# ---- bit_serializer ----
<file path="src/rtl/bit_serializer.sv">
// -----------------------------------------------------------------------------
// bit_serializer
//   Parallel-to-serial front end for the sequence-detector Moore machine.
//   A WIDTH-bit word is taken through a valid/ready handshake and sent one bit
//   per clk on ser_out. Each frame is marked with ser_valid, frame_start and
//   frame_done so downstream logic can line detector output up with frames.
//
//   Optional feature macro: SERIALIZER_PARITY_EN
//     When defined, one even-parity bit (XOR of all din bits) follows the data
//     bits, and frame_done moves to that bit-time.
//
// Parameters
//   WIDTH      bits per word, 2..32
//   MSB_FIRST  1: din[WIDTH-1] sent first, 0: din[0] sent first
//
// Ports
//   clk          in   rising-edge clock
//   rst          in   synchronous active-high reset
//   din          in   parallel word
//   din_valid    in   din holds a word
//   din_ready    out  a word can be accepted this cycle
//   ser_out      out  serial bit (registered)
//   ser_valid    out  ser_out carries a frame bit (registered)
//   frame_start  out  first bit-time of a frame (registered)
//   frame_done   out  last bit-time of a frame (registered)
//   dbg_state    out  current FSM state encoding
//
// Handshake: a word transfers at the rising clk edge where din_valid and
// din_ready are both 1. din_ready never depends on din_valid. din_ready is 1
// in IDLE and in the final bit-time of a frame, so a word offered during the
// final bit-time starts a new frame with no gap in ser_valid.
// -----------------------------------------------------------------------------
module bit_serializer #(
  parameter int WIDTH     = 8,
  parameter bit MSB_FIRST = 1'b1
) (
  input  logic             clk,
  input  logic             rst,
  input  logic [WIDTH-1:0] din,
  input  logic             din_valid,
  output logic             din_ready,
  output logic             ser_out,
  output logic             ser_valid,
  output logic             frame_start,
  output logic             frame_done,
  output logic [1:0]       dbg_state
);

  localparam int CW = $clog2(WIDTH);
  localparam logic [CW-1:0] LAST_CNT = CW'(WIDTH - 1);

`ifdef SERIALIZER_PARITY_EN
  typedef enum logic [1:0] {IDLE = 2'd0, SHIFT = 2'd1, PARITY = 2'd2} state_t;
`else
  typedef enum logic [1:0] {IDLE = 2'd0, SHIFT = 2'd1} state_t;
`endif

  state_t           state_q, state_nx;
  logic [CW-1:0]    cnt_q, cnt_nx;
  logic [WIDTH-1:0] shreg_q, shreg_nx;
  logic             accept;
  logic             data_end;
  logic             last_bit;
  logic             cur_bit;
  logic             ser_out_nx, ser_valid_nx, frame_start_nx, frame_done_nx;
`ifdef SERIALIZER_PARITY_EN
  logic             par_q, par_nx;
`endif

  always_comb begin
    data_end = (state_q == SHIFT) && (cnt_q == LAST_CNT);
`ifdef SERIALIZER_PARITY_EN
    last_bit = (state_q == PARITY);
`else
    last_bit = data_end;
`endif
    din_ready = !rst && ((state_q == IDLE) || last_bit);
    accept    = din_valid && din_ready;

    state_nx = state_q;
    cnt_nx   = cnt_q;
    shreg_nx = shreg_q;
`ifdef SERIALIZER_PARITY_EN
    par_nx   = par_q;
`endif

    if (accept) begin
      // New frame: accepted from IDLE or from the final bit-time alike.
      state_nx = SHIFT;
      cnt_nx   = '0;
      shreg_nx = din;
`ifdef SERIALIZER_PARITY_EN
      par_nx   = ^din;
`endif
    end else begin
      case (state_q)
        SHIFT: begin
          if (!data_end) begin
            cnt_nx = cnt_q + 1'b1;
            // The bit to send always sits at the outgoing end of shreg.
            if (MSB_FIRST) shreg_nx = {shreg_q[WIDTH-2:0], 1'b0};
            else           shreg_nx = {1'b0, shreg_q[WIDTH-1:1]};
          end else begin
`ifdef SERIALIZER_PARITY_EN
            state_nx = PARITY;
`else
            state_nx = IDLE;
            cnt_nx   = '0;
`endif
          end
        end
`ifdef SERIALIZER_PARITY_EN
        PARITY: begin
          state_nx = IDLE;
          cnt_nx   = '0;
        end
`endif
        default: ;
      endcase
    end

    // Serial outputs are computed from next-state values and registered,
    // so they line up with the state they describe.
    cur_bit        = MSB_FIRST ? shreg_nx[WIDTH-1] : shreg_nx[0];
    ser_valid_nx   = (state_nx != IDLE);
    frame_start_nx = (state_nx == SHIFT) && (cnt_nx == '0);
`ifdef SERIALIZER_PARITY_EN
    frame_done_nx  = (state_nx == PARITY);
    ser_out_nx     = (state_nx == PARITY) ? par_nx
                   : ((state_nx == SHIFT) && cur_bit);
`else
    frame_done_nx  = (state_nx == SHIFT) && (cnt_nx == LAST_CNT);
    ser_out_nx     = (state_nx == SHIFT) && cur_bit;
`endif
  end

  always_ff @(posedge clk) begin
    if (rst) begin
      state_q     <= IDLE;
      cnt_q       <= '0;
      shreg_q     <= '0;
      ser_out     <= 1'b0;
      ser_valid   <= 1'b0;
      frame_start <= 1'b0;
      frame_done  <= 1'b0;
`ifdef SERIALIZER_PARITY_EN
      par_q       <= 1'b0;
`endif
    end else begin
      state_q     <= state_nx;
      cnt_q       <= cnt_nx;
      shreg_q     <= shreg_nx;
      ser_out     <= ser_out_nx;
      ser_valid   <= ser_valid_nx;
      frame_start <= frame_start_nx;
      frame_done  <= frame_done_nx;
`ifdef SERIALIZER_PARITY_EN
      par_q       <= par_nx;
`endif
    end
  end

  assign dbg_state = state_q;

endmodule
</file>
<file path="config.mk">
export PLATFORM = sky130hd
export DESIGN_NAME = bit_serializer
export DESIGN_NICKNAME = d
export VERILOG_FILES = /design/src/rtl/bit_serializer.sv
export SDC_FILE = /design/constraint.sdc
export NUM_CORES = 1
export LEC_CHECK = 0
export CORE_AREA = 2 2 58 60
export DETAILED_ROUTE_END_ITERATION = 8
export DIE_AREA = 0 0 60 62
export PLACE_DENSITY = 0.5
export SYNTH_ARGS = -nofsm -noshare
export SYNTH_HDL_FRONTEND = slang
export SYNTH_SLANG_ARGS = --single-unit
</file>
<file path="constraint.sdc">
create_clock -name clk -period 2.29 [get_ports clk]
set_input_delay 0.458 -clock clk [delete_from_list [all_inputs] [get_ports clk]]
set_output_delay 0.458 -clock clk [all_outputs]
set_load 0.01 [all_outputs]
</file>
Fig. 1: bit_serializer, where the registers sit
Scale bar: 20 um. Other sequential cells in the stronger gray, the rest of the logic in the fainter gray.
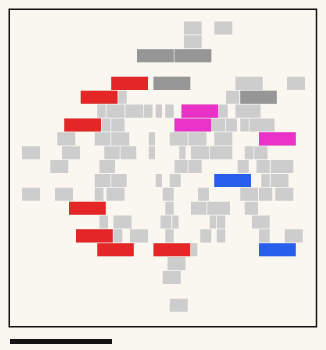
- shreg_q: red (flops 7)
- cnt_q: magenta (flops 3)
- dbg_state: blue (flops 2)
- not colored: 4
FF+latch area: 320 um2
post-route core utilization: 32.3%

==> flow_summary.rst <==
Flow metrics
------------

.. list-table::
   :header-rows: 1

   * - Metric
     - Value
   * - Share of cells above drive strength 1
     - 13.3%
   * - Run status
     - finished, final reports clean
   * - Cell types with the largest area share after synthesis
     - sky130_fd_sc_hd__dfxtp_1, sky130_fd_sc_hd__mux2i_1, sky130_fd_sc_hd__a21oi_1
   * - Top logic cells by instance count in the layout
     - sky130_fd_sc_hd__dfxtp_1, sky130_fd_sc_hd__clkdlybuf4s50_1, sky130_fd_sc_hd__a21oi_1, sky130_fd_sc_hd__mux2i_1, sky130_fd_sc_hd__o41ai_1
   * - Vias in the first global route
     - 599
   * - Critical path arrival
     - 1610 ps
   * - Clock transition at the registers of the reported paths
     - 100 ps
   * - Clock latency on the worst-skew pair
     - 300 ps
   * - MI comb cells
     - 53
   * - Initial antenna violation count
     - 0
   * - Fin crit period
     - 2070 ps
   * - Setup slack of the worst register-to-register path
     - 450 ps
   * - Most flops, register
     - shreg_q
   * - Chain of cells forming the critical path
     - clkdlybuf4s50_1
   * - Cell count in the Yosys report
     - 78
   * - Number of pins with negative max-slew slack in the final report
     - 0
   * - CTS Buf Count
     - 3
   * - Master cell of the clock root buffer
     - sky130_fd_sc_hd__clkbuf_4
   * - Power in sequential cells
     - 0.000299 W
   * - Buffer depth of the longest clock path
     - 2
   * - Area of all placed cells without fillers
     - 1030 um2
   * - Top flip-flop cell by instance count after synthesis
     - sky130_fd_sc_hd__dfxtp_1
   * - Maximum achievable frequency
     - 0.484 GHz
   * - Crit path required time
     - 1830 ps
   * - Share of cell area taken by flip-flops and latches
     - 31.2%
   * - Cells on worst reg2reg path
     - 6
   * - Max-slew headroom at the worst pin
     - 64.0%
   * - Number of rows in the core area
     - 21
Fig. 2: bit_serializer, gate-type map
Scale bar: 20 um.
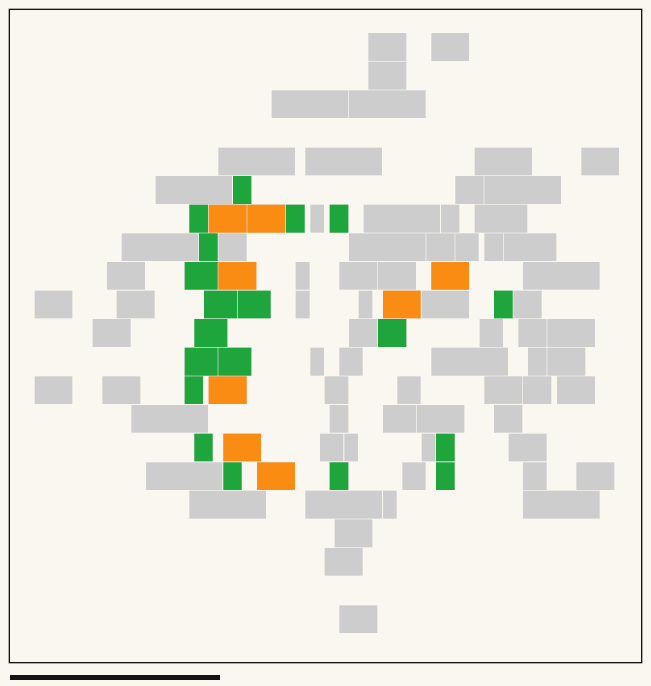
- inverting AOI/OAI gates: green (cells 19)
- multiplexers: orange (cells 8)
Comb area share: 38.5%
fin cells: 144

## repair_timing
item / 4_1_cts / 5_1_grt
gates resized: 2 / 2
buffers inserted: 1 / 0
setup endpoints to repair: 1 / 1
## tightest hold or removal path, delay by kind of cell (launching register included)
family          cells  cell delay, ps
compound gates      1              50
simple gates        1              50
flops               1             320
## through the flow
stage	std cells	power, W
final	144	0.000589
after global routing	144	0.000626
after CTS	144	0.000598
after detailed placement	139	0.000401
after global placement	139	0.000401
after floorplan	78	0.000359

# ---- axi_stream_len_stripper_flat ----
Fig. 3: axi_stream_len_stripper_flat, where the registers sit
Scale bar: 50 um. Other sequential cells in the stronger gray, the rest of the logic in the fainter gray.
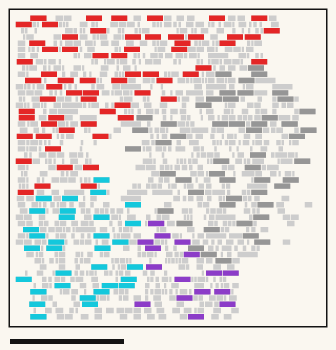
Fig. 4: axi_stream_len_stripper_flat, gate-type map
Scale bar: 50 um.
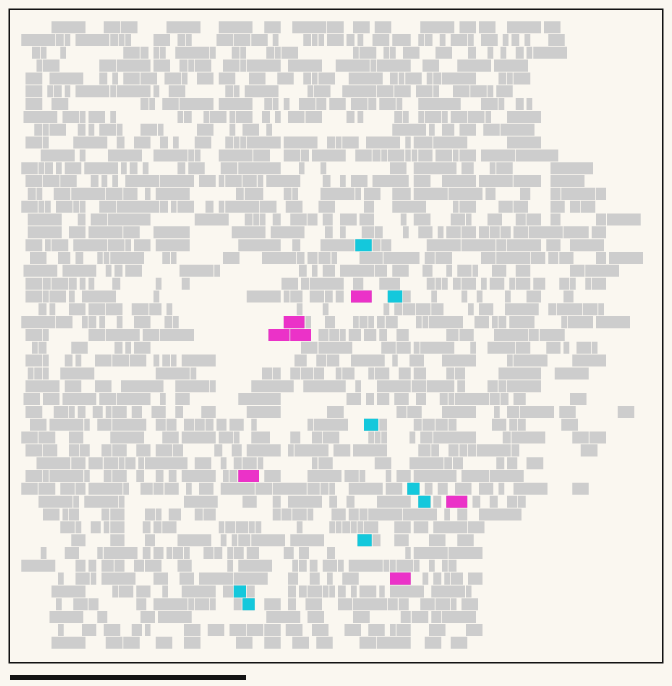
File: src/rtl/axi_stream_len_stripper_if.sv
// AXI-stream beat bundle used on both sides of the length stripper.
// The master drives data/valid/last; the slave returns ready.
interface axi_stream_len_stripper_if #(
  parameter int W = 64
);
  logic [W-1:0] tdata;
  logic         tvalid;
  logic         tlast;
  logic         tready;

  modport master (
    output tdata, tvalid, tlast,
    input  tready
  );

  modport slave (
    input  tdata, tvalid, tlast,
    output tready
  );
endinterface

File: src/rtl/axi_stream_len_stripper.sv
// Consumer of length-prepended 64-bit streams: checks ID/LEN, strips the
// header, re-derives tlast from LEN and counts framing errors.
module axi_stream_len_stripper #(
  parameter logic [7:0] ID          = 8'hF0,
  parameter int         MAX_PKT_LEN = 64,
  parameter int         CNT_WIDTH   = 16
) (
  input  logic                      clk,
  input  logic                      rst,
  input  logic                      ena,
  input  logic                      clear_counters,
  axi_stream_len_stripper_if.slave  in_axis,
  axi_stream_len_stripper_if.master out_axis,
  output logic                      busy,
  output logic [31:0]               pkt_count,
  output logic [CNT_WIDTH-1:0]      err_id_count,
  output logic [CNT_WIDTH-1:0]      err_len_count
);

  localparam logic [15:0] MAX_LEN = 16'(MAX_PKT_LEN);
  localparam logic [CNT_WIDTH-1:0] CNT_ONE = CNT_WIDTH'(1);

  typedef enum logic [1:0] {
    HDR,
    PAYLOAD,
    DROP
  } state_t;

  state_t      state_q, state_d;
  logic [15:0] len_q, len_d;
  logic [15:0] cnt_q, cnt_d;
  logic [63:0] data_q;
  logic        vld_q;
  logic        last_q;

  logic        in_rdy;
  logic        xfer;
  logic        ld;
  logic        last_d;
  logic        inc_pkt;
  logic        inc_id;
  logic        inc_len;
  logic [15:0] hdr_len;
  logic        id_bad;
  logic        len_bad;
  logic        hdr_ok;
  logic        last_hit;
  logic        tl;

  assign hdr_len  = in_axis.tdata[15:0];
  assign id_bad   = in_axis.tdata[63:56] != ID;
  assign len_bad  = (hdr_len == 16'd0) || (hdr_len > MAX_LEN);
  assign hdr_ok   = ~id_bad & ~len_bad;
  assign last_hit = cnt_q == len_q;
  assign tl       = in_axis.tlast;

  always_comb begin
    in_rdy = 1'b0;
    unique case (state_q)
      HDR:     in_rdy = ena & ~vld_q;
      PAYLOAD: in_rdy = ~vld_q | out_axis.tready;
      DROP:    in_rdy = 1'b1;
      default: in_rdy = 1'b0;
    endcase
  end

  assign in_axis.tready = in_rdy & ~rst;
  assign xfer           = in_axis.tvalid & in_axis.tready;

  always_comb begin
    state_d = state_q;
    len_d   = len_q;
    cnt_d   = cnt_q;
    ld      = 1'b0;
    last_d  = 1'b0;
    inc_pkt = 1'b0;
    inc_id  = 1'b0;
    inc_len = 1'b0;
    unique case (state_q)
      HDR: if (xfer) begin
        // ID is judged first so a packet bumps exactly one error counter
        unique case (1'b1)
          id_bad: begin
            inc_id = 1'b1;
            if (!tl) state_d = DROP;
          end
          ~id_bad & len_bad: begin
            inc_len = 1'b1;
            if (!tl) state_d = DROP;
          end
          hdr_ok & tl: inc_len = 1'b1;
          hdr_ok & ~tl: begin
            len_d   = hdr_len;
            cnt_d   = 16'd1;
            state_d = PAYLOAD;
          end
          default: ;
        endcase
      end
      PAYLOAD: if (xfer) begin
        ld     = 1'b1;
        last_d = last_hit | tl;
        unique case (1'b1)
          tl & last_hit: begin
            inc_pkt = 1'b1;
            state_d = HDR;
          end
          tl & ~last_hit: begin
            inc_len = 1'b1;
            state_d = HDR;
          end
          ~tl & last_hit: begin
            inc_len = 1'b1;
            state_d = DROP;
          end
          ~tl & ~last_hit: cnt_d = cnt_q + 16'd1;
          default: ;
        endcase
      end
      DROP: if (xfer && tl) state_d = HDR;
      default: state_d = HDR;
    endcase
  end

  always_ff @(posedge clk) begin
    if (rst) begin
      state_q <= HDR;
      len_q   <= '0;
      cnt_q   <= '0;
    end else begin
      state_q <= state_d;
      len_q   <= len_d;
      cnt_q   <= cnt_d;
    end
  end

  always_ff @(posedge clk) begin
    if (rst) begin
      vld_q  <= 1'b0;
      last_q <= 1'b0;
      data_q <= '0;
    end else if (ld) begin
      vld_q  <= 1'b1;
      last_q <= last_d;
      data_q <= in_axis.tdata;
    end else if (out_axis.tready) begin
      vld_q  <= 1'b0;
    end
  end

  assign out_axis.tdata  = data_q;
  assign out_axis.tvalid = vld_q;
  assign out_axis.tlast  = last_q;
  assign busy            = (state_q != HDR) | vld_q;

  // clear wins over a same-cycle increment
  always_ff @(posedge clk) begin
    if (rst || clear_counters) begin
      pkt_count     <= '0;
      err_id_count  <= '0;
      err_len_count <= '0;
    end else begin
      if (inc_pkt && pkt_count != '1)
        pkt_count <= pkt_count + 32'd1;
      if (inc_id && err_id_count != '1)
        err_id_count <= err_id_count + CNT_ONE;
      if (inc_len && err_len_count != '1)
        err_len_count <= err_len_count + CNT_ONE;
    end
  end

endmodule

File: src/flat_wrapper.sv
// flat-port wrapper written by rule: the top's interface ports become plain ports
module axi_stream_len_stripper_flat 
#(
  parameter logic [7:0] ID          = 8'hF0,
  parameter int         MAX_PKT_LEN = 64,
  parameter int         CNT_WIDTH   = 16
)
  (clk, rst, ena, clear_counters, busy, pkt_count, err_id_count, err_len_count, in_axis_tdata, in_axis_tvalid, in_axis_tlast, in_axis_tready, out_axis_tdata, out_axis_tvalid, out_axis_tlast, out_axis_tready);
  axi_stream_len_stripper_if in_axis_i ();
  axi_stream_len_stripper_if out_axis_i ();
  input  logic clk;
  input  logic rst;
  input  logic ena;
  input  logic clear_counters;
  output logic busy;
  output logic [31:0] pkt_count;
  output logic [CNT_WIDTH-1:0] err_id_count;
  output logic [CNT_WIDTH-1:0] err_len_count;
  input wire logic [$bits(in_axis_i.tdata)-1:0] in_axis_tdata;
  input wire logic [$bits(in_axis_i.tvalid)-1:0] in_axis_tvalid;
  input wire logic [$bits(in_axis_i.tlast)-1:0] in_axis_tlast;
  output wire logic [$bits(in_axis_i.tready)-1:0] in_axis_tready;
  output wire logic [$bits(out_axis_i.tdata)-1:0] out_axis_tdata;
  output wire logic [$bits(out_axis_i.tvalid)-1:0] out_axis_tvalid;
  output wire logic [$bits(out_axis_i.tlast)-1:0] out_axis_tlast;
  input wire logic [$bits(out_axis_i.tready)-1:0] out_axis_tready;
  assign in_axis_i.tdata = in_axis_tdata;
  assign in_axis_i.tvalid = in_axis_tvalid;
  assign in_axis_i.tlast = in_axis_tlast;
  assign in_axis_tready = in_axis_i.tready;
  assign out_axis_tdata = out_axis_i.tdata;
  assign out_axis_tvalid = out_axis_i.tvalid;
  assign out_axis_tlast = out_axis_i.tlast;
  assign out_axis_i.tready = out_axis_tready;
  axi_stream_len_stripper #(.ID(ID), .MAX_PKT_LEN(MAX_PKT_LEN), .CNT_WIDTH(CNT_WIDTH)) u_core (.clk(clk), .rst(rst), .ena(ena), .clear_counters(clear_counters), .in_axis(in_axis_i), .out_axis(out_axis_i), .busy(busy), .pkt_count(pkt_count), .err_id_count(err_id_count), .err_len_count(err_len_count));
endmodule
File: config.mk
export PLATFORM = sky130hd
export DESIGN_NAME = axi_stream_len_stripper_flat
export DESIGN_NICKNAME = d
export VERILOG_FILES = /design/src/rtl/axi_stream_len_stripper_if.sv /design/src/rtl/axi_stream_len_stripper.sv /design/src/flat_wrapper.sv
export SDC_FILE = /design/constraint.sdc
export NUM_CORES = 1
export LEC_CHECK = 0
export CORE_MARGIN = 2
export CORE_UTILIZATION = 40
export CTS_CLUSTER_DIAMETER = 150
export CTS_CLUSTER_SIZE = 30
export DETAILED_ROUTE_END_ITERATION = 16
export PLACE_DENSITY = 0.69
export SYNTH_ARGS = -nofsm -noshare
export SYNTH_HDL_FRONTEND = slang
export SYNTH_SLANG_ARGS = --single-unit
File: constraint.sdc
create_clock -name clk -period 3.65 [get_ports clk]
set_clock_uncertainty 0.1 [all_clocks]
set_input_delay 0.5475 -clock clk [delete_from_list [all_inputs] [get_ports clk]]
set_output_delay 0.5475 -clock clk [all_outputs]
set_load 0.01 [all_outputs]
==> flow_summary.rst <==
Flow metrics
------------

.. list-table::
   :header-rows: 1

   * - Metric
     - Value
   * - Pin count of the biggest net entering global routing
     - 82
   * - Share of the yosys chip area belonging to registers
     - 45.5%
   * - Floorplan utilization
     - 40.4%
   * - Top logic cells by instance count in the layout
     - sky130_fd_sc_hd__clkdlybuf4s50_1, sky130_fd_sc_hd__dfxtp_1, sky130_fd_sc_hd__nand2_1, sky130_fd_sc_hd__a21oi_1, sky130_fd_sc_hd__nor2_1
   * - Post-route antenna net violation count
     - 0
   * - Initial antenna violation count
     - 0
   * - Count of state elements after synthesis
     - 164
   * - Post-detailed-placement cell area
     - 9400 um2
   * - MI comb cells
     - 637
   * - Destination of the worst register-to-register timing path
     - u_core.pkt_count[16]$_SDFFE_PP0P_
   * - Top layer used by detailed routing
     - met4
   * - Core footprint
     - 17800 um2
   * - Worst hold slack
     - 353 ps
   * - CTS Buf Count
     - 17
   * - Post-synth EDFFs
     - 0
   * - Cell total after placement
     - 1254
   * - Top class by area
     - combinational gates
   * - Average size of a mapped cell
     - 8.39 um2
   * - Chain of cells forming the critical path
     - clkdlybuf4s50_1, or4_1, or4_4, a31oi_4, o21ai_2, or4_1, a21oi_1
   * - Area of all placed cells without fillers
     - 9990 um2
   * - Maxcap violations
     - 0
   * - Maximum achievable frequency
     - 0.332 GHz
   * - Crit path required time
     - 3890 ps
   * - Master cell of the clock root buffer
     - sky130_fd_sc_hd__clkbuf_16
   * - Share of power burned in combinational logic
     - 4.0%
   * - Fin crit period
     - 3020 ps
   * - Run status
     - finished, final reports clean
   * - Number of post-CTS setup repair buffers
     - 0
   * - Gpl congestion
     - 0.807
   * - Group drawing the most power
     - sequential cells
   * - Critical path arrival
     - 3260 ps
   * - Cell types with the largest area share after synthesis
     - sky130_fd_sc_hd__dfxtp_1, sky130_fd_sc_hd__nand2_1, sky130_fd_sc_hd__a21oi_1
   * - Vias in the first global route
     - 6031
   * - List of most frequent post-synthesis cells
     - sky130_fd_sc_hd__dfxtp_1, sky130_fd_sc_hd__nand2_1, sky130_fd_sc_hd__a21oi_1
   * - Worst Tran Pin Value
     - 901 ps
   * - Post-synth top area cell
     - sky130_fd_sc_hd__dfxtp_1
   * - Detailed-route vias per instance
     - 5.14
   * - Initial drt markers
     - 341
   * - Largest incremental delay on the critical path
     - 620 ps
   * - Number of cells on the worst hold path
     - 2
About Fig. 3:
- u_core.pkt_count: cyan (flops 32; where south-west)
- u_core.err_id_count: purple (flops 16; where south)
- u_core.out_axis.tdata: red (flops 64)
FF+latch area: 3280 um2
power in sequential cells: 0.00179 W
share of cell area taken by flip-flops and latches: 32.9%
post-route core utilization: 56.0%

About Fig. 4:
- AND-OR and OR-AND gates: cyan (cells 8)
- adder and majority cells: magenta (cells 7; where center)
Comb area share: 36.9%
most frequent standard cell in the layout excluding fill and tap cells: sky130_fd_sc_hd__clkdlybuf4s50_1
fin cells: 1286

==> logic make-up (layout without fill, tap and decap cells) <==
logic type | count (synthesis) | after routing | share of synthesized area, %
and+or+nand+nor | 405 | 405 | 27.2
buffers and inverters | 59 | 256 | 3.38
muxes | 11 | 11 | 1.53
xor gates and xnor gates | 69 | 69 | 8.38
DFF | 164 | 164 | 45.5
AOI/OAI and AO/OA | 145 | 145 | 12.7
adders and majority gates | 7 | 7 | 1.21

# ---- alu8x8_ctrl ----
Fig. 5: alu8x8_ctrl, cells by drive strength
Scale bar: 20 um.
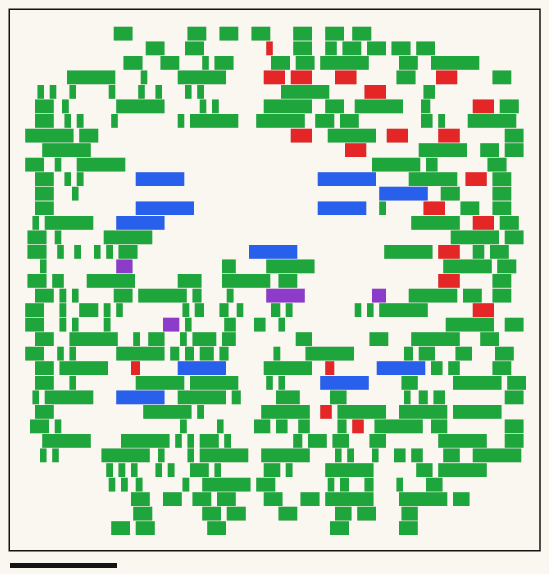
Fig. 6: alu8x8_ctrl, where the registers sit
Scale bar: 20 um. Other sequential cells in the stronger gray, the rest of the logic in the fainter gray.
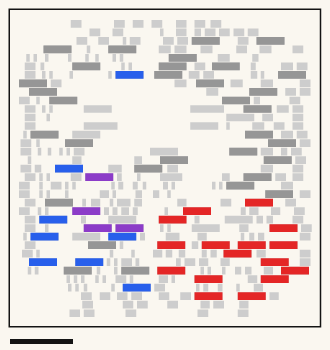
--- src/rtl/alu8x8_ctrl.sv ---
// Command sequencer in front of the combinational 8x8 ALU: registers one command
// into the ALU, waits a fixed settle time, captures the result and hands it back.
module alu8x8_ctrl #(
  parameter int unsigned SETTLE_CYCLES = 1,
  parameter int unsigned CNT_W         = 16
) (
  input  logic             clk,
  input  logic             rst,
  input  logic             cmd_valid,
  output logic             cmd_ready,
  input  logic [7:0]       cmd_a,
  input  logic [7:0]       cmd_b,
  input  logic             cmd_cin,
  input  logic [2:0]       cmd_op,
  output logic [7:0]       alu_a,
  output logic [7:0]       alu_b,
  output logic             alu_cin,
  output logic [2:0]       alu_op,
  input  logic [15:0]      alu_res,
  output logic             rsp_valid,
  input  logic             rsp_ready,
  output logic [15:0]      rsp_res,
  output logic             rsp_zero,
  output logic [CNT_W-1:0] done_cnt
);

  if (SETTLE_CYCLES < 1 || SETTLE_CYCLES > 15) begin : g_bad_settle
    $error("alu8x8_ctrl: SETTLE_CYCLES=%0d outside legal range 1..15", SETTLE_CYCLES);
  end

  typedef enum logic [1:0] {
    ST_IDLE,
    ST_SETTLE,
    ST_RESP
  } state_t;

  localparam logic [3:0] SETTLE_LD = 4'(SETTLE_CYCLES);

  state_t           r_state;
  logic [3:0]       r_settle;
  logic [7:0]       r_alu_a;
  logic [7:0]       r_alu_b;
  logic             r_alu_cin;
  logic [2:0]       r_alu_op;
  logic             r_rsp_valid;
  logic [15:0]      r_rsp_res;
  logic             r_rsp_zero;
  logic [CNT_W-1:0] r_done_cnt;
  logic             w_res_zero;

  assign w_res_zero = (alu_res == 16'h0000);

  // NOTE: every register here, data included, is cleared by the async reset so an
  // aborted command leaves no stale operands or result visible on the outputs.
  always_ff @(posedge clk or posedge rst) begin
    if (rst) begin
      r_state     <= ST_IDLE;
      r_settle    <= 4'd0;
      r_alu_a     <= 8'd0;
      r_alu_b     <= 8'd0;
      r_alu_cin   <= 1'b0;
      r_alu_op    <= 3'd0;
      r_rsp_valid <= 1'b0;
      r_rsp_res   <= 16'd0;
      r_rsp_zero  <= 1'b0;
      r_done_cnt  <= '0;
    end else begin
      // NOTE: non-blocking assignments keep every branch reading pre-edge state.
      unique case (r_state)
        ST_IDLE: begin
          if (cmd_valid) begin
            r_alu_a   <= cmd_a;
            r_alu_b   <= cmd_b;
            r_alu_cin <= cmd_cin;
            r_alu_op  <= cmd_op;
            r_settle  <= SETTLE_LD;
            r_state   <= ST_SETTLE;
          end
        end
        ST_SETTLE: begin
          r_settle <= r_settle - 4'd1;
          if (r_settle == 4'd1) begin
            r_rsp_res   <= alu_res;
            r_rsp_zero  <= w_res_zero;
            r_rsp_valid <= 1'b1;
            r_state     <= ST_RESP;
          end
        end
        ST_RESP: begin
          // A command waiting here is only taken after we are back in IDLE.
          if (rsp_ready) begin
            r_rsp_valid <= 1'b0;
            r_done_cnt  <= r_done_cnt + CNT_W'(1);
            r_state     <= ST_IDLE;
          end
        end
        default: r_state <= ST_IDLE;
      endcase
    end
  end

  assign cmd_ready = (r_state == ST_IDLE);
  assign alu_a     = r_alu_a;
  assign alu_b     = r_alu_b;
  assign alu_cin   = r_alu_cin;
  assign alu_op    = r_alu_op;
  assign rsp_valid = r_rsp_valid;
  assign rsp_res   = r_rsp_res;
  assign rsp_zero  = r_rsp_zero;
  assign done_cnt  = r_done_cnt;

endmodule

--- config.mk ---
export PLATFORM = sky130hd
export DESIGN_NAME = alu8x8_ctrl
export DESIGN_NICKNAME = d
export VERILOG_FILES = /design/src/rtl/alu8x8_ctrl.sv
export SDC_FILE = /design/constraint.sdc
export NUM_CORES = 1
export LEC_CHECK = 0
export CELL_PAD_IN_SITES_DETAIL_PLACEMENT = 1
export CELL_PAD_IN_SITES_GLOBAL_PLACEMENT = 2
export CORE_AREA = 2 2 97 99
export CTS_BUF_LIST = sky130_fd_sc_hd__clkbuf_16
export DETAILED_ROUTE_END_ITERATION = 8
export DIE_AREA = 0 0 99 101
export PLACE_DENSITY = 0.92
export SLEW_MARGIN = 15
export SYNTH_ARGS = -nofsm -noshare
export SYNTH_HDL_FRONTEND = slang
export SYNTH_SLANG_ARGS = --single-unit
--- constraint.sdc ---
create_clock -name clk -period 3.9 [get_ports clk]
set_input_delay 0.39 -clock clk [delete_from_list [all_inputs] [get_ports clk]]
set_output_delay 0.39 -clock clk [all_outputs]
set_load 0.005 [all_outputs]
==> flow_summary.rst <==
Flow metrics
------------

.. list-table::
   :header-rows: 1

   * - Metric
     - Value
   * - Run status
     - finished, final reports clean
   * - Number of pins with negative max-slew slack in the final report
     - 0
   * - Share of the yosys chip area belonging to registers
     - 61.6%
   * - Top-level port count
     - 95
   * - Input/output buffers
     - 94
   * - Most frequent standard cell in the layout excluding fill and tap cells
     - sky130_fd_sc_hd__clkdlybuf4s50_1
   * - Busiest metal layer after global routing
     - met2
   * - Highest fanout seen on the critical path
     - 20
   * - Most numerous cell in the Yosys netlist
     - sky130_fd_sc_hd__nand2_1
   * - Largest family of logic cells by area
     - simple AND/OR/NAND/NOR gates
   * - Kind of cell adding the most delay to the critical path
     - simple AND/OR/NAND/NOR gates
   * - Setup slack at placement
     - 1750 ps
   * - MI comb cells
     - 150
   * - Hold violation total from the final report
     - 0
   * - Min-Delay Endpoint
     - alu_a[3]$_DFFE_PP0P_
   * - Buffer depth of the longest clock path
     - 2
   * - Top class by area
     - registers
   * - List of most frequent post-synthesis cells
     - sky130_fd_sc_hd__nand2_1, sky130_fd_sc_hd__dfrtp_1, sky130_fd_sc_hd__mux2_2
   * - Final layout net count
     - 364
   * - CTS Buf Count
     - 9
   * - Start of the worst register-to-register path
     - r_settle[1]$_DFFE_PP0P_
   * - Simple-gate area share of the yosys netlist
     - 20.3%
   * - Cell count in the Yosys report
     - 221
   * - Unrepaired setup endpoints after global routing
     - false
   * - Wire length of the first global-routing pass
     - 10400 um
   * - Share of cell area taken by flip-flops and latches
     - 39.4%
   * - Final setup viols
     - 0
   * - Max-slew headroom at the worst pin
     - 44.5%
About Fig. 5:
- drive 6 and up: blue (cells 11)
- drive 2: red (cells 21)
- drive 3 to 4: purple (cells 4)
- drive 1 or less: green (cells 290)
non-clock buffer count in the final layout: 95
smallest setup slack after layout: 1940 ps
Layout area overhead: 56.2%
area of all placed cells without fillers: 3810 um2

About Fig. 6:
- done_cnt: red (flops 16)
- alu_a: blue (flops 8)
- r_settle: purple (flops 4)
- not colored: 32
power in sequential cells: 0.000997 W
FF+latch area: 1500 um2

## where the power goes
| part | internal (W) | switching, W | total (W) | leakage, nW |
|---|---|---|---|---|
| combinational | 0.000570 | 0.000343 | 0.000913 | 0.812 |
| clock | 0.000556 | 0.000275 | 0.000831 | 0.157 |
| sequential | 0.000854 | 0.000143 | 0.000997 | 0.748 |
| total | 0.00198 | 0.000761 | 0.00274 | 1.72 |
## worst min-delay path, delay by kind of cell (launching register included)
| family | cells | cell delay (ps) |
|---|---|---|
| DFF | 1 | 340 |
| and+or+nand+nor | 2 | 110 |

# ---- param_fifo ----
Fig. 7: param_fifo, cells by drive strength
Scale bar: 50 um.
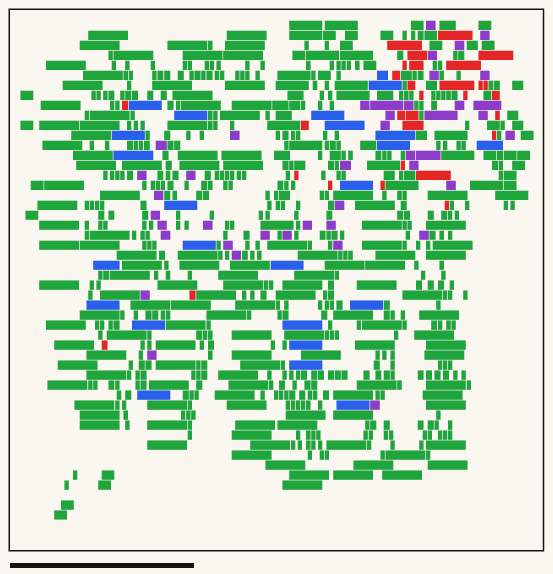
Fig. 8: param_fifo, gate-type map
Scale bar: 50 um.
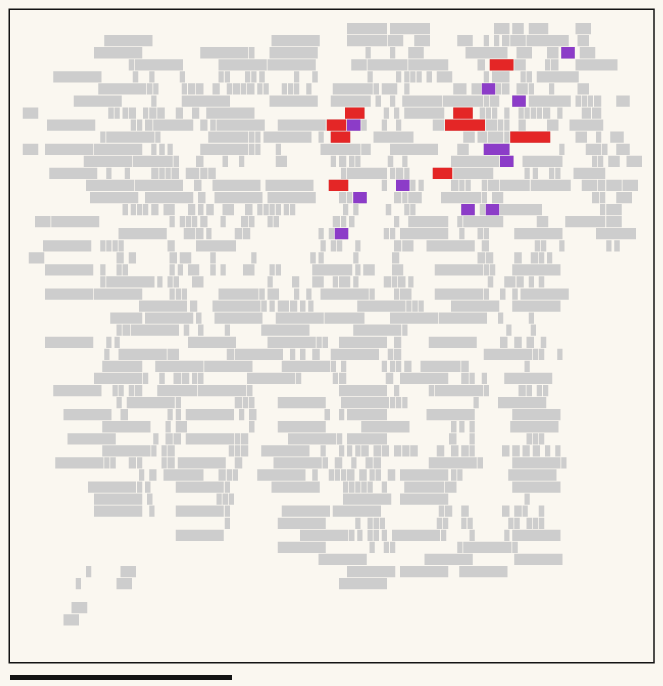
<file path="config.mk">
export PLATFORM = sky130hd
export DESIGN_NAME = param_fifo
export DESIGN_NICKNAME = d
export VERILOG_FILES = /design/src/rtl/param_fifo.sv
export SDC_FILE = /design/constraint.sdc
export NUM_CORES = 1
export LEC_CHECK = 0
export ABC_AREA = 1
export CORE_AREA = 2 2 143 145
export DETAILED_ROUTE_END_ITERATION = 10
export DIE_AREA = 0 0 145 147
export PLACE_DENSITY = 0.5
export RECOVER_POWER = 50
export SETUP_SLACK_MARGIN = 0.4
export SKIP_LAST_GASP = 1
export SYNTH_ARGS = -nofsm -noshare
export SYNTH_HDL_FRONTEND = slang
export SYNTH_SLANG_ARGS = --single-unit
</file>
<file path="constraint.sdc">
create_clock -name clk -period 2.5 [get_ports clk]
set_input_delay 0.375 -clock clk [delete_from_list [all_inputs] [get_ports clk]]
set_output_delay 0.375 -clock clk [all_outputs]
set_load 0.02 [all_outputs]
</file>
<file path="src/rtl/param_fifo.sv">
// Parameterised synchronous FIFO.
// Supports a registered-read mode and a first-word-fall-through mode.
// It has threshold status flags and sticky overflow/underflow error flags.
module param_fifo #(
    parameter int DATA_W   = 8,
    parameter int DEPTH    = 16,
    parameter int AF_LEVEL = DEPTH - 2,
    parameter int AE_LEVEL = 2,
    parameter int FWFT     = 0
) (
    input  logic                     clk,
    input  logic                     rst,
    input  logic                     wr_en,
    input  logic [DATA_W-1:0]        wr_data,
    input  logic                     rd_en,
    output logic [DATA_W-1:0]        rd_data,
    output logic                     rd_valid,
    output logic                     full,
    output logic                     empty,
    output logic                     almost_full,
    output logic                     almost_empty,
    output logic [$clog2(DEPTH):0]   count,
    output logic                     overflow,
    output logic                     underflow,
    input  logic                     clr_err
);

    localparam int AW = $clog2(DEPTH);
    localparam int CW = AW + 1;

    logic [DATA_W-1:0] mem [DEPTH];
    logic [AW-1:0]     wr_ptr_reg;
    logic [AW-1:0]     rd_ptr_reg;
    logic [CW-1:0]     count_reg;
    logic [CW-1:0]     count_next;
    logic              overflow_reg;
    logic              underflow_reg;
    logic              overflow_next;
    logic              underflow_next;
    logic              wr_acc;
    logic              rd_acc;

    // Status flags are decoded directly from the registered count.
    assign full         = (count_reg == CW'(DEPTH));
    assign empty        = (count_reg == '0);
    assign almost_full  = (count_reg >= CW'(AF_LEVEL));
    assign almost_empty = (count_reg <= CW'(AE_LEVEL));
    assign count        = count_reg;
    assign overflow     = overflow_reg;
    assign underflow    = underflow_reg;

    // A full FIFO still accepts a read, and an empty FIFO still accepts a write.
    assign wr_acc = wr_en & ~full;
    assign rd_acc = rd_en & ~empty;

    // Compute the next count and the next error flags.
    // A new error in the same cycle takes priority over clr_err.
    always_comb begin
        count_next = count_reg;
        case ({wr_acc, rd_acc})
            2'b10:   count_next = count_reg + CW'(1);
            2'b01:   count_next = count_reg - CW'(1);
            default: count_next = count_reg;
        endcase
        overflow_next  = (overflow_reg  & ~clr_err) | (wr_en & full);
        underflow_next = (underflow_reg & ~clr_err) | (rd_en & empty);
    end

    // Update the pointers, the count and the error flags.
    // All of this state clears immediately when rst is asserted.
    always_ff @(posedge clk or posedge rst) begin
        if (rst) begin
            wr_ptr_reg    <= '0;
            rd_ptr_reg    <= '0;
            count_reg     <= '0;
            overflow_reg  <= 1'b0;
            underflow_reg <= 1'b0;
        end else begin
            if (wr_acc) wr_ptr_reg <= wr_ptr_reg + AW'(1);
            if (rd_acc) rd_ptr_reg <= rd_ptr_reg + AW'(1);
            count_reg     <= count_next;
            overflow_reg  <= overflow_next;
            underflow_reg <= underflow_next;
        end
    end

    // The storage array is not reset.
    // Rejected writes never touch it.
    always_ff @(posedge clk) begin
        if (wr_acc) mem[wr_ptr_reg] <= wr_data;
    end

    generate
        if (FWFT != 0) begin : g_fwft
            // The head word is visible whenever the FIFO holds data.
            // Forcing the output to zero when empty keeps rd_data at 0 during reset.
            assign rd_data  = empty ? '0 : mem[rd_ptr_reg];
            assign rd_valid = ~empty;
        end else begin : g_registered
            logic [DATA_W-1:0] rd_data_reg;
            logic              rd_valid_reg;

            // Register the popped word.
            // rd_valid pulses for exactly the one cycle after the accepted read.
            always_ff @(posedge clk or posedge rst) begin
                if (rst) begin
                    rd_data_reg  <= '0;
                    rd_valid_reg <= 1'b0;
                end else begin
                    rd_valid_reg <= rd_acc;
                    if (rd_acc) rd_data_reg <= mem[rd_ptr_reg];
                end
            end

            assign rd_data  = rd_data_reg;
            assign rd_valid = rd_valid_reg;
        end
    endgenerate

endmodule

</file>
==> flow_summary.rst <==
Flow metrics
------------

.. list-table::
   :header-rows: 1

   * - Metric
     - Value
   * - Non-clock inverter count in the final layout
     - 123
   * - Critical path arrival
     - 1810 ps
   * - Share of power burned in combinational logic
     - 36.9%
   * - Chip Width
     - 145 um
   * - Antenna cells
     - 0
   * - Path class of the lowest-slack min-delay path
     - register to register
   * - Initial drt markers
     - 370
   * - Run status
     - finished, final reports clean
   * - Post-synthesis share of cell area spent on full adders, half adders and majority gates
     - 1.66%
   * - Reported combinational group power
     - 0.00351 W
   * - Number of rows in the core area
     - 52
   * - Clock latency on the worst-skew pair
     - 420 ps
   * - Total area of multi-input combinational cells
     - 1810 um2
   * - CTS H-Tree Depth
     - 4
   * - Count of state elements after synthesis
     - 152
   * - Maxcap violations
     - 0
   * - Buffer depth of the longest clock path
     - 2
   * - Areal power density over the cells
     - 1150 nW/um2
## Picture notes: Fig. 7
- drive 3 to 4: purple (cells 42)
- drive 6 and up: blue (cells 24)
- drive 1 or less: green (cells 661)
- drive 2: red (cells 30)
Layout area overhead: 21.9%
area of all placed cells without fillers: 8280 um2

## Picture notes: Fig. 8
- XOR/XNOR gates: purple (cells 11; where north-east)
- adder and majority cells: red (cells 9)
fin cells: 1027
most frequent standard cell in the layout excluding fill and tap cells: sky130_fd_sc_hd__nand2_1
Comb area share: 21.9%

-- final timing paths --
check | start | end | slack, ps
worst max-delay path | count[2]$_DFFE_PP0P_ | full | 310
worst min-delay path | rd_data[2]$_DFFE_PP0P_ | rd_data[2]$_DFFE_PP0P_ | 470
worst max register to register | count[2]$_DFFE_PP0P_ | count[4]$_DFFE_PP0P_ | 330
worst min register to register | rd_data[2]$_DFFE_PP0P_ | rd_data[2]$_DFFE_PP0P_ | 470
max in group asynchronous | rst | count[2]$_DFFE_PP0P_ | 790
min in group asynchronous | rst | overflow$_DFF_PP0_ | 830

# ---- fetch_unit ----
Fig. 9: fetch_unit, cells colored by class
Scale bar: 50 um.
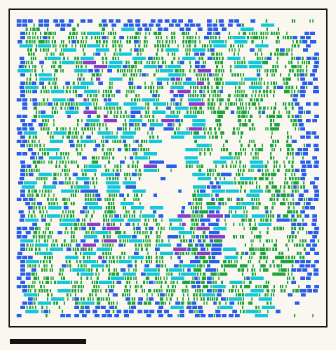
Fig. 10: fetch_unit, gate-type map
Scale bar: 50 um.
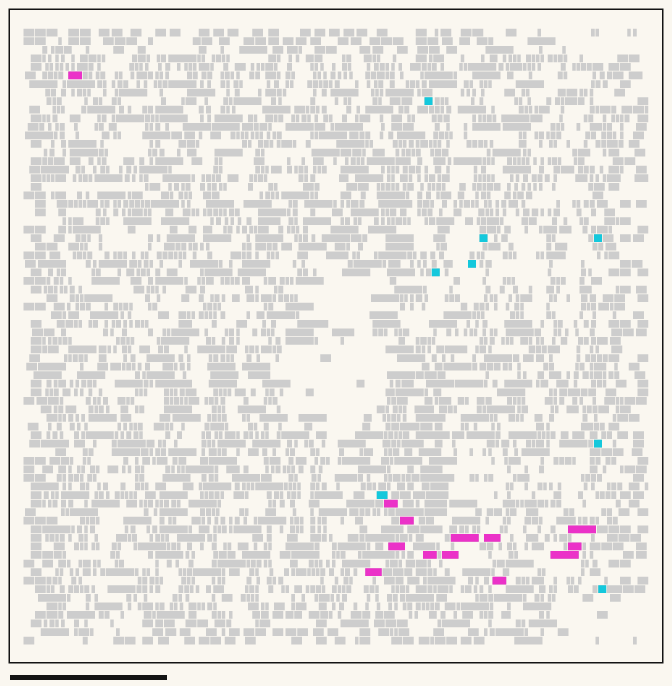
Fig. 11: fetch_unit, cells by drive strength
Scale bar: 50 um.
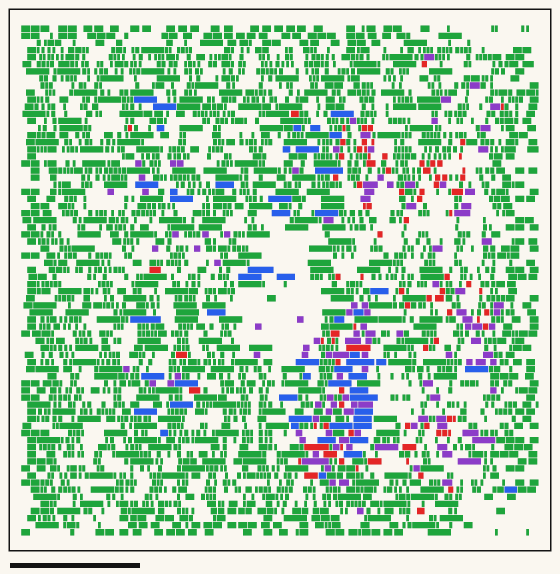
$ cat src/rtl/fetch_pkg.sv
// Shared types for the fetch front end: queue entry layout and fetch FSM states.
package fetch_pkg;

  localparam int FETCH_XLEN = 32;
  localparam int FETCH_ILEN = 32;

  typedef struct packed {
    logic [FETCH_XLEN-1:0] pc;
    logic [FETCH_ILEN-1:0] instr;
  } fetch_entry_t;

  typedef enum logic [2:0] {
    S_IDLE,
    S_REQ,
    S_WAIT,
    S_PUSH,
    S_DROP
  } fetch_state_e;

endpackage

$ cat src/rtl/fetch_compact.sv
// Shifts the valid slots (off..N-1) of a fetch block down onto ports 0..k-1,
// tagging each with its PC; ports at or above k carry zero.
module fetch_compact #(
  parameter int N    = 4,
  parameter int XLEN = 32,
  parameter int ILEN = 32
) (
  input  logic [ILEN-1:0]      i_block   [N],
  input  logic [XLEN-1:0]      i_base,
  input  logic [$clog2(N)-1:0] i_off,
  output logic [XLEN+ILEN-1:0] o_entries [N],
  output logic [0:N-1]         o_mask,
  output logic [$clog2(N):0]   o_k
);

  localparam int OFF_W = $clog2(N);

  assign o_k = (OFF_W+1)'(N) - {1'b0, i_off};

  generate
    for (genvar gi = 0; gi < N; gi++) begin : g_port
      logic [OFF_W:0] w_slot;
      logic           w_valid;

      assign w_slot  = {1'b0, i_off} + (OFF_W+1)'(gi);
      assign w_valid = (OFF_W+1)'(gi) < o_k;
      assign o_mask[gi] = w_valid;
      // Slot index wraps for invalid ports, but those are zeroed anyway.
      assign o_entries[gi] = w_valid
          ? {i_base + XLEN'({w_slot, 2'b00}), i_block[w_slot[OFF_W-1:0]]}
          : '0;
    end
  endgenerate

endmodule

$ cat src/rtl/fetch_unit.sv
// Fetch stage: one outstanding aligned block request, compacts each response
// onto contiguous queue ports, and flushes/discards on redirect.
module fetch_unit
  import fetch_pkg::*;
#(
  parameter int              N        = 4,
  parameter int              XLEN     = 32,
  parameter int              ILEN     = 32,
  parameter logic [XLEN-1:0] RESET_PC = '0
) (
  input  logic                 clk,
  input  logic                 rst_n,
  input  logic                 redirect_valid,
  input  logic [XLEN-1:0]      redirect_pc,
  output logic                 imem_req_valid,
  input  logic                 imem_req_ready,
  output logic [XLEN-1:0]      imem_req_addr,
  input  logic                 imem_resp_valid,
  input  logic [ILEN-1:0]      imem_resp_data [N],
  output logic [XLEN+ILEN-1:0] fq_wr_data     [N],
  output logic [0:N-1]         fq_wr_en,
  input  logic [0:N-1]         fq_wr_ok,
  output logic                 fq_clr
);

  localparam int              OFF_W       = $clog2(N);
  localparam logic [XLEN-1:0] FETCH_BYTES = XLEN'(N * 4);

  fetch_state_e     reg_fsm;
  logic [XLEN-1:0]  r_pc;
  logic [XLEN-1:0]  r_base;
  logic [OFF_W-1:0] r_off;
  logic [ILEN-1:0]  r_block [N];

  logic [XLEN-1:0]      w_pc_base;
  logic [XLEN-1:0]      w_src_base;
  logic [XLEN-1:0]      w_next_pc;
  logic [ILEN-1:0]      w_src_block [N];
  logic [XLEN+ILEN-1:0] w_entries   [N];
  logic [0:N-1]         w_mask;
  logic [OFF_W:0]       w_k;
  logic                 w_hs;
  logic                 w_push_ok;
  logic                 w_fire;

  assign w_pc_base  = r_pc & ~(FETCH_BYTES - XLEN'(1));
  assign w_hs       = imem_req_valid & imem_req_ready;
  // Base stays at the requested block until a push or redirect moves r_pc.
  assign w_src_base = (reg_fsm == S_PUSH) ? r_base : w_pc_base;
  assign w_next_pc  = w_src_base + FETCH_BYTES;

  generate
    for (genvar gi = 0; gi < N; gi++) begin : g_src
      assign w_src_block[gi] = (reg_fsm == S_PUSH) ? r_block[gi] : imem_resp_data[gi];
    end
  endgenerate

  fetch_compact #(
    .N    (N),
    .XLEN (XLEN),
    .ILEN (ILEN)
  ) u_compact (
    .i_block   (w_src_block),
    .i_base    (w_src_base),
    .i_off     (r_off),
    .o_entries (w_entries),
    .o_mask    (w_mask),
    .o_k       (w_k)
  );

  always_comb begin
    w_push_ok = 1'b1;
    for (int i = 0; i < N; i++) begin
      if (((OFF_W+1)'(i) < w_k) && !fq_wr_ok[i]) w_push_ok = 1'b0;
    end
  end

  assign w_fire = !redirect_valid && w_push_ok &&
                  (((reg_fsm == S_WAIT) && imem_resp_valid) || (reg_fsm == S_PUSH));

  assign imem_req_valid = (reg_fsm == S_REQ);
  assign imem_req_addr  = imem_req_valid ? w_pc_base : '0;
  assign fq_clr         = redirect_valid & rst_n;
  assign fq_wr_en       = w_fire ? w_mask : '0;

  generate
    for (genvar gi = 0; gi < N; gi++) begin : g_out
      assign fq_wr_data[gi] = fq_wr_en[gi] ? w_entries[gi] : '0;
    end
  endgenerate

  always_ff @(posedge clk or negedge rst_n) begin
    if (!rst_n) begin
      reg_fsm <= S_IDLE;
      r_pc    <= RESET_PC;
      r_base  <= '0;
      r_off   <= '0;
      for (int i = 0; i < N; i++) r_block[i] <= '0;
    end else begin
      case (reg_fsm)
        S_IDLE: begin
          if (redirect_valid) r_pc <= redirect_pc;
          reg_fsm <= S_REQ;
        end
        S_REQ: begin
          if (redirect_valid) begin
            r_pc    <= redirect_pc;
            reg_fsm <= w_hs ? S_DROP : S_REQ;
          end else if (w_hs) begin
            r_off   <= r_pc[OFF_W+1:2];
            reg_fsm <= S_WAIT;
          end
        end
        S_WAIT: begin
          if (redirect_valid) begin
            r_pc    <= redirect_pc;
            reg_fsm <= imem_resp_valid ? S_REQ : S_DROP;
          end else if (imem_resp_valid) begin
            if (w_push_ok) begin
              r_pc    <= w_next_pc;
              reg_fsm <= S_REQ;
            end else begin
              for (int i = 0; i < N; i++) r_block[i] <= imem_resp_data[i];
              r_base  <= w_pc_base;
              reg_fsm <= S_PUSH;
            end
          end
        end
        S_PUSH: begin
          if (redirect_valid) begin
            r_pc    <= redirect_pc;
            reg_fsm <= S_REQ;
          end else if (w_push_ok) begin
            r_pc    <= w_next_pc;
            reg_fsm <= S_REQ;
          end
        end
        S_DROP: begin
          if (redirect_valid) r_pc <= redirect_pc;
          else if (imem_resp_valid) reg_fsm <= S_REQ;
        end
        default: reg_fsm <= S_IDLE;
      endcase
    end
  end

endmodule

$ cat config.mk
export PLATFORM = sky130hd
export DESIGN_NAME = fetch_unit
export DESIGN_NICKNAME = d
export VERILOG_FILES = /design/src/rtl/fetch_pkg.sv /design/src/rtl/fetch_compact.sv /design/src/rtl/fetch_unit.sv
export SDC_FILE = /design/constraint.sdc
export NUM_CORES = 1
export LEC_CHECK = 0
export ABC_AREA = 1
export CAP_MARGIN = 25
export CORE_MARGIN = 4
export CORE_UTILIZATION = 40
export DETAILED_ROUTE_END_ITERATION = 16
export PLACE_DENSITY = 0.67
export REMOVE_ABC_BUFFERS = 1
export SYNTH_ARGS = -nofsm -noshare
export SYNTH_HDL_FRONTEND = slang
export SYNTH_SLANG_ARGS = --single-unit
$ cat constraint.sdc
create_clock -name clk -period 4.5 [get_ports clk]
set_clock_uncertainty 0.15 [all_clocks]
set_input_delay 0.9 -clock clk [delete_from_list [all_inputs] [get_ports clk]]
set_output_delay 0.9 -clock clk [all_outputs]
set_load 0.005 [all_outputs]
==> flow_summary.rst <==
Flow metrics
------------

.. list-table::
   :header-rows: 1

   * - Metric
     - Value
   * - Total Wirelength
     - 68500 um
   * - Share of the yosys chip area belonging to registers
     - 30.1%
   * - Internal cell power
     - 0.00573 W
   * - Initial drt markers
     - 1731
   * - Height of the die
     - 207 um
   * - Total cell area reported by yosys after synthesis
     - 15900 um2
   * - Run status
     - finished, final reports clean
   * - Sort of element at the start of the critical path
     - input port
   * - Synth Area in XOR/XNOR
     - 0.110%
   * - Part of the power in the clock network
     - 14.2%
   * - Worst hold slack
     - 266 ps
   * - Highest fanout seen on the critical path
     - 29
   * - Fin crit period
     - 4440 ps
   * - Areal power density over the cells
     - 529 nW/um2
   * - Max-slew headroom at the worst pin
     - 32.4%
   * - Most numerous cell in the Yosys netlist
     - sky130_fd_sc_hd__nand2_1
   * - Post-detailed-placement cell area
     - 20900 um2
   * - Crit path required time
     - 3450 ps
   * - Setup slack of the worst register-to-register path
     - 1510 ps
   * - Power, Total
     - 0.0117 W
   * - Sequential group share of total power
     - 24.5%
   * - Top flip-flop cell by instance count after synthesis
     - sky130_fd_sc_hd__dfrtp_1
   * - Largest family of logic cells by area
     - simple AND/OR/NAND/NOR gates
   * - Clock Power
     - 0.00165 W
   * - Clock transition at the registers of the reported paths
     - 80 ps
   * - Count of yosys warnings during synthesis
     - 0
   * - Start of the worst register-to-register path
     - r_off[0]$_DFFE_PN0P_
   * - Registers with the highest flip-flop counts
     - r_block (128), r_pc (30), r_base (28)
   * - Number of post-CTS setup repair buffers
     - 2
   * - Mux frac, synth
     - 0%
   * - Count of state elements after synthesis
     - 191
   * - CTS Buf Count
     - 17
   * - CTS H-Tree Depth
     - 4
   * - Fin cells
     - 3560
   * - Post-synth top area cell
     - sky130_fd_sc_hd__dfrtp_1
Notes on Fig. 9 above:
- other buffers and delay cells: blue (cells 536)
- all other logic: green (cells 2275)
- clock drivers and dummy loads: purple (cells 32)
- flops: cyan (cells 191)
core footprint: 38900 um2
post-route core utilization: 56.6%
share of cell area taken by flip-flops and latches: 21.7%
number of rows in the core area: 72

Notes on Fig. 10 above:
- adder and majority cells: magenta (cells 13)
- AND-OR and OR-AND gates: cyan (cells 8)
Comb area share: 41.7%
most frequent standard cell in the layout excluding fill and tap cells: sky130_fd_sc_hd__nand2_1

Notes on Fig. 11 above:
- drive 3 to 4: purple (cells 115)
- drive 6 and up: blue (cells 53)
- drive 1 or less: green (cells 2777)
- drive 2: red (cells 89)
area of all placed cells without fillers: 22000 um2
Layout area overhead: 39.0%

## cell type report
| type | count | area, um2 |
|---|---|---|
| multi-input combinational | 1920 | 9190 |
| timing repair buffer | 536 | 5430 |
| clock inverter | 13 | 171 |
| clock buffer | 19 | 443 |
| sequential | 191 | 4790 |
| tap | 518 | 648 |
| inverter | 355 | 1350 |
| antenna | 8 | 20.0 |
| fill | 3842 | 16900 |
## layer usage
layer	GRT usage, %	share of wire [%]	vias up
li1	-	-	9161
met2	49.7	46	845
met5	0	0.24	-
met4	10.3	3.2	24
met3	7.94	8.9	146
met1	39.7	42	8885

# ---- video_shifter_gen_flat ----
Fig. 12: video_shifter_gen_flat, cells colored by class
Scale bar: 50 um.
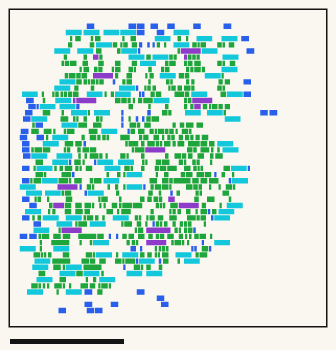
Fig. 13: video_shifter_gen_flat, track usage over the die
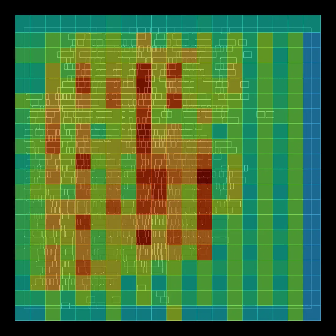
Fig. 14: video_shifter_gen_flat, cells by drive strength
Scale bar: 50 um.
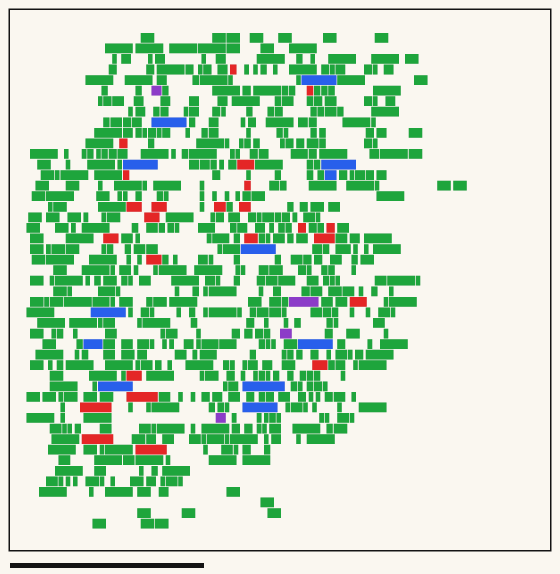
===== src/rtl/video_shifter_gen_if.sv =====
// Port bundle for video_shifter_gen: pixel-rate controls, palette write port,
// framebuffer fetch path and the RGBI/sync pins.
interface video_shifter_gen_if #(
  parameter int ADDR_W = 16
);
  logic              pix_en;
  logic [1:0]        mode_in;
  logic              pal_we;
  logic [1:0]        pal_sel;
  logic [3:0]        pal_data;
  logic              fetch_req;
  logic [ADDR_W-1:0] fetch_addr;
  logic [7:0]        fetch_data;
  logic              hsync;
  logic              vsync;
  logic              red;
  logic              green;
  logic              blue;
  logic              intensity;
  logic              active;
  logic              frame_start;

  modport master (
    input  pix_en, mode_in, pal_we, pal_sel, pal_data, fetch_data,
    output fetch_req, fetch_addr, hsync, vsync, red, green, blue, intensity,
           active, frame_start
  );

  modport slave (
    output pix_en, mode_in, pal_we, pal_sel, pal_data, fetch_data,
    input  fetch_req, fetch_addr, hsync, vsync, red, green, blue, intensity,
           active, frame_start
  );
endinterface


===== src/rtl/video_shifter_gen.sv =====
// Video timing generator with linear framebuffer fetch and 1/2/4 bpp shifter.
// Define VIDEO_SHIFTER_LINE_DOUBLE_EN to show every source line twice.
module video_shifter_gen #(
  parameter int H_ACTIVE     = 256,
  parameter int H_SYNC_START = 296,
  parameter int H_SYNC_END   = 344,
  parameter int H_TOTAL      = 400,
  parameter int V_ACTIVE     = 240,
  parameter int V_SYNC_START = 262,
  parameter int V_SYNC_END   = 264,
  parameter int V_TOTAL      = 268,
  parameter int ADDR_W       = 16,
  parameter int SYNC_POL     = 0
) (
  input  logic                master_clock,
  input  logic                reset,
  video_shifter_gen_if.master bus
);

  localparam int HW = $clog2(H_TOTAL);
  localparam int VW = $clog2(V_TOTAL);

  localparam logic [HW-1:0] H_ACT  = HW'(H_ACTIVE);
  localparam logic [HW-1:0] HA_M1  = HW'(H_ACTIVE - 1);
  localparam logic [HW-1:0] H_LAST = HW'(H_TOTAL - 1);
  localparam logic [HW-1:0] HS_ON  = HW'(H_SYNC_START);
  localparam logic [HW-1:0] HS_OFF = HW'(H_SYNC_END);
  localparam logic [VW-1:0] V_ACT  = VW'(V_ACTIVE);
  localparam logic [VW-1:0] V_LAST = VW'(V_TOTAL - 1);
  localparam logic [VW-1:0] VS_ON  = VW'(V_SYNC_START);
  localparam logic [VW-1:0] VS_OFF = VW'(V_SYNC_END);
  localparam logic          SYNC_ON = (SYNC_POL != 0);

  logic [HW-1:0]     h_r;
  logic [HW-1:0]     h_nxt_s;
  logic [VW-1:0]     v_r;
  logic [VW-1:0]     v_nxt_s;
  logic [VW-1:0]     tgt_v_s;
  logic [1:0]        mode_r;
  logic [1:0]        wsel_s;
  logic [2:0]        pmask_s;
  logic              wrap_s;
  logic              line_fetch_s;
  logic              byte0_s;
  logic              vis_s;
  logic              load_s;
  logic [7:0]        hold_r;
  logic [7:0]        shift_r;
  logic [7:0]        src_s;
  logic [7:0]        shift_nxt_s;
  logic [3:0]        color_s;
  logic [3:0]        pal_r [4];
  logic [ADDR_W-1:0] fetch_addr_r;
  logic [ADDR_W-1:0] next_addr_r;
  logic [ADDR_W-1:0] req_addr_s;
  logic              fetch_req_r;
  logic              frame_start_r;
  logic              hsync_r;
  logic              vsync_r;
  logic              active_r;
  logic [3:0]        rgbi_r;
`ifdef VIDEO_SHIFTER_LINE_DOUBLE_EN
  logic [ADDR_W-1:0] line_start_r;
`endif

  // Raster position after the next pixel tick
  always_comb begin
    h_nxt_s = h_r;
    v_nxt_s = v_r;
    if (h_r == H_LAST) begin
      h_nxt_s = '0;
      if (v_r == V_LAST) begin
        v_nxt_s = '0;
      end else begin
        v_nxt_s = v_r + 1'b1;
      end
    end else begin
      h_nxt_s = h_r + 1'b1;
    end
  end

  // Frame mode decode; reserved mode falls back to 1bpp
  always_comb begin
    case (mode_r)
      2'd1:    begin wsel_s = 2'd1; pmask_s = 3'd3; end
      2'd2:    begin wsel_s = 2'd2; pmask_s = 3'd1; end
      default: begin wsel_s = 2'd0; pmask_s = 3'd7; end
    endcase
  end

  // Fetch points are judged on the position being entered, so the request
  // occupies the first clock spent at that position
  always_comb begin
    if (v_nxt_s == V_LAST) begin
      tgt_v_s = '0;
    end else begin
      tgt_v_s = v_nxt_s + 1'b1;
    end
    wrap_s       = (h_nxt_s == '0) && (v_nxt_s == '0);
    line_fetch_s = (v_nxt_s < V_ACT) && (h_nxt_s < HA_M1) &&
                   ((h_nxt_s[2:0] & pmask_s) == pmask_s);
    byte0_s      = (h_nxt_s == H_LAST) && (tgt_v_s < V_ACT);
  end

  // Address of the request being raised
  always_comb begin
    req_addr_s = next_addr_r;
    if (byte0_s && (tgt_v_s == '0)) begin
      req_addr_s = '0;
`ifdef VIDEO_SHIFTER_LINE_DOUBLE_EN
    end else if (byte0_s && !v_nxt_s[0]) begin
      req_addr_s = line_start_r;
`endif
    end else begin
      req_addr_s = next_addr_r;
    end
  end

  // Pixel source: the first pixel of a byte comes straight from the holding register
  always_comb begin
    vis_s  = (h_r < H_ACT) && (v_r < V_ACT);
    load_s = vis_s && ((h_r[2:0] & pmask_s) == 3'd0);
    if (load_s) begin
      src_s = hold_r;
    end else begin
      src_s = shift_r;
    end
    case (wsel_s)
      2'd1:    begin color_s = pal_r[src_s[7:6]];       shift_nxt_s = {src_s[5:0], 2'b00}; end
      2'd2:    begin color_s = src_s[7:4];              shift_nxt_s = {src_s[3:0], 4'h0};  end
      default: begin color_s = pal_r[{1'b0, src_s[7]}]; shift_nxt_s = {src_s[6:0], 1'b0};  end
    endcase
  end

  // Raster counters, per-frame mode capture and frame-start strobe
  always_ff @(posedge master_clock) begin
    if (reset) begin
      h_r           <= '0;
      v_r           <= '0;
      mode_r        <= 2'd0;
      frame_start_r <= 1'b0;
    end else if (bus.pix_en) begin
      h_r           <= h_nxt_s;
      v_r           <= v_nxt_s;
      frame_start_r <= wrap_s;
      if (wrap_s) begin
        mode_r <= bus.mode_in;
      end else begin
        mode_r <= mode_r;
      end
    end else begin
      frame_start_r <= 1'b0;
    end
  end

  // Fetch request, address sequencing and byte capture
  always_ff @(posedge master_clock) begin
    if (reset) begin
      fetch_req_r  <= 1'b0;
      fetch_addr_r <= '0;
      next_addr_r  <= ADDR_W'(1);
      hold_r       <= 8'h00;
`ifdef VIDEO_SHIFTER_LINE_DOUBLE_EN
      line_start_r <= '0;
`endif
    end else begin
      if (fetch_req_r) begin
        hold_r <= bus.fetch_data;
      end else begin
        hold_r <= hold_r;
      end
      if (bus.pix_en && (line_fetch_s || byte0_s)) begin
        fetch_req_r  <= 1'b1;
        fetch_addr_r <= req_addr_s;
        next_addr_r  <= req_addr_s + 1'b1;
`ifdef VIDEO_SHIFTER_LINE_DOUBLE_EN
        if (byte0_s) begin
          line_start_r <= req_addr_s;
        end else begin
          line_start_r <= line_start_r;
        end
`endif
      end else begin
        fetch_req_r <= 1'b0;
      end
    end
  end

  // Shifter and registered pixel/sync outputs, one tick behind the raster
  always_ff @(posedge master_clock) begin
    if (reset) begin
      shift_r  <= 8'h00;
      active_r <= 1'b0;
      rgbi_r   <= 4'h0;
      hsync_r  <= ~SYNC_ON;
      vsync_r  <= ~SYNC_ON;
    end else if (bus.pix_en) begin
      shift_r  <= shift_nxt_s;
      active_r <= vis_s;
      rgbi_r   <= vis_s ? color_s : 4'h0;
      hsync_r  <= ((h_r >= HS_ON) && (h_r < HS_OFF)) ? SYNC_ON : ~SYNC_ON;
      if (h_r == '0) begin
        vsync_r <= ((v_r >= VS_ON) && (v_r < VS_OFF)) ? SYNC_ON : ~SYNC_ON;
      end else begin
        vsync_r <= vsync_r;
      end
    end else begin
      shift_r <= shift_r;
    end
  end

  // CPU palette writes, independent of the pixel enable
  always_ff @(posedge master_clock) begin
    if (reset) begin
      pal_r[0] <= 4'h0;
      pal_r[1] <= 4'h7;
      pal_r[2] <= 4'hE;
      pal_r[3] <= 4'hF;
    end else if (bus.pal_we) begin
      pal_r[bus.pal_sel] <= bus.pal_data;
    end else begin
      pal_r <= pal_r;
    end
  end

  assign bus.fetch_req   = fetch_req_r;
  assign bus.fetch_addr  = fetch_addr_r;
  assign bus.hsync       = hsync_r;
  assign bus.vsync       = vsync_r;
  assign bus.red         = rgbi_r[3];
  assign bus.green       = rgbi_r[2];
  assign bus.blue        = rgbi_r[1];
  assign bus.intensity   = rgbi_r[0];
  assign bus.active      = active_r;
  assign bus.frame_start = frame_start_r;

endmodule


===== src/flat_wrapper.sv =====
// flat-port wrapper written by rule: the top's interface ports become plain ports
module video_shifter_gen_flat 
#(
  parameter int H_ACTIVE     = 256,
  parameter int H_SYNC_START = 296,
  parameter int H_SYNC_END   = 344,
  parameter int H_TOTAL      = 400,
  parameter int V_ACTIVE     = 240,
  parameter int V_SYNC_START = 262,
  parameter int V_SYNC_END   = 264,
  parameter int V_TOTAL      = 268,
  parameter int ADDR_W       = 16,
  parameter int SYNC_POL     = 0
)
  (master_clock, reset, bus_pix_en, bus_mode_in, bus_pal_we, bus_pal_sel, bus_pal_data, bus_fetch_data, bus_fetch_req, bus_fetch_addr, bus_hsync, bus_vsync, bus_red, bus_green, bus_blue, bus_intensity, bus_active, bus_frame_start);
  video_shifter_gen_if #(.ADDR_W(ADDR_W)) bus_i ();
  input  logic master_clock;
  input  logic reset;
  input wire logic [$bits(bus_i.pix_en)-1:0] bus_pix_en;
  input wire logic [$bits(bus_i.mode_in)-1:0] bus_mode_in;
  input wire logic [$bits(bus_i.pal_we)-1:0] bus_pal_we;
  input wire logic [$bits(bus_i.pal_sel)-1:0] bus_pal_sel;
  input wire logic [$bits(bus_i.pal_data)-1:0] bus_pal_data;
  input wire logic [$bits(bus_i.fetch_data)-1:0] bus_fetch_data;
  output wire logic [$bits(bus_i.fetch_req)-1:0] bus_fetch_req;
  output wire logic [$bits(bus_i.fetch_addr)-1:0] bus_fetch_addr;
  output wire logic [$bits(bus_i.hsync)-1:0] bus_hsync;
  output wire logic [$bits(bus_i.vsync)-1:0] bus_vsync;
  output wire logic [$bits(bus_i.red)-1:0] bus_red;
  output wire logic [$bits(bus_i.green)-1:0] bus_green;
  output wire logic [$bits(bus_i.blue)-1:0] bus_blue;
  output wire logic [$bits(bus_i.intensity)-1:0] bus_intensity;
  output wire logic [$bits(bus_i.active)-1:0] bus_active;
  output wire logic [$bits(bus_i.frame_start)-1:0] bus_frame_start;
  assign bus_i.pix_en = bus_pix_en;
  assign bus_i.mode_in = bus_mode_in;
  assign bus_i.pal_we = bus_pal_we;
  assign bus_i.pal_sel = bus_pal_sel;
  assign bus_i.pal_data = bus_pal_data;
  assign bus_i.fetch_data = bus_fetch_data;
  assign bus_fetch_req = bus_i.fetch_req;
  assign bus_fetch_addr = bus_i.fetch_addr;
  assign bus_hsync = bus_i.hsync;
  assign bus_vsync = bus_i.vsync;
  assign bus_red = bus_i.red;
  assign bus_green = bus_i.green;
  assign bus_blue = bus_i.blue;
  assign bus_intensity = bus_i.intensity;
  assign bus_active = bus_i.active;
  assign bus_frame_start = bus_i.frame_start;
  video_shifter_gen #(.H_ACTIVE(H_ACTIVE), .H_SYNC_START(H_SYNC_START), .H_SYNC_END(H_SYNC_END), .H_TOTAL(H_TOTAL), .V_ACTIVE(V_ACTIVE), .V_SYNC_START(V_SYNC_START), .V_SYNC_END(V_SYNC_END), .V_TOTAL(V_TOTAL), .ADDR_W(ADDR_W), .SYNC_POL(SYNC_POL)) u_core (.master_clock(master_clock), .reset(reset), .bus(bus_i));
endmodule

===== config.mk =====
export PLATFORM = sky130hd
export DESIGN_NAME = video_shifter_gen_flat
export DESIGN_NICKNAME = d
export VERILOG_FILES = /design/src/rtl/video_shifter_gen_if.sv /design/src/rtl/video_shifter_gen.sv /design/src/flat_wrapper.sv
export SDC_FILE = /design/constraint.sdc
export NUM_CORES = 1
export LEC_CHECK = 0
export CORE_MARGIN = 4
export CORE_UTILIZATION = 30
export DETAILED_ROUTE_END_ITERATION = 10
export GPL_ROUTABILITY_DRIVEN = 0
export GPL_TIMING_DRIVEN = 0
export RECOVER_POWER = 100
export SLEW_MARGIN = 25
export SYNTH_ARGS = -nofsm -noshare
export SYNTH_HDL_FRONTEND = slang
export SYNTH_SLANG_ARGS = --single-unit

===== constraint.sdc =====
create_clock -name master_clock -period 6.7 [get_ports master_clock]
set_input_delay 1.34 -clock master_clock [delete_from_list [all_inputs] [get_ports master_clock]]
set_output_delay 1.34 -clock master_clock [all_outputs]
set_load 0.05 [all_outputs]

==> flow_summary.rst <==
Flow metrics
------------

.. list-table::
   :header-rows: 1

   * - Metric
     - Value
   * - Run status
     - finished, violations left
   * - Violated checks
     - capacitance limit, slew limit
   * - Total Wirelength
     - 14600 um
   * - Sequential group share of total power
     - 47.9%
   * - Areal power density over the cells
     - 193 nW/um2
   * - Highest fanout seen on the critical path
     - 10
   * - Ys async rst share
     - 0%
   * - Share of the yosys chip area belonging to registers
     - 35.7%
   * - Simple-gate area share of the yosys netlist
     - 26.0%
   * - Chip area
     - 19300 um2
   * - Number of pins with negative max-slew slack in the final report
     - 10
   * - Power, Total
     - 0.00119 W
   * - Number of stages on the worst setup path
     - 16
   * - List of most frequent post-synthesis cells
     - sky130_fd_sc_hd__nor2_1, sky130_fd_sc_hd__dfxtp_1, sky130_fd_sc_hd__a21oi_1
   * - Number of well taps
     - 220
   * - Wire length of the first global-routing pass
     - 23500 um
   * - Clock latency on the worst-skew pair
     - 350 ps
   * - Number of distinct standard cells referenced by the synthesized netlist
     - 66
   * - Master cell of the clock root buffer
     - sky130_fd_sc_hd__clkbuf_16
   * - Clock tree from TritonCTS
     - yes
   * - Count of filler cells inserted in the layout
     - 1791
   * - FF+latch area
     - 1840 um2
   * - MI comb cells
     - 472
   * - Most used cell along the critical path
     - sky130_fd_sc_hd__a21oi_1
   * - Part of the cycle the worst path needs
     - 91.1%
   * - Maxcap violations
     - 1
   * - Average size of a mapped cell
     - 8.23 um2
   * - CTS hold repair buffers
     - 0
   * - Top-level port count
     - 45
   * - Via total after detailed routing
     - 4961
   * - CTS Buf Count
     - 9
   * - Setup clock skew after layout
     - 8.02 ps
## Picture notes: Fig. 12
- flops: cyan (cells 92)
- clock drivers and dummy loads: purple (cells 16)
- other buffers and delay cells: blue (cells 86)
- all other logic: green (cells 491)
post-route core utilization: 36.7%
share of cell area taken by flip-flops and latches: 30.0%
area of all placed cells without fillers: 6140 um2
number of rows in the core area: 47

## Picture notes: Fig. 13
total global routing track utilization: 14.8%
detail-routed net length per standard cell: 16.2 um
met2 usage: 23.0%

## Picture notes: Fig. 14
- drive 1 or less: green (cells 645)
- drive 3 to 4: purple (cells 4)
- drive 2: red (cells 24)
- drive 6 and up: blue (cells 12)
Layout area overhead: 19.1%
smallest setup slack after layout: 593 ps
non-clock buffer count in the final layout: 86

-- cells in the final DEF (no fill, tap or decap), types with 19 or more instances in the layout --
cell                             n
sky130_fd_sc_hd__a21oi_1        51
sky130_fd_sc_hd__a31oi_1        20
sky130_fd_sc_hd__clkbuf_1       39
sky130_fd_sc_hd__dfxtp_1        92
sky130_fd_sc_hd__dlygate4sd3_1  27
sky130_fd_sc_hd__inv_1          19
sky130_fd_sc_hd__mux2i_1        26
sky130_fd_sc_hd__nand2_1        36
sky130_fd_sc_hd__nand3_1        23
sky130_fd_sc_hd__nor2_1         95

# ---- trivium_rng_flat ----
[config.mk]
export PLATFORM = sky130hd
export DESIGN_NAME = trivium_rng_flat
export DESIGN_NICKNAME = d
export VERILOG_FILES = /design/src/rtl/trivium_rng_if.sv /design/src/rtl/trivium_rng.sv /design/src/flat_wrapper.sv
export SDC_FILE = /design/constraint.sdc
export NUM_CORES = 1
export LEC_CHECK = 0
export ABC_AREA = 1
export CELL_PAD_IN_SITES_DETAIL_PLACEMENT = 0
export CELL_PAD_IN_SITES_GLOBAL_PLACEMENT = 1
export CORE_MARGIN = 1
export CORE_UTILIZATION = 46
export DETAILED_ROUTE_END_ITERATION = 7
export GPL_TIMING_DRIVEN = 0
export PLACE_DENSITY = 0.85
export SKIP_CTS_REPAIR_TIMING = 1
export SLEW_MARGIN = 15
export SYNTH_ARGS = -nofsm -noshare
export SYNTH_HDL_FRONTEND = slang
export SYNTH_SLANG_ARGS = --single-unit
[constraint.sdc]
create_clock -name clk -period 3.1 [get_ports clk]
set_input_delay 0.62 -clock clk [delete_from_list [all_inputs] [get_ports clk]]
set_output_delay 0.62 -clock clk [all_outputs]
set_load 0.05 [all_outputs]
[src/rtl/trivium_rng_if.sv]
// trivium_rng_if: seeding and word-request handshake between the keystream RNG
// and the error-generation controller that consumes its words.
interface trivium_rng_if;
    logic        seed_load;
    logic [79:0] seed_key;
    logic [79:0] seed_iv;
    logic        rng_start;
    logic        rng_finish;
    logic [95:0] rng_data;
    logic        seeded;
    logic        busy;

    // Consumer side: seeds the generator and requests words
    modport master (
        output seed_load, seed_key, seed_iv, rng_start,
        input  rng_finish, rng_data, seeded, busy
    );

    // Generator side
    modport slave (
        input  seed_load, seed_key, seed_iv, rng_start,
        output rng_finish, rng_data, seeded, busy
    );
endinterface

[src/rtl/trivium_rng.sv]
// trivium_rng: Trivium keystream generator delivering 96-bit words on a
// start/finish handshake. W cipher steps are chained per clock.
// Optional build macro RNG_DBG_CNT_EN replaces the delivered word with a
// deterministic counter (1, 2, 3, ...) while keeping all control timing.
//
// Internal state bit s_k (k = 1..288 in cipher notation) lives at s[k-1].

// One Trivium round: consumes a 288-bit state, yields next state and z.
module trivium_step (
    input  logic [287:0] s_in,
    output logic [287:0] s_out,
    output logic         z
);
    logic t1, t2, t3, a1, a2, a3;

    // Output bit and feedback taps of a single round
    always_comb begin
        t1    = s_in[65]  ^ s_in[92];
        t2    = s_in[161] ^ s_in[176];
        t3    = s_in[242] ^ s_in[287];
        z     = t1 ^ t2 ^ t3;
        a1    = t1 ^ (s_in[90]  & s_in[91])  ^ s_in[170];
        a2    = t2 ^ (s_in[174] & s_in[175]) ^ s_in[263];
        a3    = t3 ^ (s_in[285] & s_in[286]) ^ s_in[68];
        // Each of the three registers shifts up by one and takes its feedback at the bottom
        s_out = {s_in[286:177], a2, s_in[175:93], a1, s_in[91:0], a3};
    end
endmodule

module trivium_rng #(
    parameter int W      = 8,
    parameter int WARMUP = 1152
) (
    input  logic         clk,
    input  logic         rst_b,
    trivium_rng_if.slave rng
);
    localparam int WARM_CYC = WARMUP / W;
    localparam int WORD_CYC = 96 / W;
    localparam int CW       = $clog2(WARM_CYC + 1);
    localparam logic [CW-1:0] WARM_LAST = CW'(WARM_CYC - 1);
    localparam logic [CW-1:0] WORD_LAST = CW'(WORD_CYC - 1);

    typedef enum logic [1:0] {
        S_UNSEEDED = 2'd0,
        S_WARMUP   = 2'd1,
        S_READY    = 2'd2,
        S_GEN      = 2'd3
    } state_t;

    state_t          state, state_nxt;
    logic            pending, pending_nxt;
    logic [CW-1:0]   cnt, cnt_nxt;
    logic            seeded_q, seeded_nxt;
    logic            step_en;
    logic            deliver;

    logic [287:0]    s;
    logic [287:0]    load_vec;
    logic [W:0][287:0] chain;
    logic [W-1:0]    zv;
    logic [95:0]     word;
    logic [95:0]     word_nxt;
    logic [95:0]     deliver_word;

    // Cipher rounds chained combinationally; step 0 is the oldest bit, placed at the MSB of zv
    assign chain[0] = s;
    for (genvar i = 0; i < W; i++) begin : g_step
        trivium_step u_step (
            .s_in  (chain[i]),
            .s_out (chain[i+1]),
            .z     (zv[W-1-i])
        );
    end

    // Oldest keystream bits drift toward bit 95 as new chunks enter at the bottom
    assign word_nxt = {word[95-W:0], zv};

    // Seed image: key and IV bit-reversed so K1/IV1 land on s1/s94, s286..s288 set
    always_comb begin
        load_vec = '0;
        for (int j = 0; j < 80; j++) begin
            load_vec[j]      = rng.seed_key[79-j];
            load_vec[93 + j] = rng.seed_iv[79-j];
        end
        load_vec[287:285] = 3'b111;
    end

    // Next-state logic: seed_load overrides everything, otherwise per-state handling
    always_comb begin
        state_nxt   = state;
        pending_nxt = pending;
        cnt_nxt     = cnt;
        seeded_nxt  = seeded_q;
        step_en     = 1'b0;
        deliver     = 1'b0;
        if (rng.seed_load) begin
            state_nxt  = S_WARMUP;
            cnt_nxt    = '0;
            seeded_nxt = 1'b0;
            // A word cut short by the reload is re-requested after warm-up
            if (rng.rng_start || state == S_GEN)
                pending_nxt = 1'b1;
        end else begin
            case (state)
                S_UNSEEDED: begin
                    if (rng.rng_start)
                        pending_nxt = 1'b1;
                end
                S_WARMUP: begin
                    step_en = 1'b1;
                    if (rng.rng_start)
                        pending_nxt = 1'b1;
                    if (cnt == WARM_LAST) begin
                        state_nxt  = S_READY;
                        cnt_nxt    = '0;
                        seeded_nxt = 1'b1;
                    end else begin
                        cnt_nxt = cnt + 1'b1;
                    end
                end
                S_READY: begin
                    if (rng.rng_start || pending) begin
                        state_nxt   = S_GEN;
                        pending_nxt = 1'b0;
                        cnt_nxt     = '0;
                    end
                end
                S_GEN: begin
                    step_en = 1'b1;
                    if (rng.rng_start)
                        pending_nxt = 1'b1;
                    if (cnt == WORD_LAST) begin
                        deliver   = 1'b1;
                        state_nxt = S_READY;
                        cnt_nxt   = '0;
                    end else begin
                        cnt_nxt = cnt + 1'b1;
                    end
                end
                default: state_nxt = S_UNSEEDED;
            endcase
        end
    end

    // Control registers: FSM state, one-deep request queue, shared counter, seeded flag
    always_ff @(posedge clk or negedge rst_b) begin
        if (!rst_b) begin
            state    <= S_UNSEEDED;
            pending  <= 1'b0;
            cnt      <= '0;
            seeded_q <= 1'b0;
        end else begin
            state    <= state_nxt;
            pending  <= pending_nxt;
            cnt      <= cnt_nxt;
            seeded_q <= seeded_nxt;
        end
    end

    // Cipher state and word assembly; the cipher only advances while warming up or generating
    always_ff @(posedge clk or negedge rst_b) begin
        if (!rst_b) begin
            s    <= '0;
            word <= '0;
        end else if (rng.seed_load) begin
            s    <= load_vec;
            word <= '0;
        end else if (step_en) begin
            s    <= chain[W];
            word <= word_nxt;
        end
    end

`ifdef RNG_DBG_CNT_EN
    logic [95:0] dbg_cnt;

    // Debug word counter: restarts at 1 on reset or reseed, advances per delivered word
    always_ff @(posedge clk or negedge rst_b) begin
        if (!rst_b)
            dbg_cnt <= 96'd1;
        else if (rng.seed_load)
            dbg_cnt <= 96'd1;
        else if (deliver)
            dbg_cnt <= dbg_cnt + 96'd1;
    end

    assign deliver_word = dbg_cnt;
`else
    assign deliver_word = word_nxt;
`endif

    // Output word and finish pulse; rng_data only moves when a word is delivered
    always_ff @(posedge clk or negedge rst_b) begin
        if (!rst_b) begin
            rng.rng_finish <= 1'b0;
            rng.rng_data   <= '0;
        end else begin
            rng.rng_finish <= deliver;
            if (deliver)
                rng.rng_data <= deliver_word;
        end
    end

    assign rng.seeded = seeded_q;
    assign rng.busy   = (state == S_WARMUP) || (state == S_GEN);
endmodule

[src/flat_wrapper.sv]
// flat-port wrapper written by rule: the top's interface ports become plain ports
module trivium_rng_flat 
#(
    parameter int W      = 8,
    parameter int WARMUP = 1152
)
  (clk, rst_b, rng_seed_load, rng_seed_key, rng_seed_iv, rng_rng_start, rng_rng_finish, rng_rng_data, rng_seeded, rng_busy);
  trivium_rng_if rng_i ();
  input  logic clk;
  input  logic rst_b;
  input wire logic [$bits(rng_i.seed_load)-1:0] rng_seed_load;
  input wire logic [$bits(rng_i.seed_key)-1:0] rng_seed_key;
  input wire logic [$bits(rng_i.seed_iv)-1:0] rng_seed_iv;
  input wire logic [$bits(rng_i.rng_start)-1:0] rng_rng_start;
  output wire logic [$bits(rng_i.rng_finish)-1:0] rng_rng_finish;
  output wire logic [$bits(rng_i.rng_data)-1:0] rng_rng_data;
  output wire logic [$bits(rng_i.seeded)-1:0] rng_seeded;
  output wire logic [$bits(rng_i.busy)-1:0] rng_busy;
  assign rng_i.seed_load = rng_seed_load;
  assign rng_i.seed_key = rng_seed_key;
  assign rng_i.seed_iv = rng_seed_iv;
  assign rng_i.rng_start = rng_rng_start;
  assign rng_rng_finish = rng_i.rng_finish;
  assign rng_rng_data = rng_i.rng_data;
  assign rng_seeded = rng_i.seeded;
  assign rng_busy = rng_i.busy;
  trivium_rng #(.W(W), .WARMUP(WARMUP)) u_core (.clk(clk), .rst_b(rst_b), .rng(rng_i));
endmodule
Fig. 15: trivium_rng_flat, track usage over the die
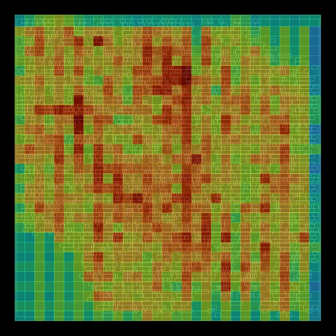
post-route core utilization: 58.5%
met1 GRT Util: 33.9%
busiest metal layer after global routing: met2

Fig. 16: trivium_rng_flat, gate-type map
Scale bar: 50 um.
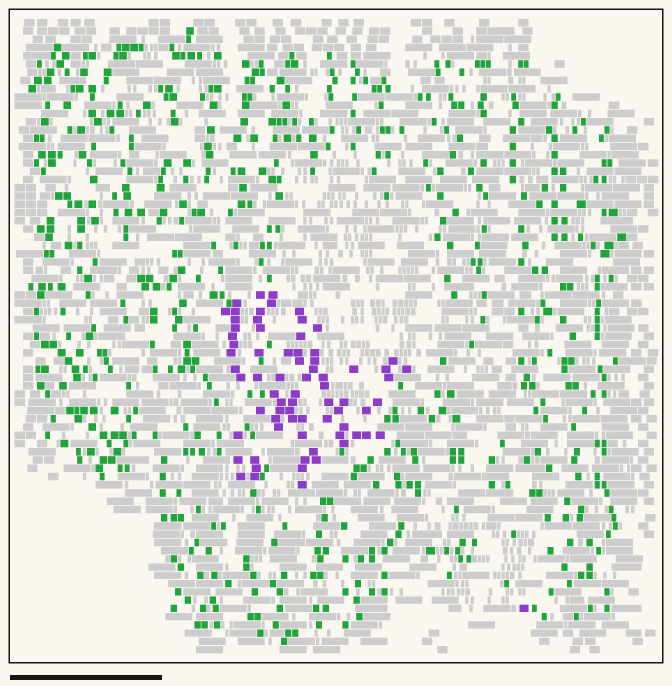
- inverting AOI/OAI gates: green (cells 587; where widely spread)
- XOR/XNOR gates: purple (cells 73; where center)
Comb area share: 25.1%
most frequent standard cell in the layout excluding fill and tap cells: sky130_fd_sc_hd__nand2_1
fin cells: 3267

==> layout make-up <==
| type | count | area share, % |
|---|---|---|
| Clock inverter | 20 | 0.759 |
| Clock buffer | 71 | 5.53 |
| Antenna cell | 2 | 0.0192 |
| Multi-Input combinational cell | 1270 | 25.1 |
| Timing Repair Buffer | 268 | 10.7 |
| Inverter | 420 | 6.06 |
| Sequential cell | 485 | 46.6 |
| Tap cell | 592 | 2.85 |
| Buffer | 139 | 2.44 |
==> worst max-delay path, delay by kind of cell <==
family | cells | cell delay (ps)
buffers and inverters | 4 | 2320
and+or+nand+nor | 1 | 220
AOI/OAI and AO/OA | 1 | 190
==> flow_summary.rst <==
Flow metrics
------------

.. list-table::
   :header-rows: 1

   * - Metric
     - Value
   * - Total Wirelength
     - 59600 um
   * - Maximum resistive drop on vdd
     - 439 uV
   * - Worst min-delay path startpoint
     - u_core.word[2]$_DFFE_PN0P_
   * - Leakage component of the power
     - 12.2 nW
   * - Core footprint
     - 44500 um2
   * - Run status
     - finished, final reports clean
   * - Clock transition at the registers of the reported paths
     - 60 ps
   * - Worst Tran Pin Value
     - 1010 ps
   * - Area of all placed cells without fillers
     - 26000 um2
   * - Drc violations
     - 0
   * - Post-route antenna net violation count
     - 0
   * - Metal2 WL
     - 27900 um
   * - Met3 wire length
     - 4550 um
   * - Count of tool warnings
     - 32
   * - Maximum achievable frequency
     - 0.350 GHz
   * - Total cell area reported by yosys after synthesis
     - 20900 um2
   * - Post-synthesis share of cell area spent on full adders, half adders and majority gates
     - 0.0599%
   * - Number of pins with negative max-slew slack in the final report
     - 0
   * - Clock Power
     - 0.00599 W
   * - Smallest setup slack after layout
     - 242 ps
   * - Group drawing the most power
     - sequential cells

# ---- mem_copy_master_flat ----
Fig. 17: mem_copy_master_flat, track usage over the die
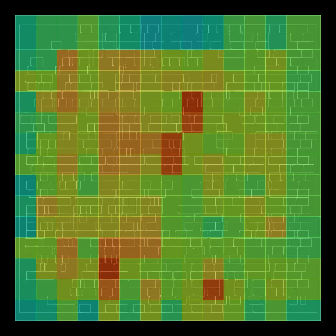
Fig. 18: mem_copy_master_flat, cells colored by class
Scale bar: 20 um.
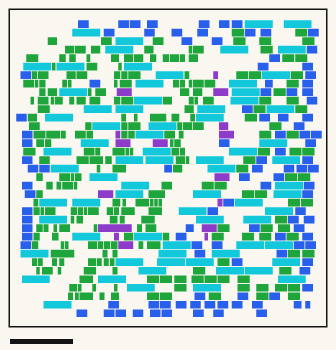
<file path="config.mk">
export PLATFORM = sky130hd
export DESIGN_NAME = mem_copy_master_flat
export DESIGN_NICKNAME = d
export VERILOG_FILES = /design/src/rtl/mem_copy_master_if.sv /design/src/rtl/mem_copy_master.sv /design/src/flat_wrapper.sv
export SDC_FILE = /design/constraint.sdc
export NUM_CORES = 1
export LEC_CHECK = 0
export CAP_MARGIN = 10
export CELL_PAD_IN_SITES_DETAIL_PLACEMENT = 0
export CELL_PAD_IN_SITES_GLOBAL_PLACEMENT = 1
export CORE_UTILIZATION = 41
export DETAILED_ROUTE_END_ITERATION = 10
export PLACE_DENSITY_LB_ADDON = 0.1
export SYNTH_ARGS = -nofsm -noshare
export SYNTH_HDL_FRONTEND = slang
export SYNTH_SLANG_ARGS = --single-unit
</file>
<file path="constraint.sdc">
create_clock -name CLK -period 6.36 [get_ports CLK]
set_input_delay 1.272 -clock CLK [delete_from_list [all_inputs] [get_ports CLK]]
set_output_delay 1.272 -clock CLK [all_outputs]
set_load 0.05 [all_outputs]
</file>
<file path="src/rtl/mem_copy_master_if.sv">
// -----------------------------------------------------------------------------
// mem_copy_master_if
// Purpose : single-port word memory bus between a bus initiator (master) and
//           a word memory (slave).
// Signals : MEM_ADDR  [WIDTH-1:0]  word address            (master -> slave)
//           MEM_DIN   [31:0]       write data              (master -> slave)
//           MEM_RW                 1 = write, 0 = read     (master -> slave)
//           MEM_VALID              access enable           (master -> slave)
//           MEM_DOUT  [31:0]       registered read data,   (slave -> master)
//                                  valid the cycle after a read access
// -----------------------------------------------------------------------------
interface mem_copy_master_if #(
    parameter int WIDTH = 8
);
    logic [WIDTH-1:0] MEM_ADDR;
    logic [31:0]      MEM_DIN;
    logic             MEM_RW;
    logic             MEM_VALID;
    logic [31:0]      MEM_DOUT;

    modport master (
        output MEM_ADDR,
        output MEM_DIN,
        output MEM_RW,
        output MEM_VALID,
        input  MEM_DOUT
    );

    modport slave (
        input  MEM_ADDR,
        input  MEM_DIN,
        input  MEM_RW,
        input  MEM_VALID,
        output MEM_DOUT
    );
endinterface

</file>
<file path="src/rtl/mem_copy_master.sv">
// -----------------------------------------------------------------------------
// mem_copy_master
// Purpose : copies LEN 32-bit words from SRC to DST inside one single-port
//           memory, one read cycle plus one write cycle per word, ascending
//           addresses, modulo-2**WIDTH pointer arithmetic.
// Ports   : CLK        system clock, rising edge
//           RESET_N    asynchronous active-low reset
//           START      one-cycle request, sampled only when idle
//           SRC/DST    first source / destination word address
//           LEN        word count 0 .. 2**WIDTH
//           ABORT      stop at the next word boundary
//           BUSY       transfer in progress
//           DONE       one-cycle completion pulse
//           ABORTED    qualifies DONE: transfer ended by ABORT
//           CHKSUM     (optional) modulo-2**32 sum of words written
//           mem        memory bus, master side of mem_copy_master_if
// Options : define MEM_COPY_CHECKSUM_EN to add the CHKSUM output and adder.
// -----------------------------------------------------------------------------
module mem_copy_master #(
    parameter int WIDTH = 8
) (
    input  logic              CLK,
    input  logic              RESET_N,
    input  logic              START,
    input  logic [WIDTH-1:0]  SRC,
    input  logic [WIDTH-1:0]  DST,
    input  logic [WIDTH:0]    LEN,
    input  logic              ABORT,
    output logic              BUSY,
    output logic              DONE,
    output logic              ABORTED,
`ifdef MEM_COPY_CHECKSUM_EN
    output logic [31:0]       CHKSUM,
`endif
    mem_copy_master_if.master mem
);

    typedef enum logic [1:0] {
        S_IDLE = 2'd0,
        S_RD   = 2'd1,
        S_WR   = 2'd2,
        S_FIN  = 2'd3
    } state_t;

    localparam logic [WIDTH-1:0] PTR_ONE  = WIDTH'(1);
    localparam logic [WIDTH:0]   CNT_ONE  = (WIDTH + 1)'(1);
    localparam logic [WIDTH:0]   CNT_ZERO = (WIDTH + 1)'(0);

    state_t           r_state;
    state_t           w_state_nxt;

    logic [WIDTH-1:0] r_src;
    logic [WIDTH-1:0] r_dst;
    logic [WIDTH:0]   r_cnt;
    logic             r_abort_seen;
    logic [WIDTH-1:0] w_src_nxt;
    logic [WIDTH-1:0] w_dst_nxt;
    logic [WIDTH:0]   w_cnt_nxt;
    logic             w_abort_nxt;

    logic             r_busy;
    logic             r_done;
    logic             r_aborted;
    logic             r_mem_valid;
    logic             r_mem_rw;
    logic [WIDTH-1:0] r_mem_addr;
    logic [31:0]      r_mem_din;
    logic             r_din_fwd;
    logic             w_busy;
    logic             w_done;
    logic             w_aborted;
    logic             w_mem_valid;
    logic             w_mem_rw;
    logic [WIDTH-1:0] w_mem_addr;
    logic [31:0]      w_mem_din;
    logic             w_din_fwd;

    // State register.
    always_ff @(posedge CLK or negedge RESET_N) begin
        if (!RESET_N) begin
            r_state <= S_IDLE;
        end else begin
            r_state <= w_state_nxt;
        end
    end

    // Next-state logic: a word ends in FIN when the count is exhausted or an
    // abort was seen during its RD or WR cycle.
    always_comb begin
        w_state_nxt = r_state;
        case (r_state)
            S_IDLE: begin
                if (START) begin
                    if (LEN != CNT_ZERO) begin
                        w_state_nxt = S_RD;
                    end else begin
                        w_state_nxt = S_FIN;
                    end
                end else begin
                    w_state_nxt = S_IDLE;
                end
            end
            S_RD: begin
                w_state_nxt = S_WR;
            end
            S_WR: begin
                if ((r_cnt == CNT_ONE) || r_abort_seen || ABORT) begin
                    w_state_nxt = S_FIN;
                end else begin
                    w_state_nxt = S_RD;
                end
            end
            S_FIN: begin
                w_state_nxt = S_IDLE;
            end
            default: begin
                w_state_nxt = S_IDLE;
            end
        endcase
    end

    // Pointer, count and abort-flag next values.
    always_comb begin
        w_src_nxt   = r_src;
        w_dst_nxt   = r_dst;
        w_cnt_nxt   = r_cnt;
        w_abort_nxt = r_abort_seen;
        case (r_state)
            S_IDLE: begin
                if (START) begin
                    w_src_nxt   = SRC;
                    w_dst_nxt   = DST;
                    w_cnt_nxt   = LEN;
                    w_abort_nxt = 1'b0;
                end else begin
                    w_abort_nxt = r_abort_seen;
                end
            end
            S_RD: begin
                w_abort_nxt = r_abort_seen | ABORT;
            end
            S_WR: begin
                // Pointers wrap silently at 2**WIDTH.
                w_src_nxt   = r_src + PTR_ONE;
                w_dst_nxt   = r_dst + PTR_ONE;
                w_cnt_nxt   = r_cnt - CNT_ONE;
                w_abort_nxt = r_abort_seen | ABORT;
            end
            default: begin
                w_abort_nxt = r_abort_seen;
            end
        endcase
    end

    // Pointer, count and abort-flag registers.
    always_ff @(posedge CLK or negedge RESET_N) begin
        if (!RESET_N) begin
            r_src        <= {WIDTH{1'b0}};
            r_dst        <= {WIDTH{1'b0}};
            r_cnt        <= CNT_ZERO;
            r_abort_seen <= 1'b0;
        end else begin
            r_src        <= w_src_nxt;
            r_dst        <= w_dst_nxt;
            r_cnt        <= w_cnt_nxt;
            r_abort_seen <= w_abort_nxt;
        end
    end

    // Output logic: bus outputs follow the state being entered so the access
    // lines up with the RD/WR state; DONE follows the FIN state by one cycle.
    always_comb begin
        w_busy      = (w_state_nxt != S_IDLE);
        w_done      = (r_state == S_FIN);
        w_aborted   = (r_state == S_FIN) && r_abort_seen;
        w_mem_valid = (w_state_nxt == S_RD) || (w_state_nxt == S_WR);
        w_mem_rw    = (w_state_nxt == S_WR);
        w_din_fwd   = (w_state_nxt == S_WR);
        if (r_state == S_WR) begin
            w_mem_din = mem.MEM_DOUT;
        end else begin
            w_mem_din = r_mem_din;
        end
        case (w_state_nxt)
            S_RD:    w_mem_addr = w_src_nxt;
            S_WR:    w_mem_addr = w_dst_nxt;
            default: w_mem_addr = r_mem_addr;
        endcase
    end

    // Output registers.
    always_ff @(posedge CLK or negedge RESET_N) begin
        if (!RESET_N) begin
            r_busy      <= 1'b0;
            r_done      <= 1'b0;
            r_aborted   <= 1'b0;
            r_mem_valid <= 1'b0;
            r_mem_rw    <= 1'b0;
            r_mem_addr  <= {WIDTH{1'b0}};
            r_mem_din   <= 32'd0;
            r_din_fwd   <= 1'b0;
        end else begin
            r_busy      <= w_busy;
            r_done      <= w_done;
            r_aborted   <= w_aborted;
            r_mem_valid <= w_mem_valid;
            r_mem_rw    <= w_mem_rw;
            r_mem_addr  <= w_mem_addr;
            r_mem_din   <= w_mem_din;
            r_din_fwd   <= w_din_fwd;
        end
    end

    assign BUSY          = r_busy;
    assign DONE          = r_done;
    assign ABORTED       = r_aborted;
    assign mem.MEM_VALID = r_mem_valid;
    assign mem.MEM_RW    = r_mem_rw;
    assign mem.MEM_ADDR  = r_mem_addr;
    // The read word only exists in the memory's output register during the
    // WR cycle, so it is forwarded straight from that register (a
    // register-to-register path); r_mem_din keeps it afterwards.
    assign mem.MEM_DIN   = r_din_fwd ? mem.MEM_DOUT : r_mem_din;

`ifdef MEM_COPY_CHECKSUM_EN
    logic [31:0] r_chksum;
    logic [31:0] w_chksum_nxt;

    // Checksum next value: cleared on accepted START, accumulates each write.
    always_comb begin
        w_chksum_nxt = r_chksum;
        if ((r_state == S_IDLE) && START) begin
            w_chksum_nxt = 32'd0;
        end else if (r_state == S_WR) begin
            w_chksum_nxt = r_chksum + mem.MEM_DOUT;
        end else begin
            w_chksum_nxt = r_chksum;
        end
    end

    // Checksum register.
    always_ff @(posedge CLK or negedge RESET_N) begin
        if (!RESET_N) begin
            r_chksum <= 32'd0;
        end else begin
            r_chksum <= w_chksum_nxt;
        end
    end

    assign CHKSUM = r_chksum;
`endif

endmodule

</file>
<file path="src/flat_wrapper.sv">
// flat-port wrapper written by rule: the top's interface ports become plain ports
module mem_copy_master_flat 
#(
    parameter int WIDTH = 8
)
  (CLK, RESET_N, START, SRC, DST, LEN, ABORT, BUSY, DONE, ABORTED, mem_MEM_ADDR, mem_MEM_DIN, mem_MEM_RW, mem_MEM_VALID, mem_MEM_DOUT);
  mem_copy_master_if #(.WIDTH(WIDTH)) mem_i ();
  input  logic CLK;
  input  logic RESET_N;
  input  logic START;
  input  logic [WIDTH-1:0] SRC;
  input  logic [WIDTH-1:0] DST;
  input  logic [WIDTH:0] LEN;
  input  logic ABORT;
  output logic BUSY;
  output logic DONE;
  output logic ABORTED;
  output wire logic [$bits(mem_i.MEM_ADDR)-1:0] mem_MEM_ADDR;
  output wire logic [$bits(mem_i.MEM_DIN)-1:0] mem_MEM_DIN;
  output wire logic [$bits(mem_i.MEM_RW)-1:0] mem_MEM_RW;
  output wire logic [$bits(mem_i.MEM_VALID)-1:0] mem_MEM_VALID;
  input wire logic [$bits(mem_i.MEM_DOUT)-1:0] mem_MEM_DOUT;
  assign mem_MEM_ADDR = mem_i.MEM_ADDR;
  assign mem_MEM_DIN = mem_i.MEM_DIN;
  assign mem_MEM_RW = mem_i.MEM_RW;
  assign mem_MEM_VALID = mem_i.MEM_VALID;
  assign mem_i.MEM_DOUT = mem_MEM_DOUT;
  mem_copy_master #(.WIDTH(WIDTH)) u_core (.CLK(CLK), .RESET_N(RESET_N), .START(START), .SRC(SRC), .DST(DST), .LEN(LEN), .ABORT(ABORT), .BUSY(BUSY), .DONE(DONE), .ABORTED(ABORTED), .mem(mem_i));
endmodule
</file>
==> flow_summary.rst <==
Flow metrics
------------

.. list-table::
   :header-rows: 1

   * - Metric
     - Value
   * - Count of yosys warnings during synthesis
     - 0
   * - Clock latency on the worst-skew pair
     - 340 ps
   * - Drc violations
     - 0
   * - Top class by area
     - combinational gates
   * - Final HPWL from detailed placement
     - 6270 um
   * - Start of the worst register-to-register path
     - u_core.r_state[0]$_DFF_PN0_
   * - Total area of multi-input combinational cells
     - 2050 um2
   * - Count of state elements after synthesis
     - 73
   * - Chip Width
     - 101 um
   * - Post-synth EDFFs
     - 0
   * - Final layout net count
     - 517
   * - Final setup viols
     - 0
   * - Run status
     - finished, final reports clean
   * - Post-route antenna net violation count
     - 0
   * - Post-synthesis compound-gate area fraction
     - 10.6%
   * - Initial antenna violation count
     - 0
   * - Leakage component of the power
     - 2.18 nW
   * - Floorplan utilization
     - 43.0%
Notes on Fig. 17 above:
detail-routed net length per standard cell: 15.8 um
busiest metal layer after global routing: met2
met2 usage: 28.5%
total global routing track utilization: 18.3%
met1 GRT Util: 24.9%

Notes on Fig. 18 above:
- all other logic: green (cells 252)
- other buffers and delay cells: blue (cells 109)
- flops: cyan (cells 73)
- clock drivers and dummy loads: purple (cells 16)
area of all placed cells without fillers: 5330 um2
share of cell area taken by flip-flops and latches: 34.3%
number of rows in the core area: 35

## layer usage
| metal | track usage, % | wire (um) |
|---|---|---|
| met1 | 24.9 | 4380 |
| met4 | 6.58 | 109 |
| met5 | 0 | 0 |
| met2 | 28.5 | 4080 |
| met3 | 4.09 | 561 |
## sequential cells by signal (all words and copies together), names as in the netlist, 2 cells and up
signal and cells:
u_core.mem.MEM_ADDR 8, u_core.r_cnt 9, u_core.r_dst 8, u_core.r_mem_din 32, u_core.r_src 8, u_core.r_state 2
## worst max-delay path: cells and delay by family
kind / cells / cell delay [ps]
buffers and inverters: 2 / 1310
multiplexers: 1 / 150

# ---- sobel_conv ----
Fig. 19: sobel_conv, cells by drive strength
Scale bar: 50 um.
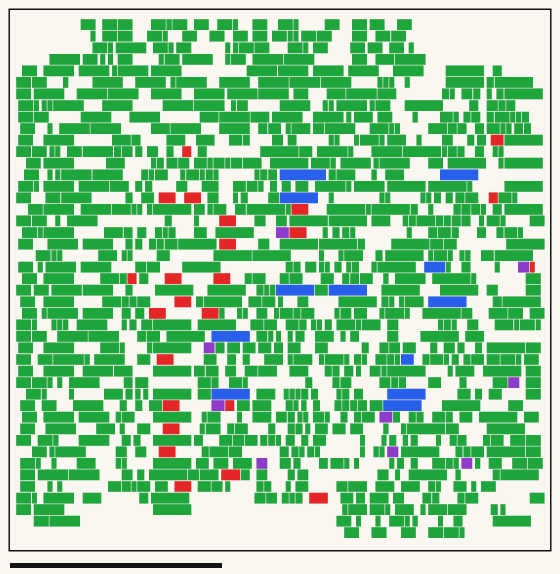
Fig. 20: sobel_conv, gate-type map
Scale bar: 50 um.
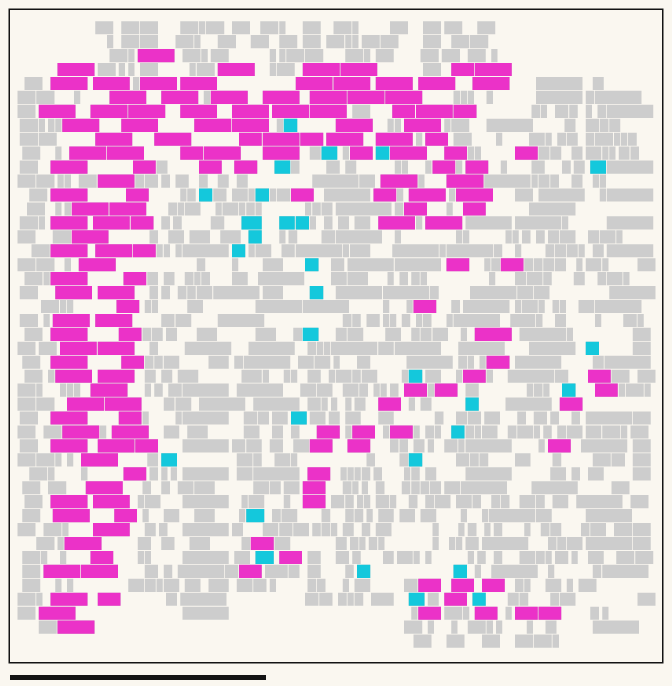
Fig. 21: sobel_conv, where the registers sit
Scale bar: 50 um. Other sequential cells in the stronger gray, the rest of the logic in the fainter gray.
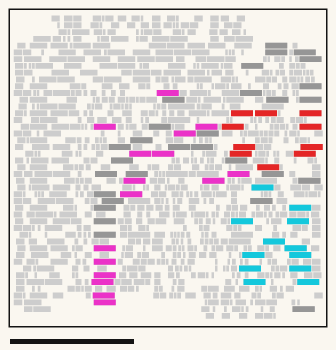
--- config.mk ---
export PLATFORM = sky130hd
export DESIGN_NAME = sobel_conv
export DESIGN_NICKNAME = d
export VERILOG_FILES = /design/src/rtl/sobel_conv.sv
export SDC_FILE = /design/constraint.sdc
export NUM_CORES = 1
export LEC_CHECK = 0
export CAP_MARGIN = 15
export CORE_UTILIZATION = 50
export CTS_CLUSTER_DIAMETER = 200
export CTS_CLUSTER_SIZE = 10
export DETAILED_ROUTE_END_ITERATION = 8
export GPL_ROUTABILITY_DRIVEN = 0
export GPL_TIMING_DRIVEN = 1
export PLACE_DENSITY_LB_ADDON = 0.1
export SYNTH_ARGS = -nofsm -noshare
export SYNTH_HDL_FRONTEND = slang
export SYNTH_SLANG_ARGS = --single-unit
--- constraint.sdc ---
create_clock -name clk -period 7.97 [get_ports clk]
set_input_delay 0.797 -clock clk [delete_from_list [all_inputs] [get_ports clk]]
set_output_delay 0.797 -clock clk [all_outputs]
set_load 0.1 [all_outputs]
--- src/rtl/sobel_conv.sv ---
// Sobel gradient-magnitude stage fed by the 3x3 line-buffer window.
// Latency: 2 cycles from win_valid to pixel_valid_out; one window per cycle.
// Backpressure: none; free-running pipeline, gaps in win_valid become gaps in pixel_valid_out.
//
// Ports:
//   clk, rst          - clock and asynchronous active-high reset
//   frame_start       - clears the column/row position before the first window of a frame
//   win_valid         - window_in holds a window to be consumed this cycle
//   window_in[j][k]   - j=0 newest (bottom) line, j=2 top; k=0 newest (right) pixel, k=2 left
//   thresh_en, thresh - binary-output mode select and edge threshold (sampled at stage 2)
//   pixel_out         - saturated magnitude, or 0/max in binary mode; 0 for border windows
//   pixel_edge_out    - magnitude >= thresh (0 for border windows)
//   pixel_valid_out   - outputs are valid this cycle
module sobel_conv #(
    parameter int DATA_WIDTH = 12,
    parameter int IMG_WIDTH  = 640,
    parameter int IMG_HEIGHT = 480
) (
    input  logic                  clk,
    input  logic                  rst,
    input  logic                  frame_start,
    input  logic                  win_valid,
    input  logic [DATA_WIDTH-1:0] window_in [2:0][2:0],
    input  logic                  thresh_en,
    input  logic [DATA_WIDTH-1:0] thresh,
    output logic [DATA_WIDTH-1:0] pixel_out,
    output logic                  pixel_edge_out,
    output logic                  pixel_valid_out
);

    // Gradient width: 4x max pixel plus sign fits in DATA_WIDTH+4 bits (16 for 12-bit pixels).
    localparam int GW = DATA_WIDTH + 4;
    localparam int CW = $clog2(IMG_WIDTH);
    localparam int RW = $clog2(IMG_HEIGHT);
    localparam logic [DATA_WIDTH-1:0] PIX_MAX = '1;

    logic [CW-1:0] col;
    logic [RW-1:0] row;
    logic [CW-1:0] cur_col;
    logic [RW-1:0] cur_row;
    logic          border_now;

    logic signed [GW-1:0] gx_c;
    logic signed [GW-1:0] gy_c;
    logic signed [GW-1:0] gx1;
    logic signed [GW-1:0] gy1;
    logic                 border1;
    logic                 vld1;

    logic [GW-1:0]         abs_x;
    logic [GW-1:0]         abs_y;
    logic [GW-1:0]         mag;
    logic [DATA_WIDTH-1:0] sat;
    logic                  is_edge;

    function automatic logic signed [GW-1:0] ext(input logic [DATA_WIDTH-1:0] p);
        return $signed({{(GW-DATA_WIDTH){1'b0}}, p});
    endfunction

    // A window arriving together with frame_start is position (0,0).
    assign cur_col    = frame_start ? '0 : col;
    assign cur_row    = frame_start ? '0 : row;
    assign border_now = (cur_col < CW'(2)) || (cur_row < RW'(2));

    assign gx_c = (ext(window_in[0][0]) + (ext(window_in[1][0]) <<< 1) + ext(window_in[2][0]))
                - (ext(window_in[0][2]) + (ext(window_in[1][2]) <<< 1) + ext(window_in[2][2]));
    assign gy_c = (ext(window_in[0][0]) + (ext(window_in[0][1]) <<< 1) + ext(window_in[0][2]))
                - (ext(window_in[2][0]) + (ext(window_in[2][1]) <<< 1) + ext(window_in[2][2]));

    // Position counters advance only on accepted windows.
    always_ff @(posedge clk or posedge rst) begin
        if (rst) begin
            col <= '0;
            row <= '0;
        end else if (frame_start) begin
            col <= win_valid ? CW'(1) : '0;
            row <= '0;
        end else if (win_valid) begin
            if (col == CW'(IMG_WIDTH - 1)) begin
                col <= '0;
                row <= (row == RW'(IMG_HEIGHT - 1)) ? '0 : row + RW'(1);
            end else begin
                col <= col + CW'(1);
            end
        end
    end

    // Stage 1: gradients and border flag; data holds while idle.
    always_ff @(posedge clk or posedge rst) begin
        if (rst) begin
            vld1    <= 1'b0;
            gx1     <= '0;
            gy1     <= '0;
            border1 <= 1'b0;
        end else begin
            vld1 <= win_valid;
            if (win_valid) begin
                gx1     <= gx_c;
                gy1     <= gy_c;
                border1 <= border_now;
            end
        end
    end

    // Stage 2 combinational: |Gx|+|Gy| never overflows GW bits (max 32760).
    assign abs_x   = gx1[GW-1] ? $unsigned(-gx1) : $unsigned(gx1);
    assign abs_y   = gy1[GW-1] ? $unsigned(-gy1) : $unsigned(gy1);
    assign mag     = abs_x + abs_y;
    assign sat     = (mag > GW'(PIX_MAX)) ? PIX_MAX : mag[DATA_WIDTH-1:0];
    assign is_edge = (sat >= thresh);

    always_ff @(posedge clk or posedge rst) begin
        if (rst) begin
            pixel_valid_out <= 1'b0;
            pixel_out       <= '0;
            pixel_edge_out  <= 1'b0;
        end else begin
            pixel_valid_out <= vld1;
            if (vld1) begin
                pixel_edge_out <= !border1 && is_edge;
                if (border1)
                    pixel_out <= '0;
                else if (thresh_en)
                    pixel_out <= is_edge ? PIX_MAX : '0;
                else
                    pixel_out <= sat;
            end
        end
    end

endmodule

==> flow_summary.rst <==
Flow metrics
------------

.. list-table::
   :header-rows: 1

   * - Metric
     - Value
   * - Run status
     - finished, final reports clean
   * - Start of the worst register-to-register path
     - gx1[2]$_DFFE_PP0P_
   * - CTS Buf Count
     - 9
   * - Master cell of the clock root buffer
     - sky130_fd_sc_hd__clkbuf_16
   * - Share of the yosys chip area belonging to registers
     - 21.4%
   * - Setup slack of the worst register-to-register path
     - 2190 ps
   * - Final setup viols
     - 0
   * - Number of pins with negative max-slew slack in the final report
     - 0
   * - Worst Tran Pin Value
     - 967 ps
   * - Number of rows in the core area
     - 45
   * - Count of yosys warnings during synthesis
     - 0
   * - Met3 wire length
     - 405 um
   * - Detailed-route vias per instance
     - 5.31
   * - Post-synthesis share of cell area spent on full adders, half adders and majority gates
     - 34.3%
   * - Largest incremental delay on the critical path
     - 760 ps
   * - Synthesized net count
     - 1121
   * - CP Capture Point
     - pixel_out[1]$_DFFE_PP0P_
   * - Areal power density over the cells
     - 452 nW/um2
   * - Mux frac, synth
     - 2.55%
   * - Post-route antenna net violation count
     - 0
   * - Metal2 WL
     - 8290 um
   * - Total Wirelength
     - 16300 um
   * - Antenna cells
     - 0
   * - Kind of cell adding the most delay to the critical path
     - AND-OR/OR-AND gates
   * - Power, Total
     - 0.00436 W
   * - Top class by area
     - combinational gates
   * - Final total negative setup slack
     - 0 ps
   * - Top-level port count
     - 139
   * - Total area of multi-input combinational cells
     - 5700 um2
About Fig. 19:
- drive 1 or less: green (cells 920)
- drive 3 to 4: purple (cells 9)
- drive 2: red (cells 24)
- drive 6 and up: blue (cells 12)
area of all placed cells without fillers: 9630 um2
non-clock buffer count in the final layout: 131
Layout area overhead: 22.9%

About Fig. 20:
- AND-OR and OR-AND gates: cyan (cells 29)
- adder and majority cells: magenta (cells 158; where widely spread)
fin cells: 1176
most frequent standard cell in the layout excluding fill and tap cells: sky130_fd_sc_hd__clkdlybuf4s50_1
Comb area share: 59.2%

About Fig. 21:
- gx1: magenta (flops 16)
- pixel_out: cyan (flops 12; where south-east)
- col: red (flops 10; where east)
FF+latch area: 1680 um2
post-route core utilization: 63.1%

cell families after synthesis:
family | Yosys count
buffers and inverters | 121
flip-flops | 67
AND-OR/OR-AND | 170
multiplexers | 18
XOR/XNOR | 61
adder cells (fa/ha/maj) | 158
AND/OR/NAND/NOR | 243
power breakdown:
part / internal (W) / total (W) / switching [W]
sequential: 0.000451 / 0.000589 / 0.000138
combinational: 0.00143 / 0.00336 / 0.00193
clock: 0.000253 / 0.000407 / 0.000154

# ---- hazard_scoreboard ----
### src/rtl/hazard_scoreboard.sv
// hazard_scoreboard
// Hazard and forwarding unit for the in-order RISC-V pipeline. A small
// registered scoreboard follows every in-flight register write from EX
// (entry 1) down to WB (entry NUM_FWD_STAGES). From it the block derives
// the issue stall, the decode flush and one forwarding select per source.
//
// Optional build macro: HAZARD_SCOREBOARD_STATS_EN
//   defined   -> stall_cycles / flush_count are saturating event counters
//   undefined -> both ports are tied to zero and no counter flops exist
//
// Decode handshake: the instruction in decode issues into EX on a cycle
// where id_valid=1, stall_out=0 and ex_redirect=0. With stall_out=1 the
// front end must hold the same instruction. With ex_redirect=1 the
// instruction is killed (flush_id=1) and never issues.

module hazard_scoreboard #(
  parameter int NUM_FWD_STAGES = 3,
  parameter int REG_ADDR_W     = 5,
  parameter int LOAD_LAT       = 1,
  parameter int MULDIV_LAT     = 4,
  parameter int FWD_W          = $clog2(NUM_FWD_STAGES + 1)
) (
  input  logic                  clk,
  input  logic                  rst,
  input  logic                  id_valid,
  input  logic [REG_ADDR_W-1:0] id_rs1,
  input  logic [REG_ADDR_W-1:0] id_rs2,
  input  logic                  id_uses_rs1,
  input  logic                  id_uses_rs2,
  input  logic [REG_ADDR_W-1:0] id_rd,
  input  logic                  id_writes_rd,
  input  logic [1:0]            id_class,
  input  logic                  ex_redirect,
  output logic                  stall_out,
  output logic                  flush_id,
  output logic [FWD_W-1:0]      fwd_sel_rs1,
  output logic [FWD_W-1:0]      fwd_sel_rs2,
  output logic                  busy,
  output logic [31:0]           stall_cycles,
  output logic [31:0]           flush_count
);

  // Wait counter only has to hold LOAD_LAT; hold counter holds MULDIV_LAT-1.
  localparam int WAIT_W = (LOAD_LAT > 1) ? $clog2(LOAD_LAT + 1) : 1;
  localparam int HOLD_W = (MULDIV_LAT > 2) ? $clog2(MULDIV_LAT) : 1;

  localparam logic [1:0] CLS_ALU    = 2'd0;
  localparam logic [1:0] CLS_LOAD   = 2'd1;
  localparam logic [1:0] CLS_MULDIV = 2'd2;
  localparam logic [1:0] CLS_NONE   = 2'd3;

  // Scoreboard entries, index 1 = youngest (EX/MEM), NUM_FWD_STAGES = WB.
  logic [NUM_FWD_STAGES:1] ent_v;
  logic [REG_ADDR_W-1:0]   ent_rd   [1:NUM_FWD_STAGES];
  logic [WAIT_W-1:0]       ent_wait [1:NUM_FWD_STAGES];
  logic [HOLD_W-1:0]       hold_cnt;

  logic [NUM_FWD_STAGES:1] nxt_v;
  logic [REG_ADDR_W-1:0]   nxt_rd   [1:NUM_FWD_STAGES];
  logic [WAIT_W-1:0]       nxt_wait [1:NUM_FWD_STAGES];
  logic [HOLD_W-1:0]       nxt_hold;

  logic                    holding;
  logic [NUM_FWD_STAGES:1] match_ok;
  logic                    haz_rs1;
  logic                    haz_rs2;
  logic                    issue;

  // Saturating decrement applied to every entry that moves down the pipe.
  function automatic logic [WAIT_W-1:0] dec_sat(input logic [WAIT_W-1:0] w);
    return (w != '0) ? (w - WAIT_W'(1)) : '0;
  endfunction

  assign holding = (hold_cnt != '0);

  // Entries eligible for matching; entry 1 is the stalled mul/div during a hold.
  always_comb begin
    match_ok    = ent_v;
    match_ok[1] = ent_v[1] & ~holding;
  end

  // Source 1 lookup: scan oldest to youngest so the youngest match wins.
  always_comb begin
    haz_rs1     = 1'b0;
    fwd_sel_rs1 = '0;
    if (id_uses_rs1 && (id_rs1 != '0)) begin
      for (int k = NUM_FWD_STAGES; k >= 1; k--) begin
        if (match_ok[k] && (ent_rd[k] == id_rs1)) begin
          haz_rs1     = (ent_wait[k] != '0);
          fwd_sel_rs1 = (ent_wait[k] != '0) ? '0 : FWD_W'(k);
        end
      end
    end
  end

  // Source 2 lookup, same rule as source 1.
  always_comb begin
    haz_rs2     = 1'b0;
    fwd_sel_rs2 = '0;
    if (id_uses_rs2 && (id_rs2 != '0)) begin
      for (int k = NUM_FWD_STAGES; k >= 1; k--) begin
        if (match_ok[k] && (ent_rd[k] == id_rs2)) begin
          haz_rs2     = (ent_wait[k] != '0);
          fwd_sel_rs2 = (ent_wait[k] != '0) ? '0 : FWD_W'(k);
        end
      end
    end
  end

  // Control outputs: the hold stalls regardless, a redirect masks data hazards.
  always_comb begin
    stall_out = holding | (id_valid & ~ex_redirect & (haz_rs1 | haz_rs2));
    flush_id  = ex_redirect;
    issue     = id_valid & ~stall_out & ~ex_redirect;
  end

  // Next scoreboard contents: shift down, then fill entry 1 by hold/issue/bubble.
  always_comb begin
    nxt_v    = ent_v;
    nxt_hold = hold_cnt;
    for (int k = 1; k <= NUM_FWD_STAGES; k++) begin
      nxt_rd[k]   = ent_rd[k];
      nxt_wait[k] = ent_wait[k];
    end

    for (int k = 2; k <= NUM_FWD_STAGES; k++) begin
      if (holding && (k == 2)) begin
        // The mul/div stays in EX, so MEM sees a bubble behind it.
        nxt_v[k]    = 1'b0;
        nxt_rd[k]   = '0;
        nxt_wait[k] = '0;
      end else begin
        nxt_v[k]    = ent_v[k-1];
        nxt_rd[k]   = ent_rd[k-1];
        nxt_wait[k] = dec_sat(ent_wait[k-1]);
      end
    end

    if (holding) begin
      // Entry 1 keeps its value while the mul/div occupies EX.
      nxt_hold = hold_cnt - HOLD_W'(1);
    end else if (issue) begin
      nxt_v[1]    = id_writes_rd & (id_class != CLS_NONE);
      nxt_rd[1]   = id_rd;
      nxt_wait[1] = (id_class == CLS_LOAD) ? WAIT_W'(LOAD_LAT) : '0;
      nxt_hold    = (id_class == CLS_MULDIV) ? HOLD_W'(MULDIV_LAT - 1) : '0;
    end else begin
      nxt_v[1]    = 1'b0;
      nxt_rd[1]   = '0;
      nxt_wait[1] = '0;
    end
  end

  // Scoreboard and hold counter registers.
  always_ff @(posedge clk) begin
    if (rst) begin
      ent_v    <= '0;
      hold_cnt <= '0;
      for (int k = 1; k <= NUM_FWD_STAGES; k++) begin
        ent_rd[k]   <= '0;
        ent_wait[k] <= '0;
      end
    end else begin
      ent_v    <= nxt_v;
      hold_cnt <= nxt_hold;
      for (int k = 1; k <= NUM_FWD_STAGES; k++) begin
        ent_rd[k]   <= nxt_rd[k];
        ent_wait[k] <= nxt_wait[k];
      end
    end
  end

  assign busy = |ent_v;

`ifdef HAZARD_SCOREBOARD_STATS_EN
  logic [31:0] stall_cnt_q;
  logic [31:0] flush_cnt_q;

  // Saturating counts of stall cycles and flush cycles.
  always_ff @(posedge clk) begin
    if (rst) begin
      stall_cnt_q <= '0;
      flush_cnt_q <= '0;
    end else begin
      if (stall_out && (stall_cnt_q != '1)) stall_cnt_q <= stall_cnt_q + 32'd1;
      if (flush_id && (flush_cnt_q != '1))  flush_cnt_q <= flush_cnt_q + 32'd1;
    end
  end

  assign stall_cycles = stall_cnt_q;
  assign flush_count  = flush_cnt_q;
`else
  assign stall_cycles = '0;
  assign flush_count  = '0;
`endif

endmodule

### config.mk
export PLATFORM = sky130hd
export DESIGN_NAME = hazard_scoreboard
export DESIGN_NICKNAME = d
export VERILOG_FILES = /design/src/rtl/hazard_scoreboard.sv
export SDC_FILE = /design/constraint.sdc
export NUM_CORES = 1
export LEC_CHECK = 0
export CORE_MARGIN = 2
export CORE_UTILIZATION = 41
export DETAILED_ROUTE_END_ITERATION = 6
export HOLD_SLACK_MARGIN = 0.06
export PLACE_DENSITY = 0.86
export SYNTH_ARGS = -nofsm -noshare
export SYNTH_HDL_FRONTEND = slang
export SYNTH_SLANG_ARGS = --single-unit
### constraint.sdc
create_clock -name clk -period 3.17 [get_ports clk]
set_input_delay 0.634 -clock clk [delete_from_list [all_inputs] [get_ports clk]]
set_output_delay 0.634 -clock clk [all_outputs]
set_load 0.01 [all_outputs]
Fig. 22: hazard_scoreboard, gate-type map
Scale bar: 20 um.
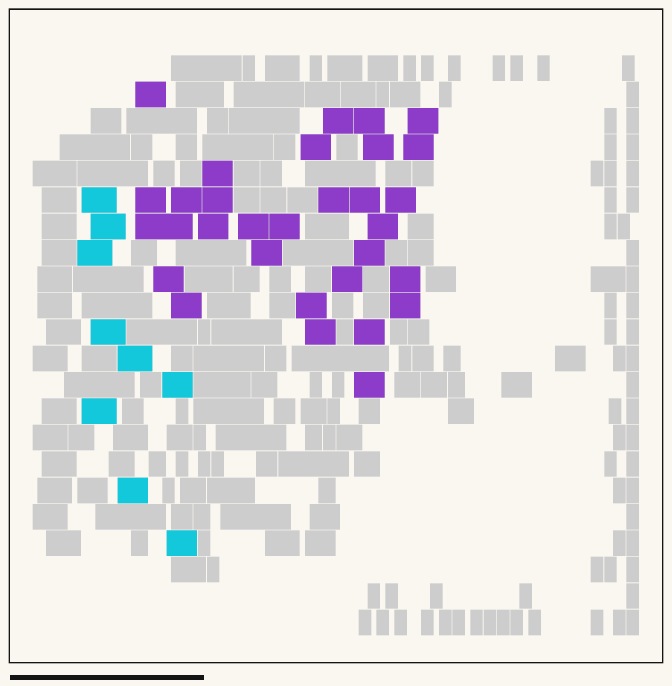
- XOR/XNOR gates: purple (cells 30)
- AND-OR and OR-AND gates: cyan (cells 9)
fin cells: 281
Comb area share: 50.5%
most frequent standard cell in the layout excluding fill and tap cells: sky130_fd_sc_hd__conb_1

Fig. 23: hazard_scoreboard, where the registers sit
Scale bar: 20 um. Other sequential cells in the stronger gray, the rest of the logic in the fainter gray.
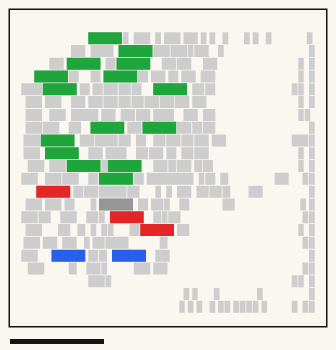
- ent_rd: green (flops 15)
- hold_cnt: blue (flops 2)
- ent_v: red (flops 3)
- not colored: 1
FF+latch area: 420 um2
post-route core utilization: 51.3%

==> flow_summary.rst <==
Flow metrics
------------

.. list-table::
   :header-rows: 1

   * - Metric
     - Value
   * - Top logic cells by instance count in the layout
     - sky130_fd_sc_hd__conb_1, sky130_fd_sc_hd__dfxtp_1, sky130_fd_sc_hd__clkdlybuf4s50_1, sky130_fd_sc_hd__xor2_1, sky130_fd_sc_hd__buf_4
   * - Min-Delay Endpoint
     - ent_rd[0][17]$_SDFF_PP0_
   * - Sort of element at the start of the critical path
     - input port
   * - Core footprint
     - 3740 um2
   * - Number of pins with negative max-slew slack in the final report
     - 0
   * - Crit path required time
     - 2540 ps
   * - Run status
     - finished, final reports clean
   * - Ys async rst share
     - 0%
   * - Post-synth EDFFs
     - 0
   * - Setup slack at placement
     - -247 ps
   * - Areal power density over the cells
     - 304 nW/um2
   * - Count of yosys warnings during synthesis
     - 0
   * - Drc violations
     - 0
   * - Top flip-flop cell by instance count after synthesis
     - sky130_fd_sc_hd__dfxtp_1
   * - Post-synth top area cell
     - sky130_fd_sc_hd__buf_4
Fig. 24: hazard_scoreboard, track usage over the die
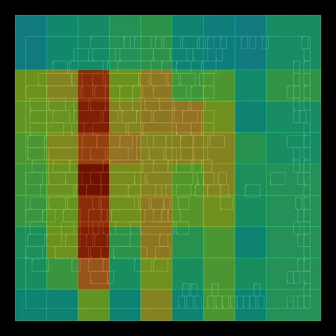
met2 usage: 24.9%
detail-routed net length per standard cell: 10.4 um
met1 GRT Util: 16.8%
busiest metal layer after global routing: met2
total global routing track utilization: 14.0%

## power by group
part,internal (W),leakage [nW],switching [W],total (W)
registers,0.000269,0.170,0.00000586,0.000275
clock network,0.0000897,0.0228,0.0000852,0.000175
logic,0.0000590,0.694,0.0000755,0.000134
## sequential cells by signal (all words and copies together) (netlist names)
register / flops
ent_rd: 15
ent_v: 3
ent_wait: 1
hold_cnt: 2
## area by class of cell
type	instances	area share (%)
clock buffer	4	2.35
inverter	2	0.391
multi-input combinational	159	50.5
sequential	21	21.9
tap	48	3.13
timing repair buffer	47	21.7


==> gallery <==
Cells colored by class.
image #1
Scale bar: 20 um.
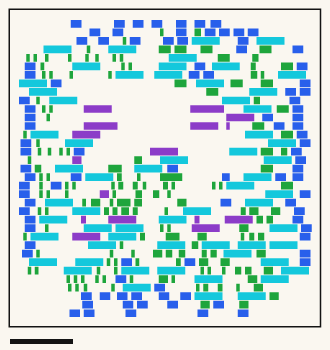
image #2
Scale bar: 20 um.
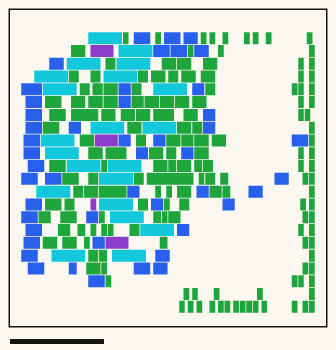
image #3
Scale bar: 20 um.
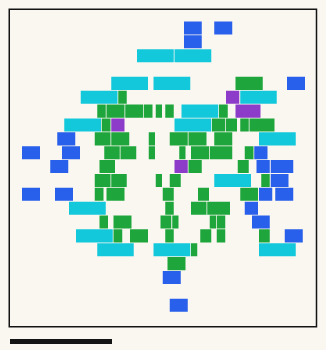
image #4
Scale bar: 50 um.
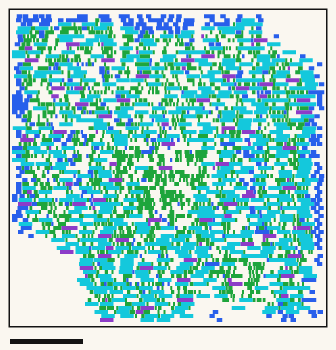
image #5
Scale bar: 50 um.
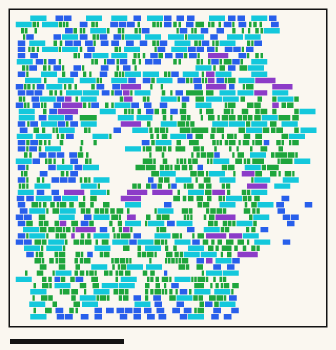
image #6
Scale bar: 50 um.
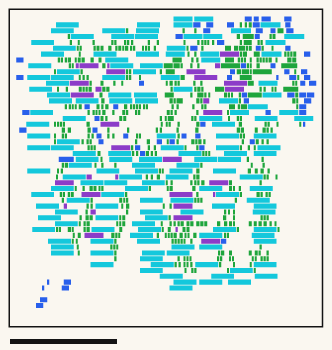
Image #4 is trivium_rng_flat.
Image #6 is param_fifo.
Image #5 is axi_stream_len_stripper_flat.
Image #3 is bit_serializer.
Image #1 is alu8x8_ctrl.
Image #2 is hazard_scoreboard.


==> screenshots <==
Track usage over the die.
Plate I
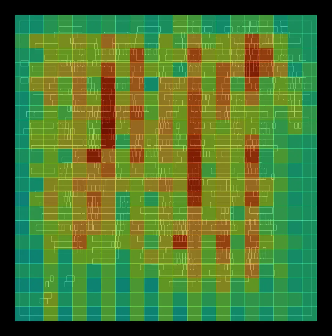
Plate II
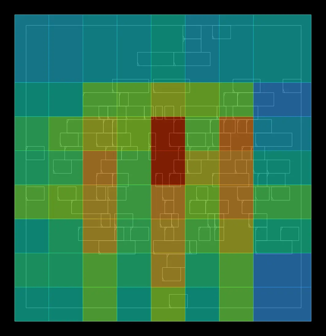
Plate III
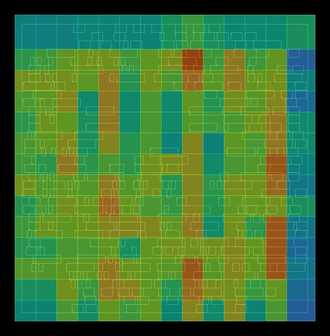
Plate IV
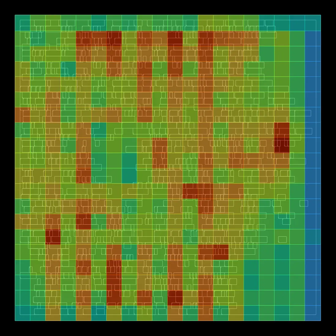
Plate V
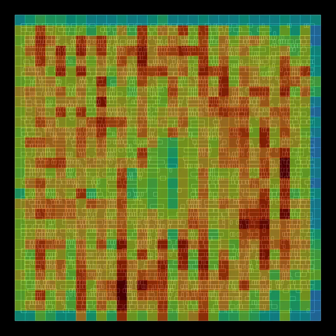
Plate VI
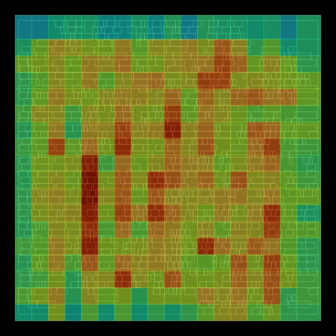
| from | picture |
|---|---|
| param_fifo | Plate I |
| sobel_conv | Plate VI |
| alu8x8_ctrl | Plate III |
| axi_stream_len_stripper_flat | Plate IV |
| fetch_unit | Plate V |
| bit_serializer | Plate II |

Power is estimated from default activity; no workload was simulated.
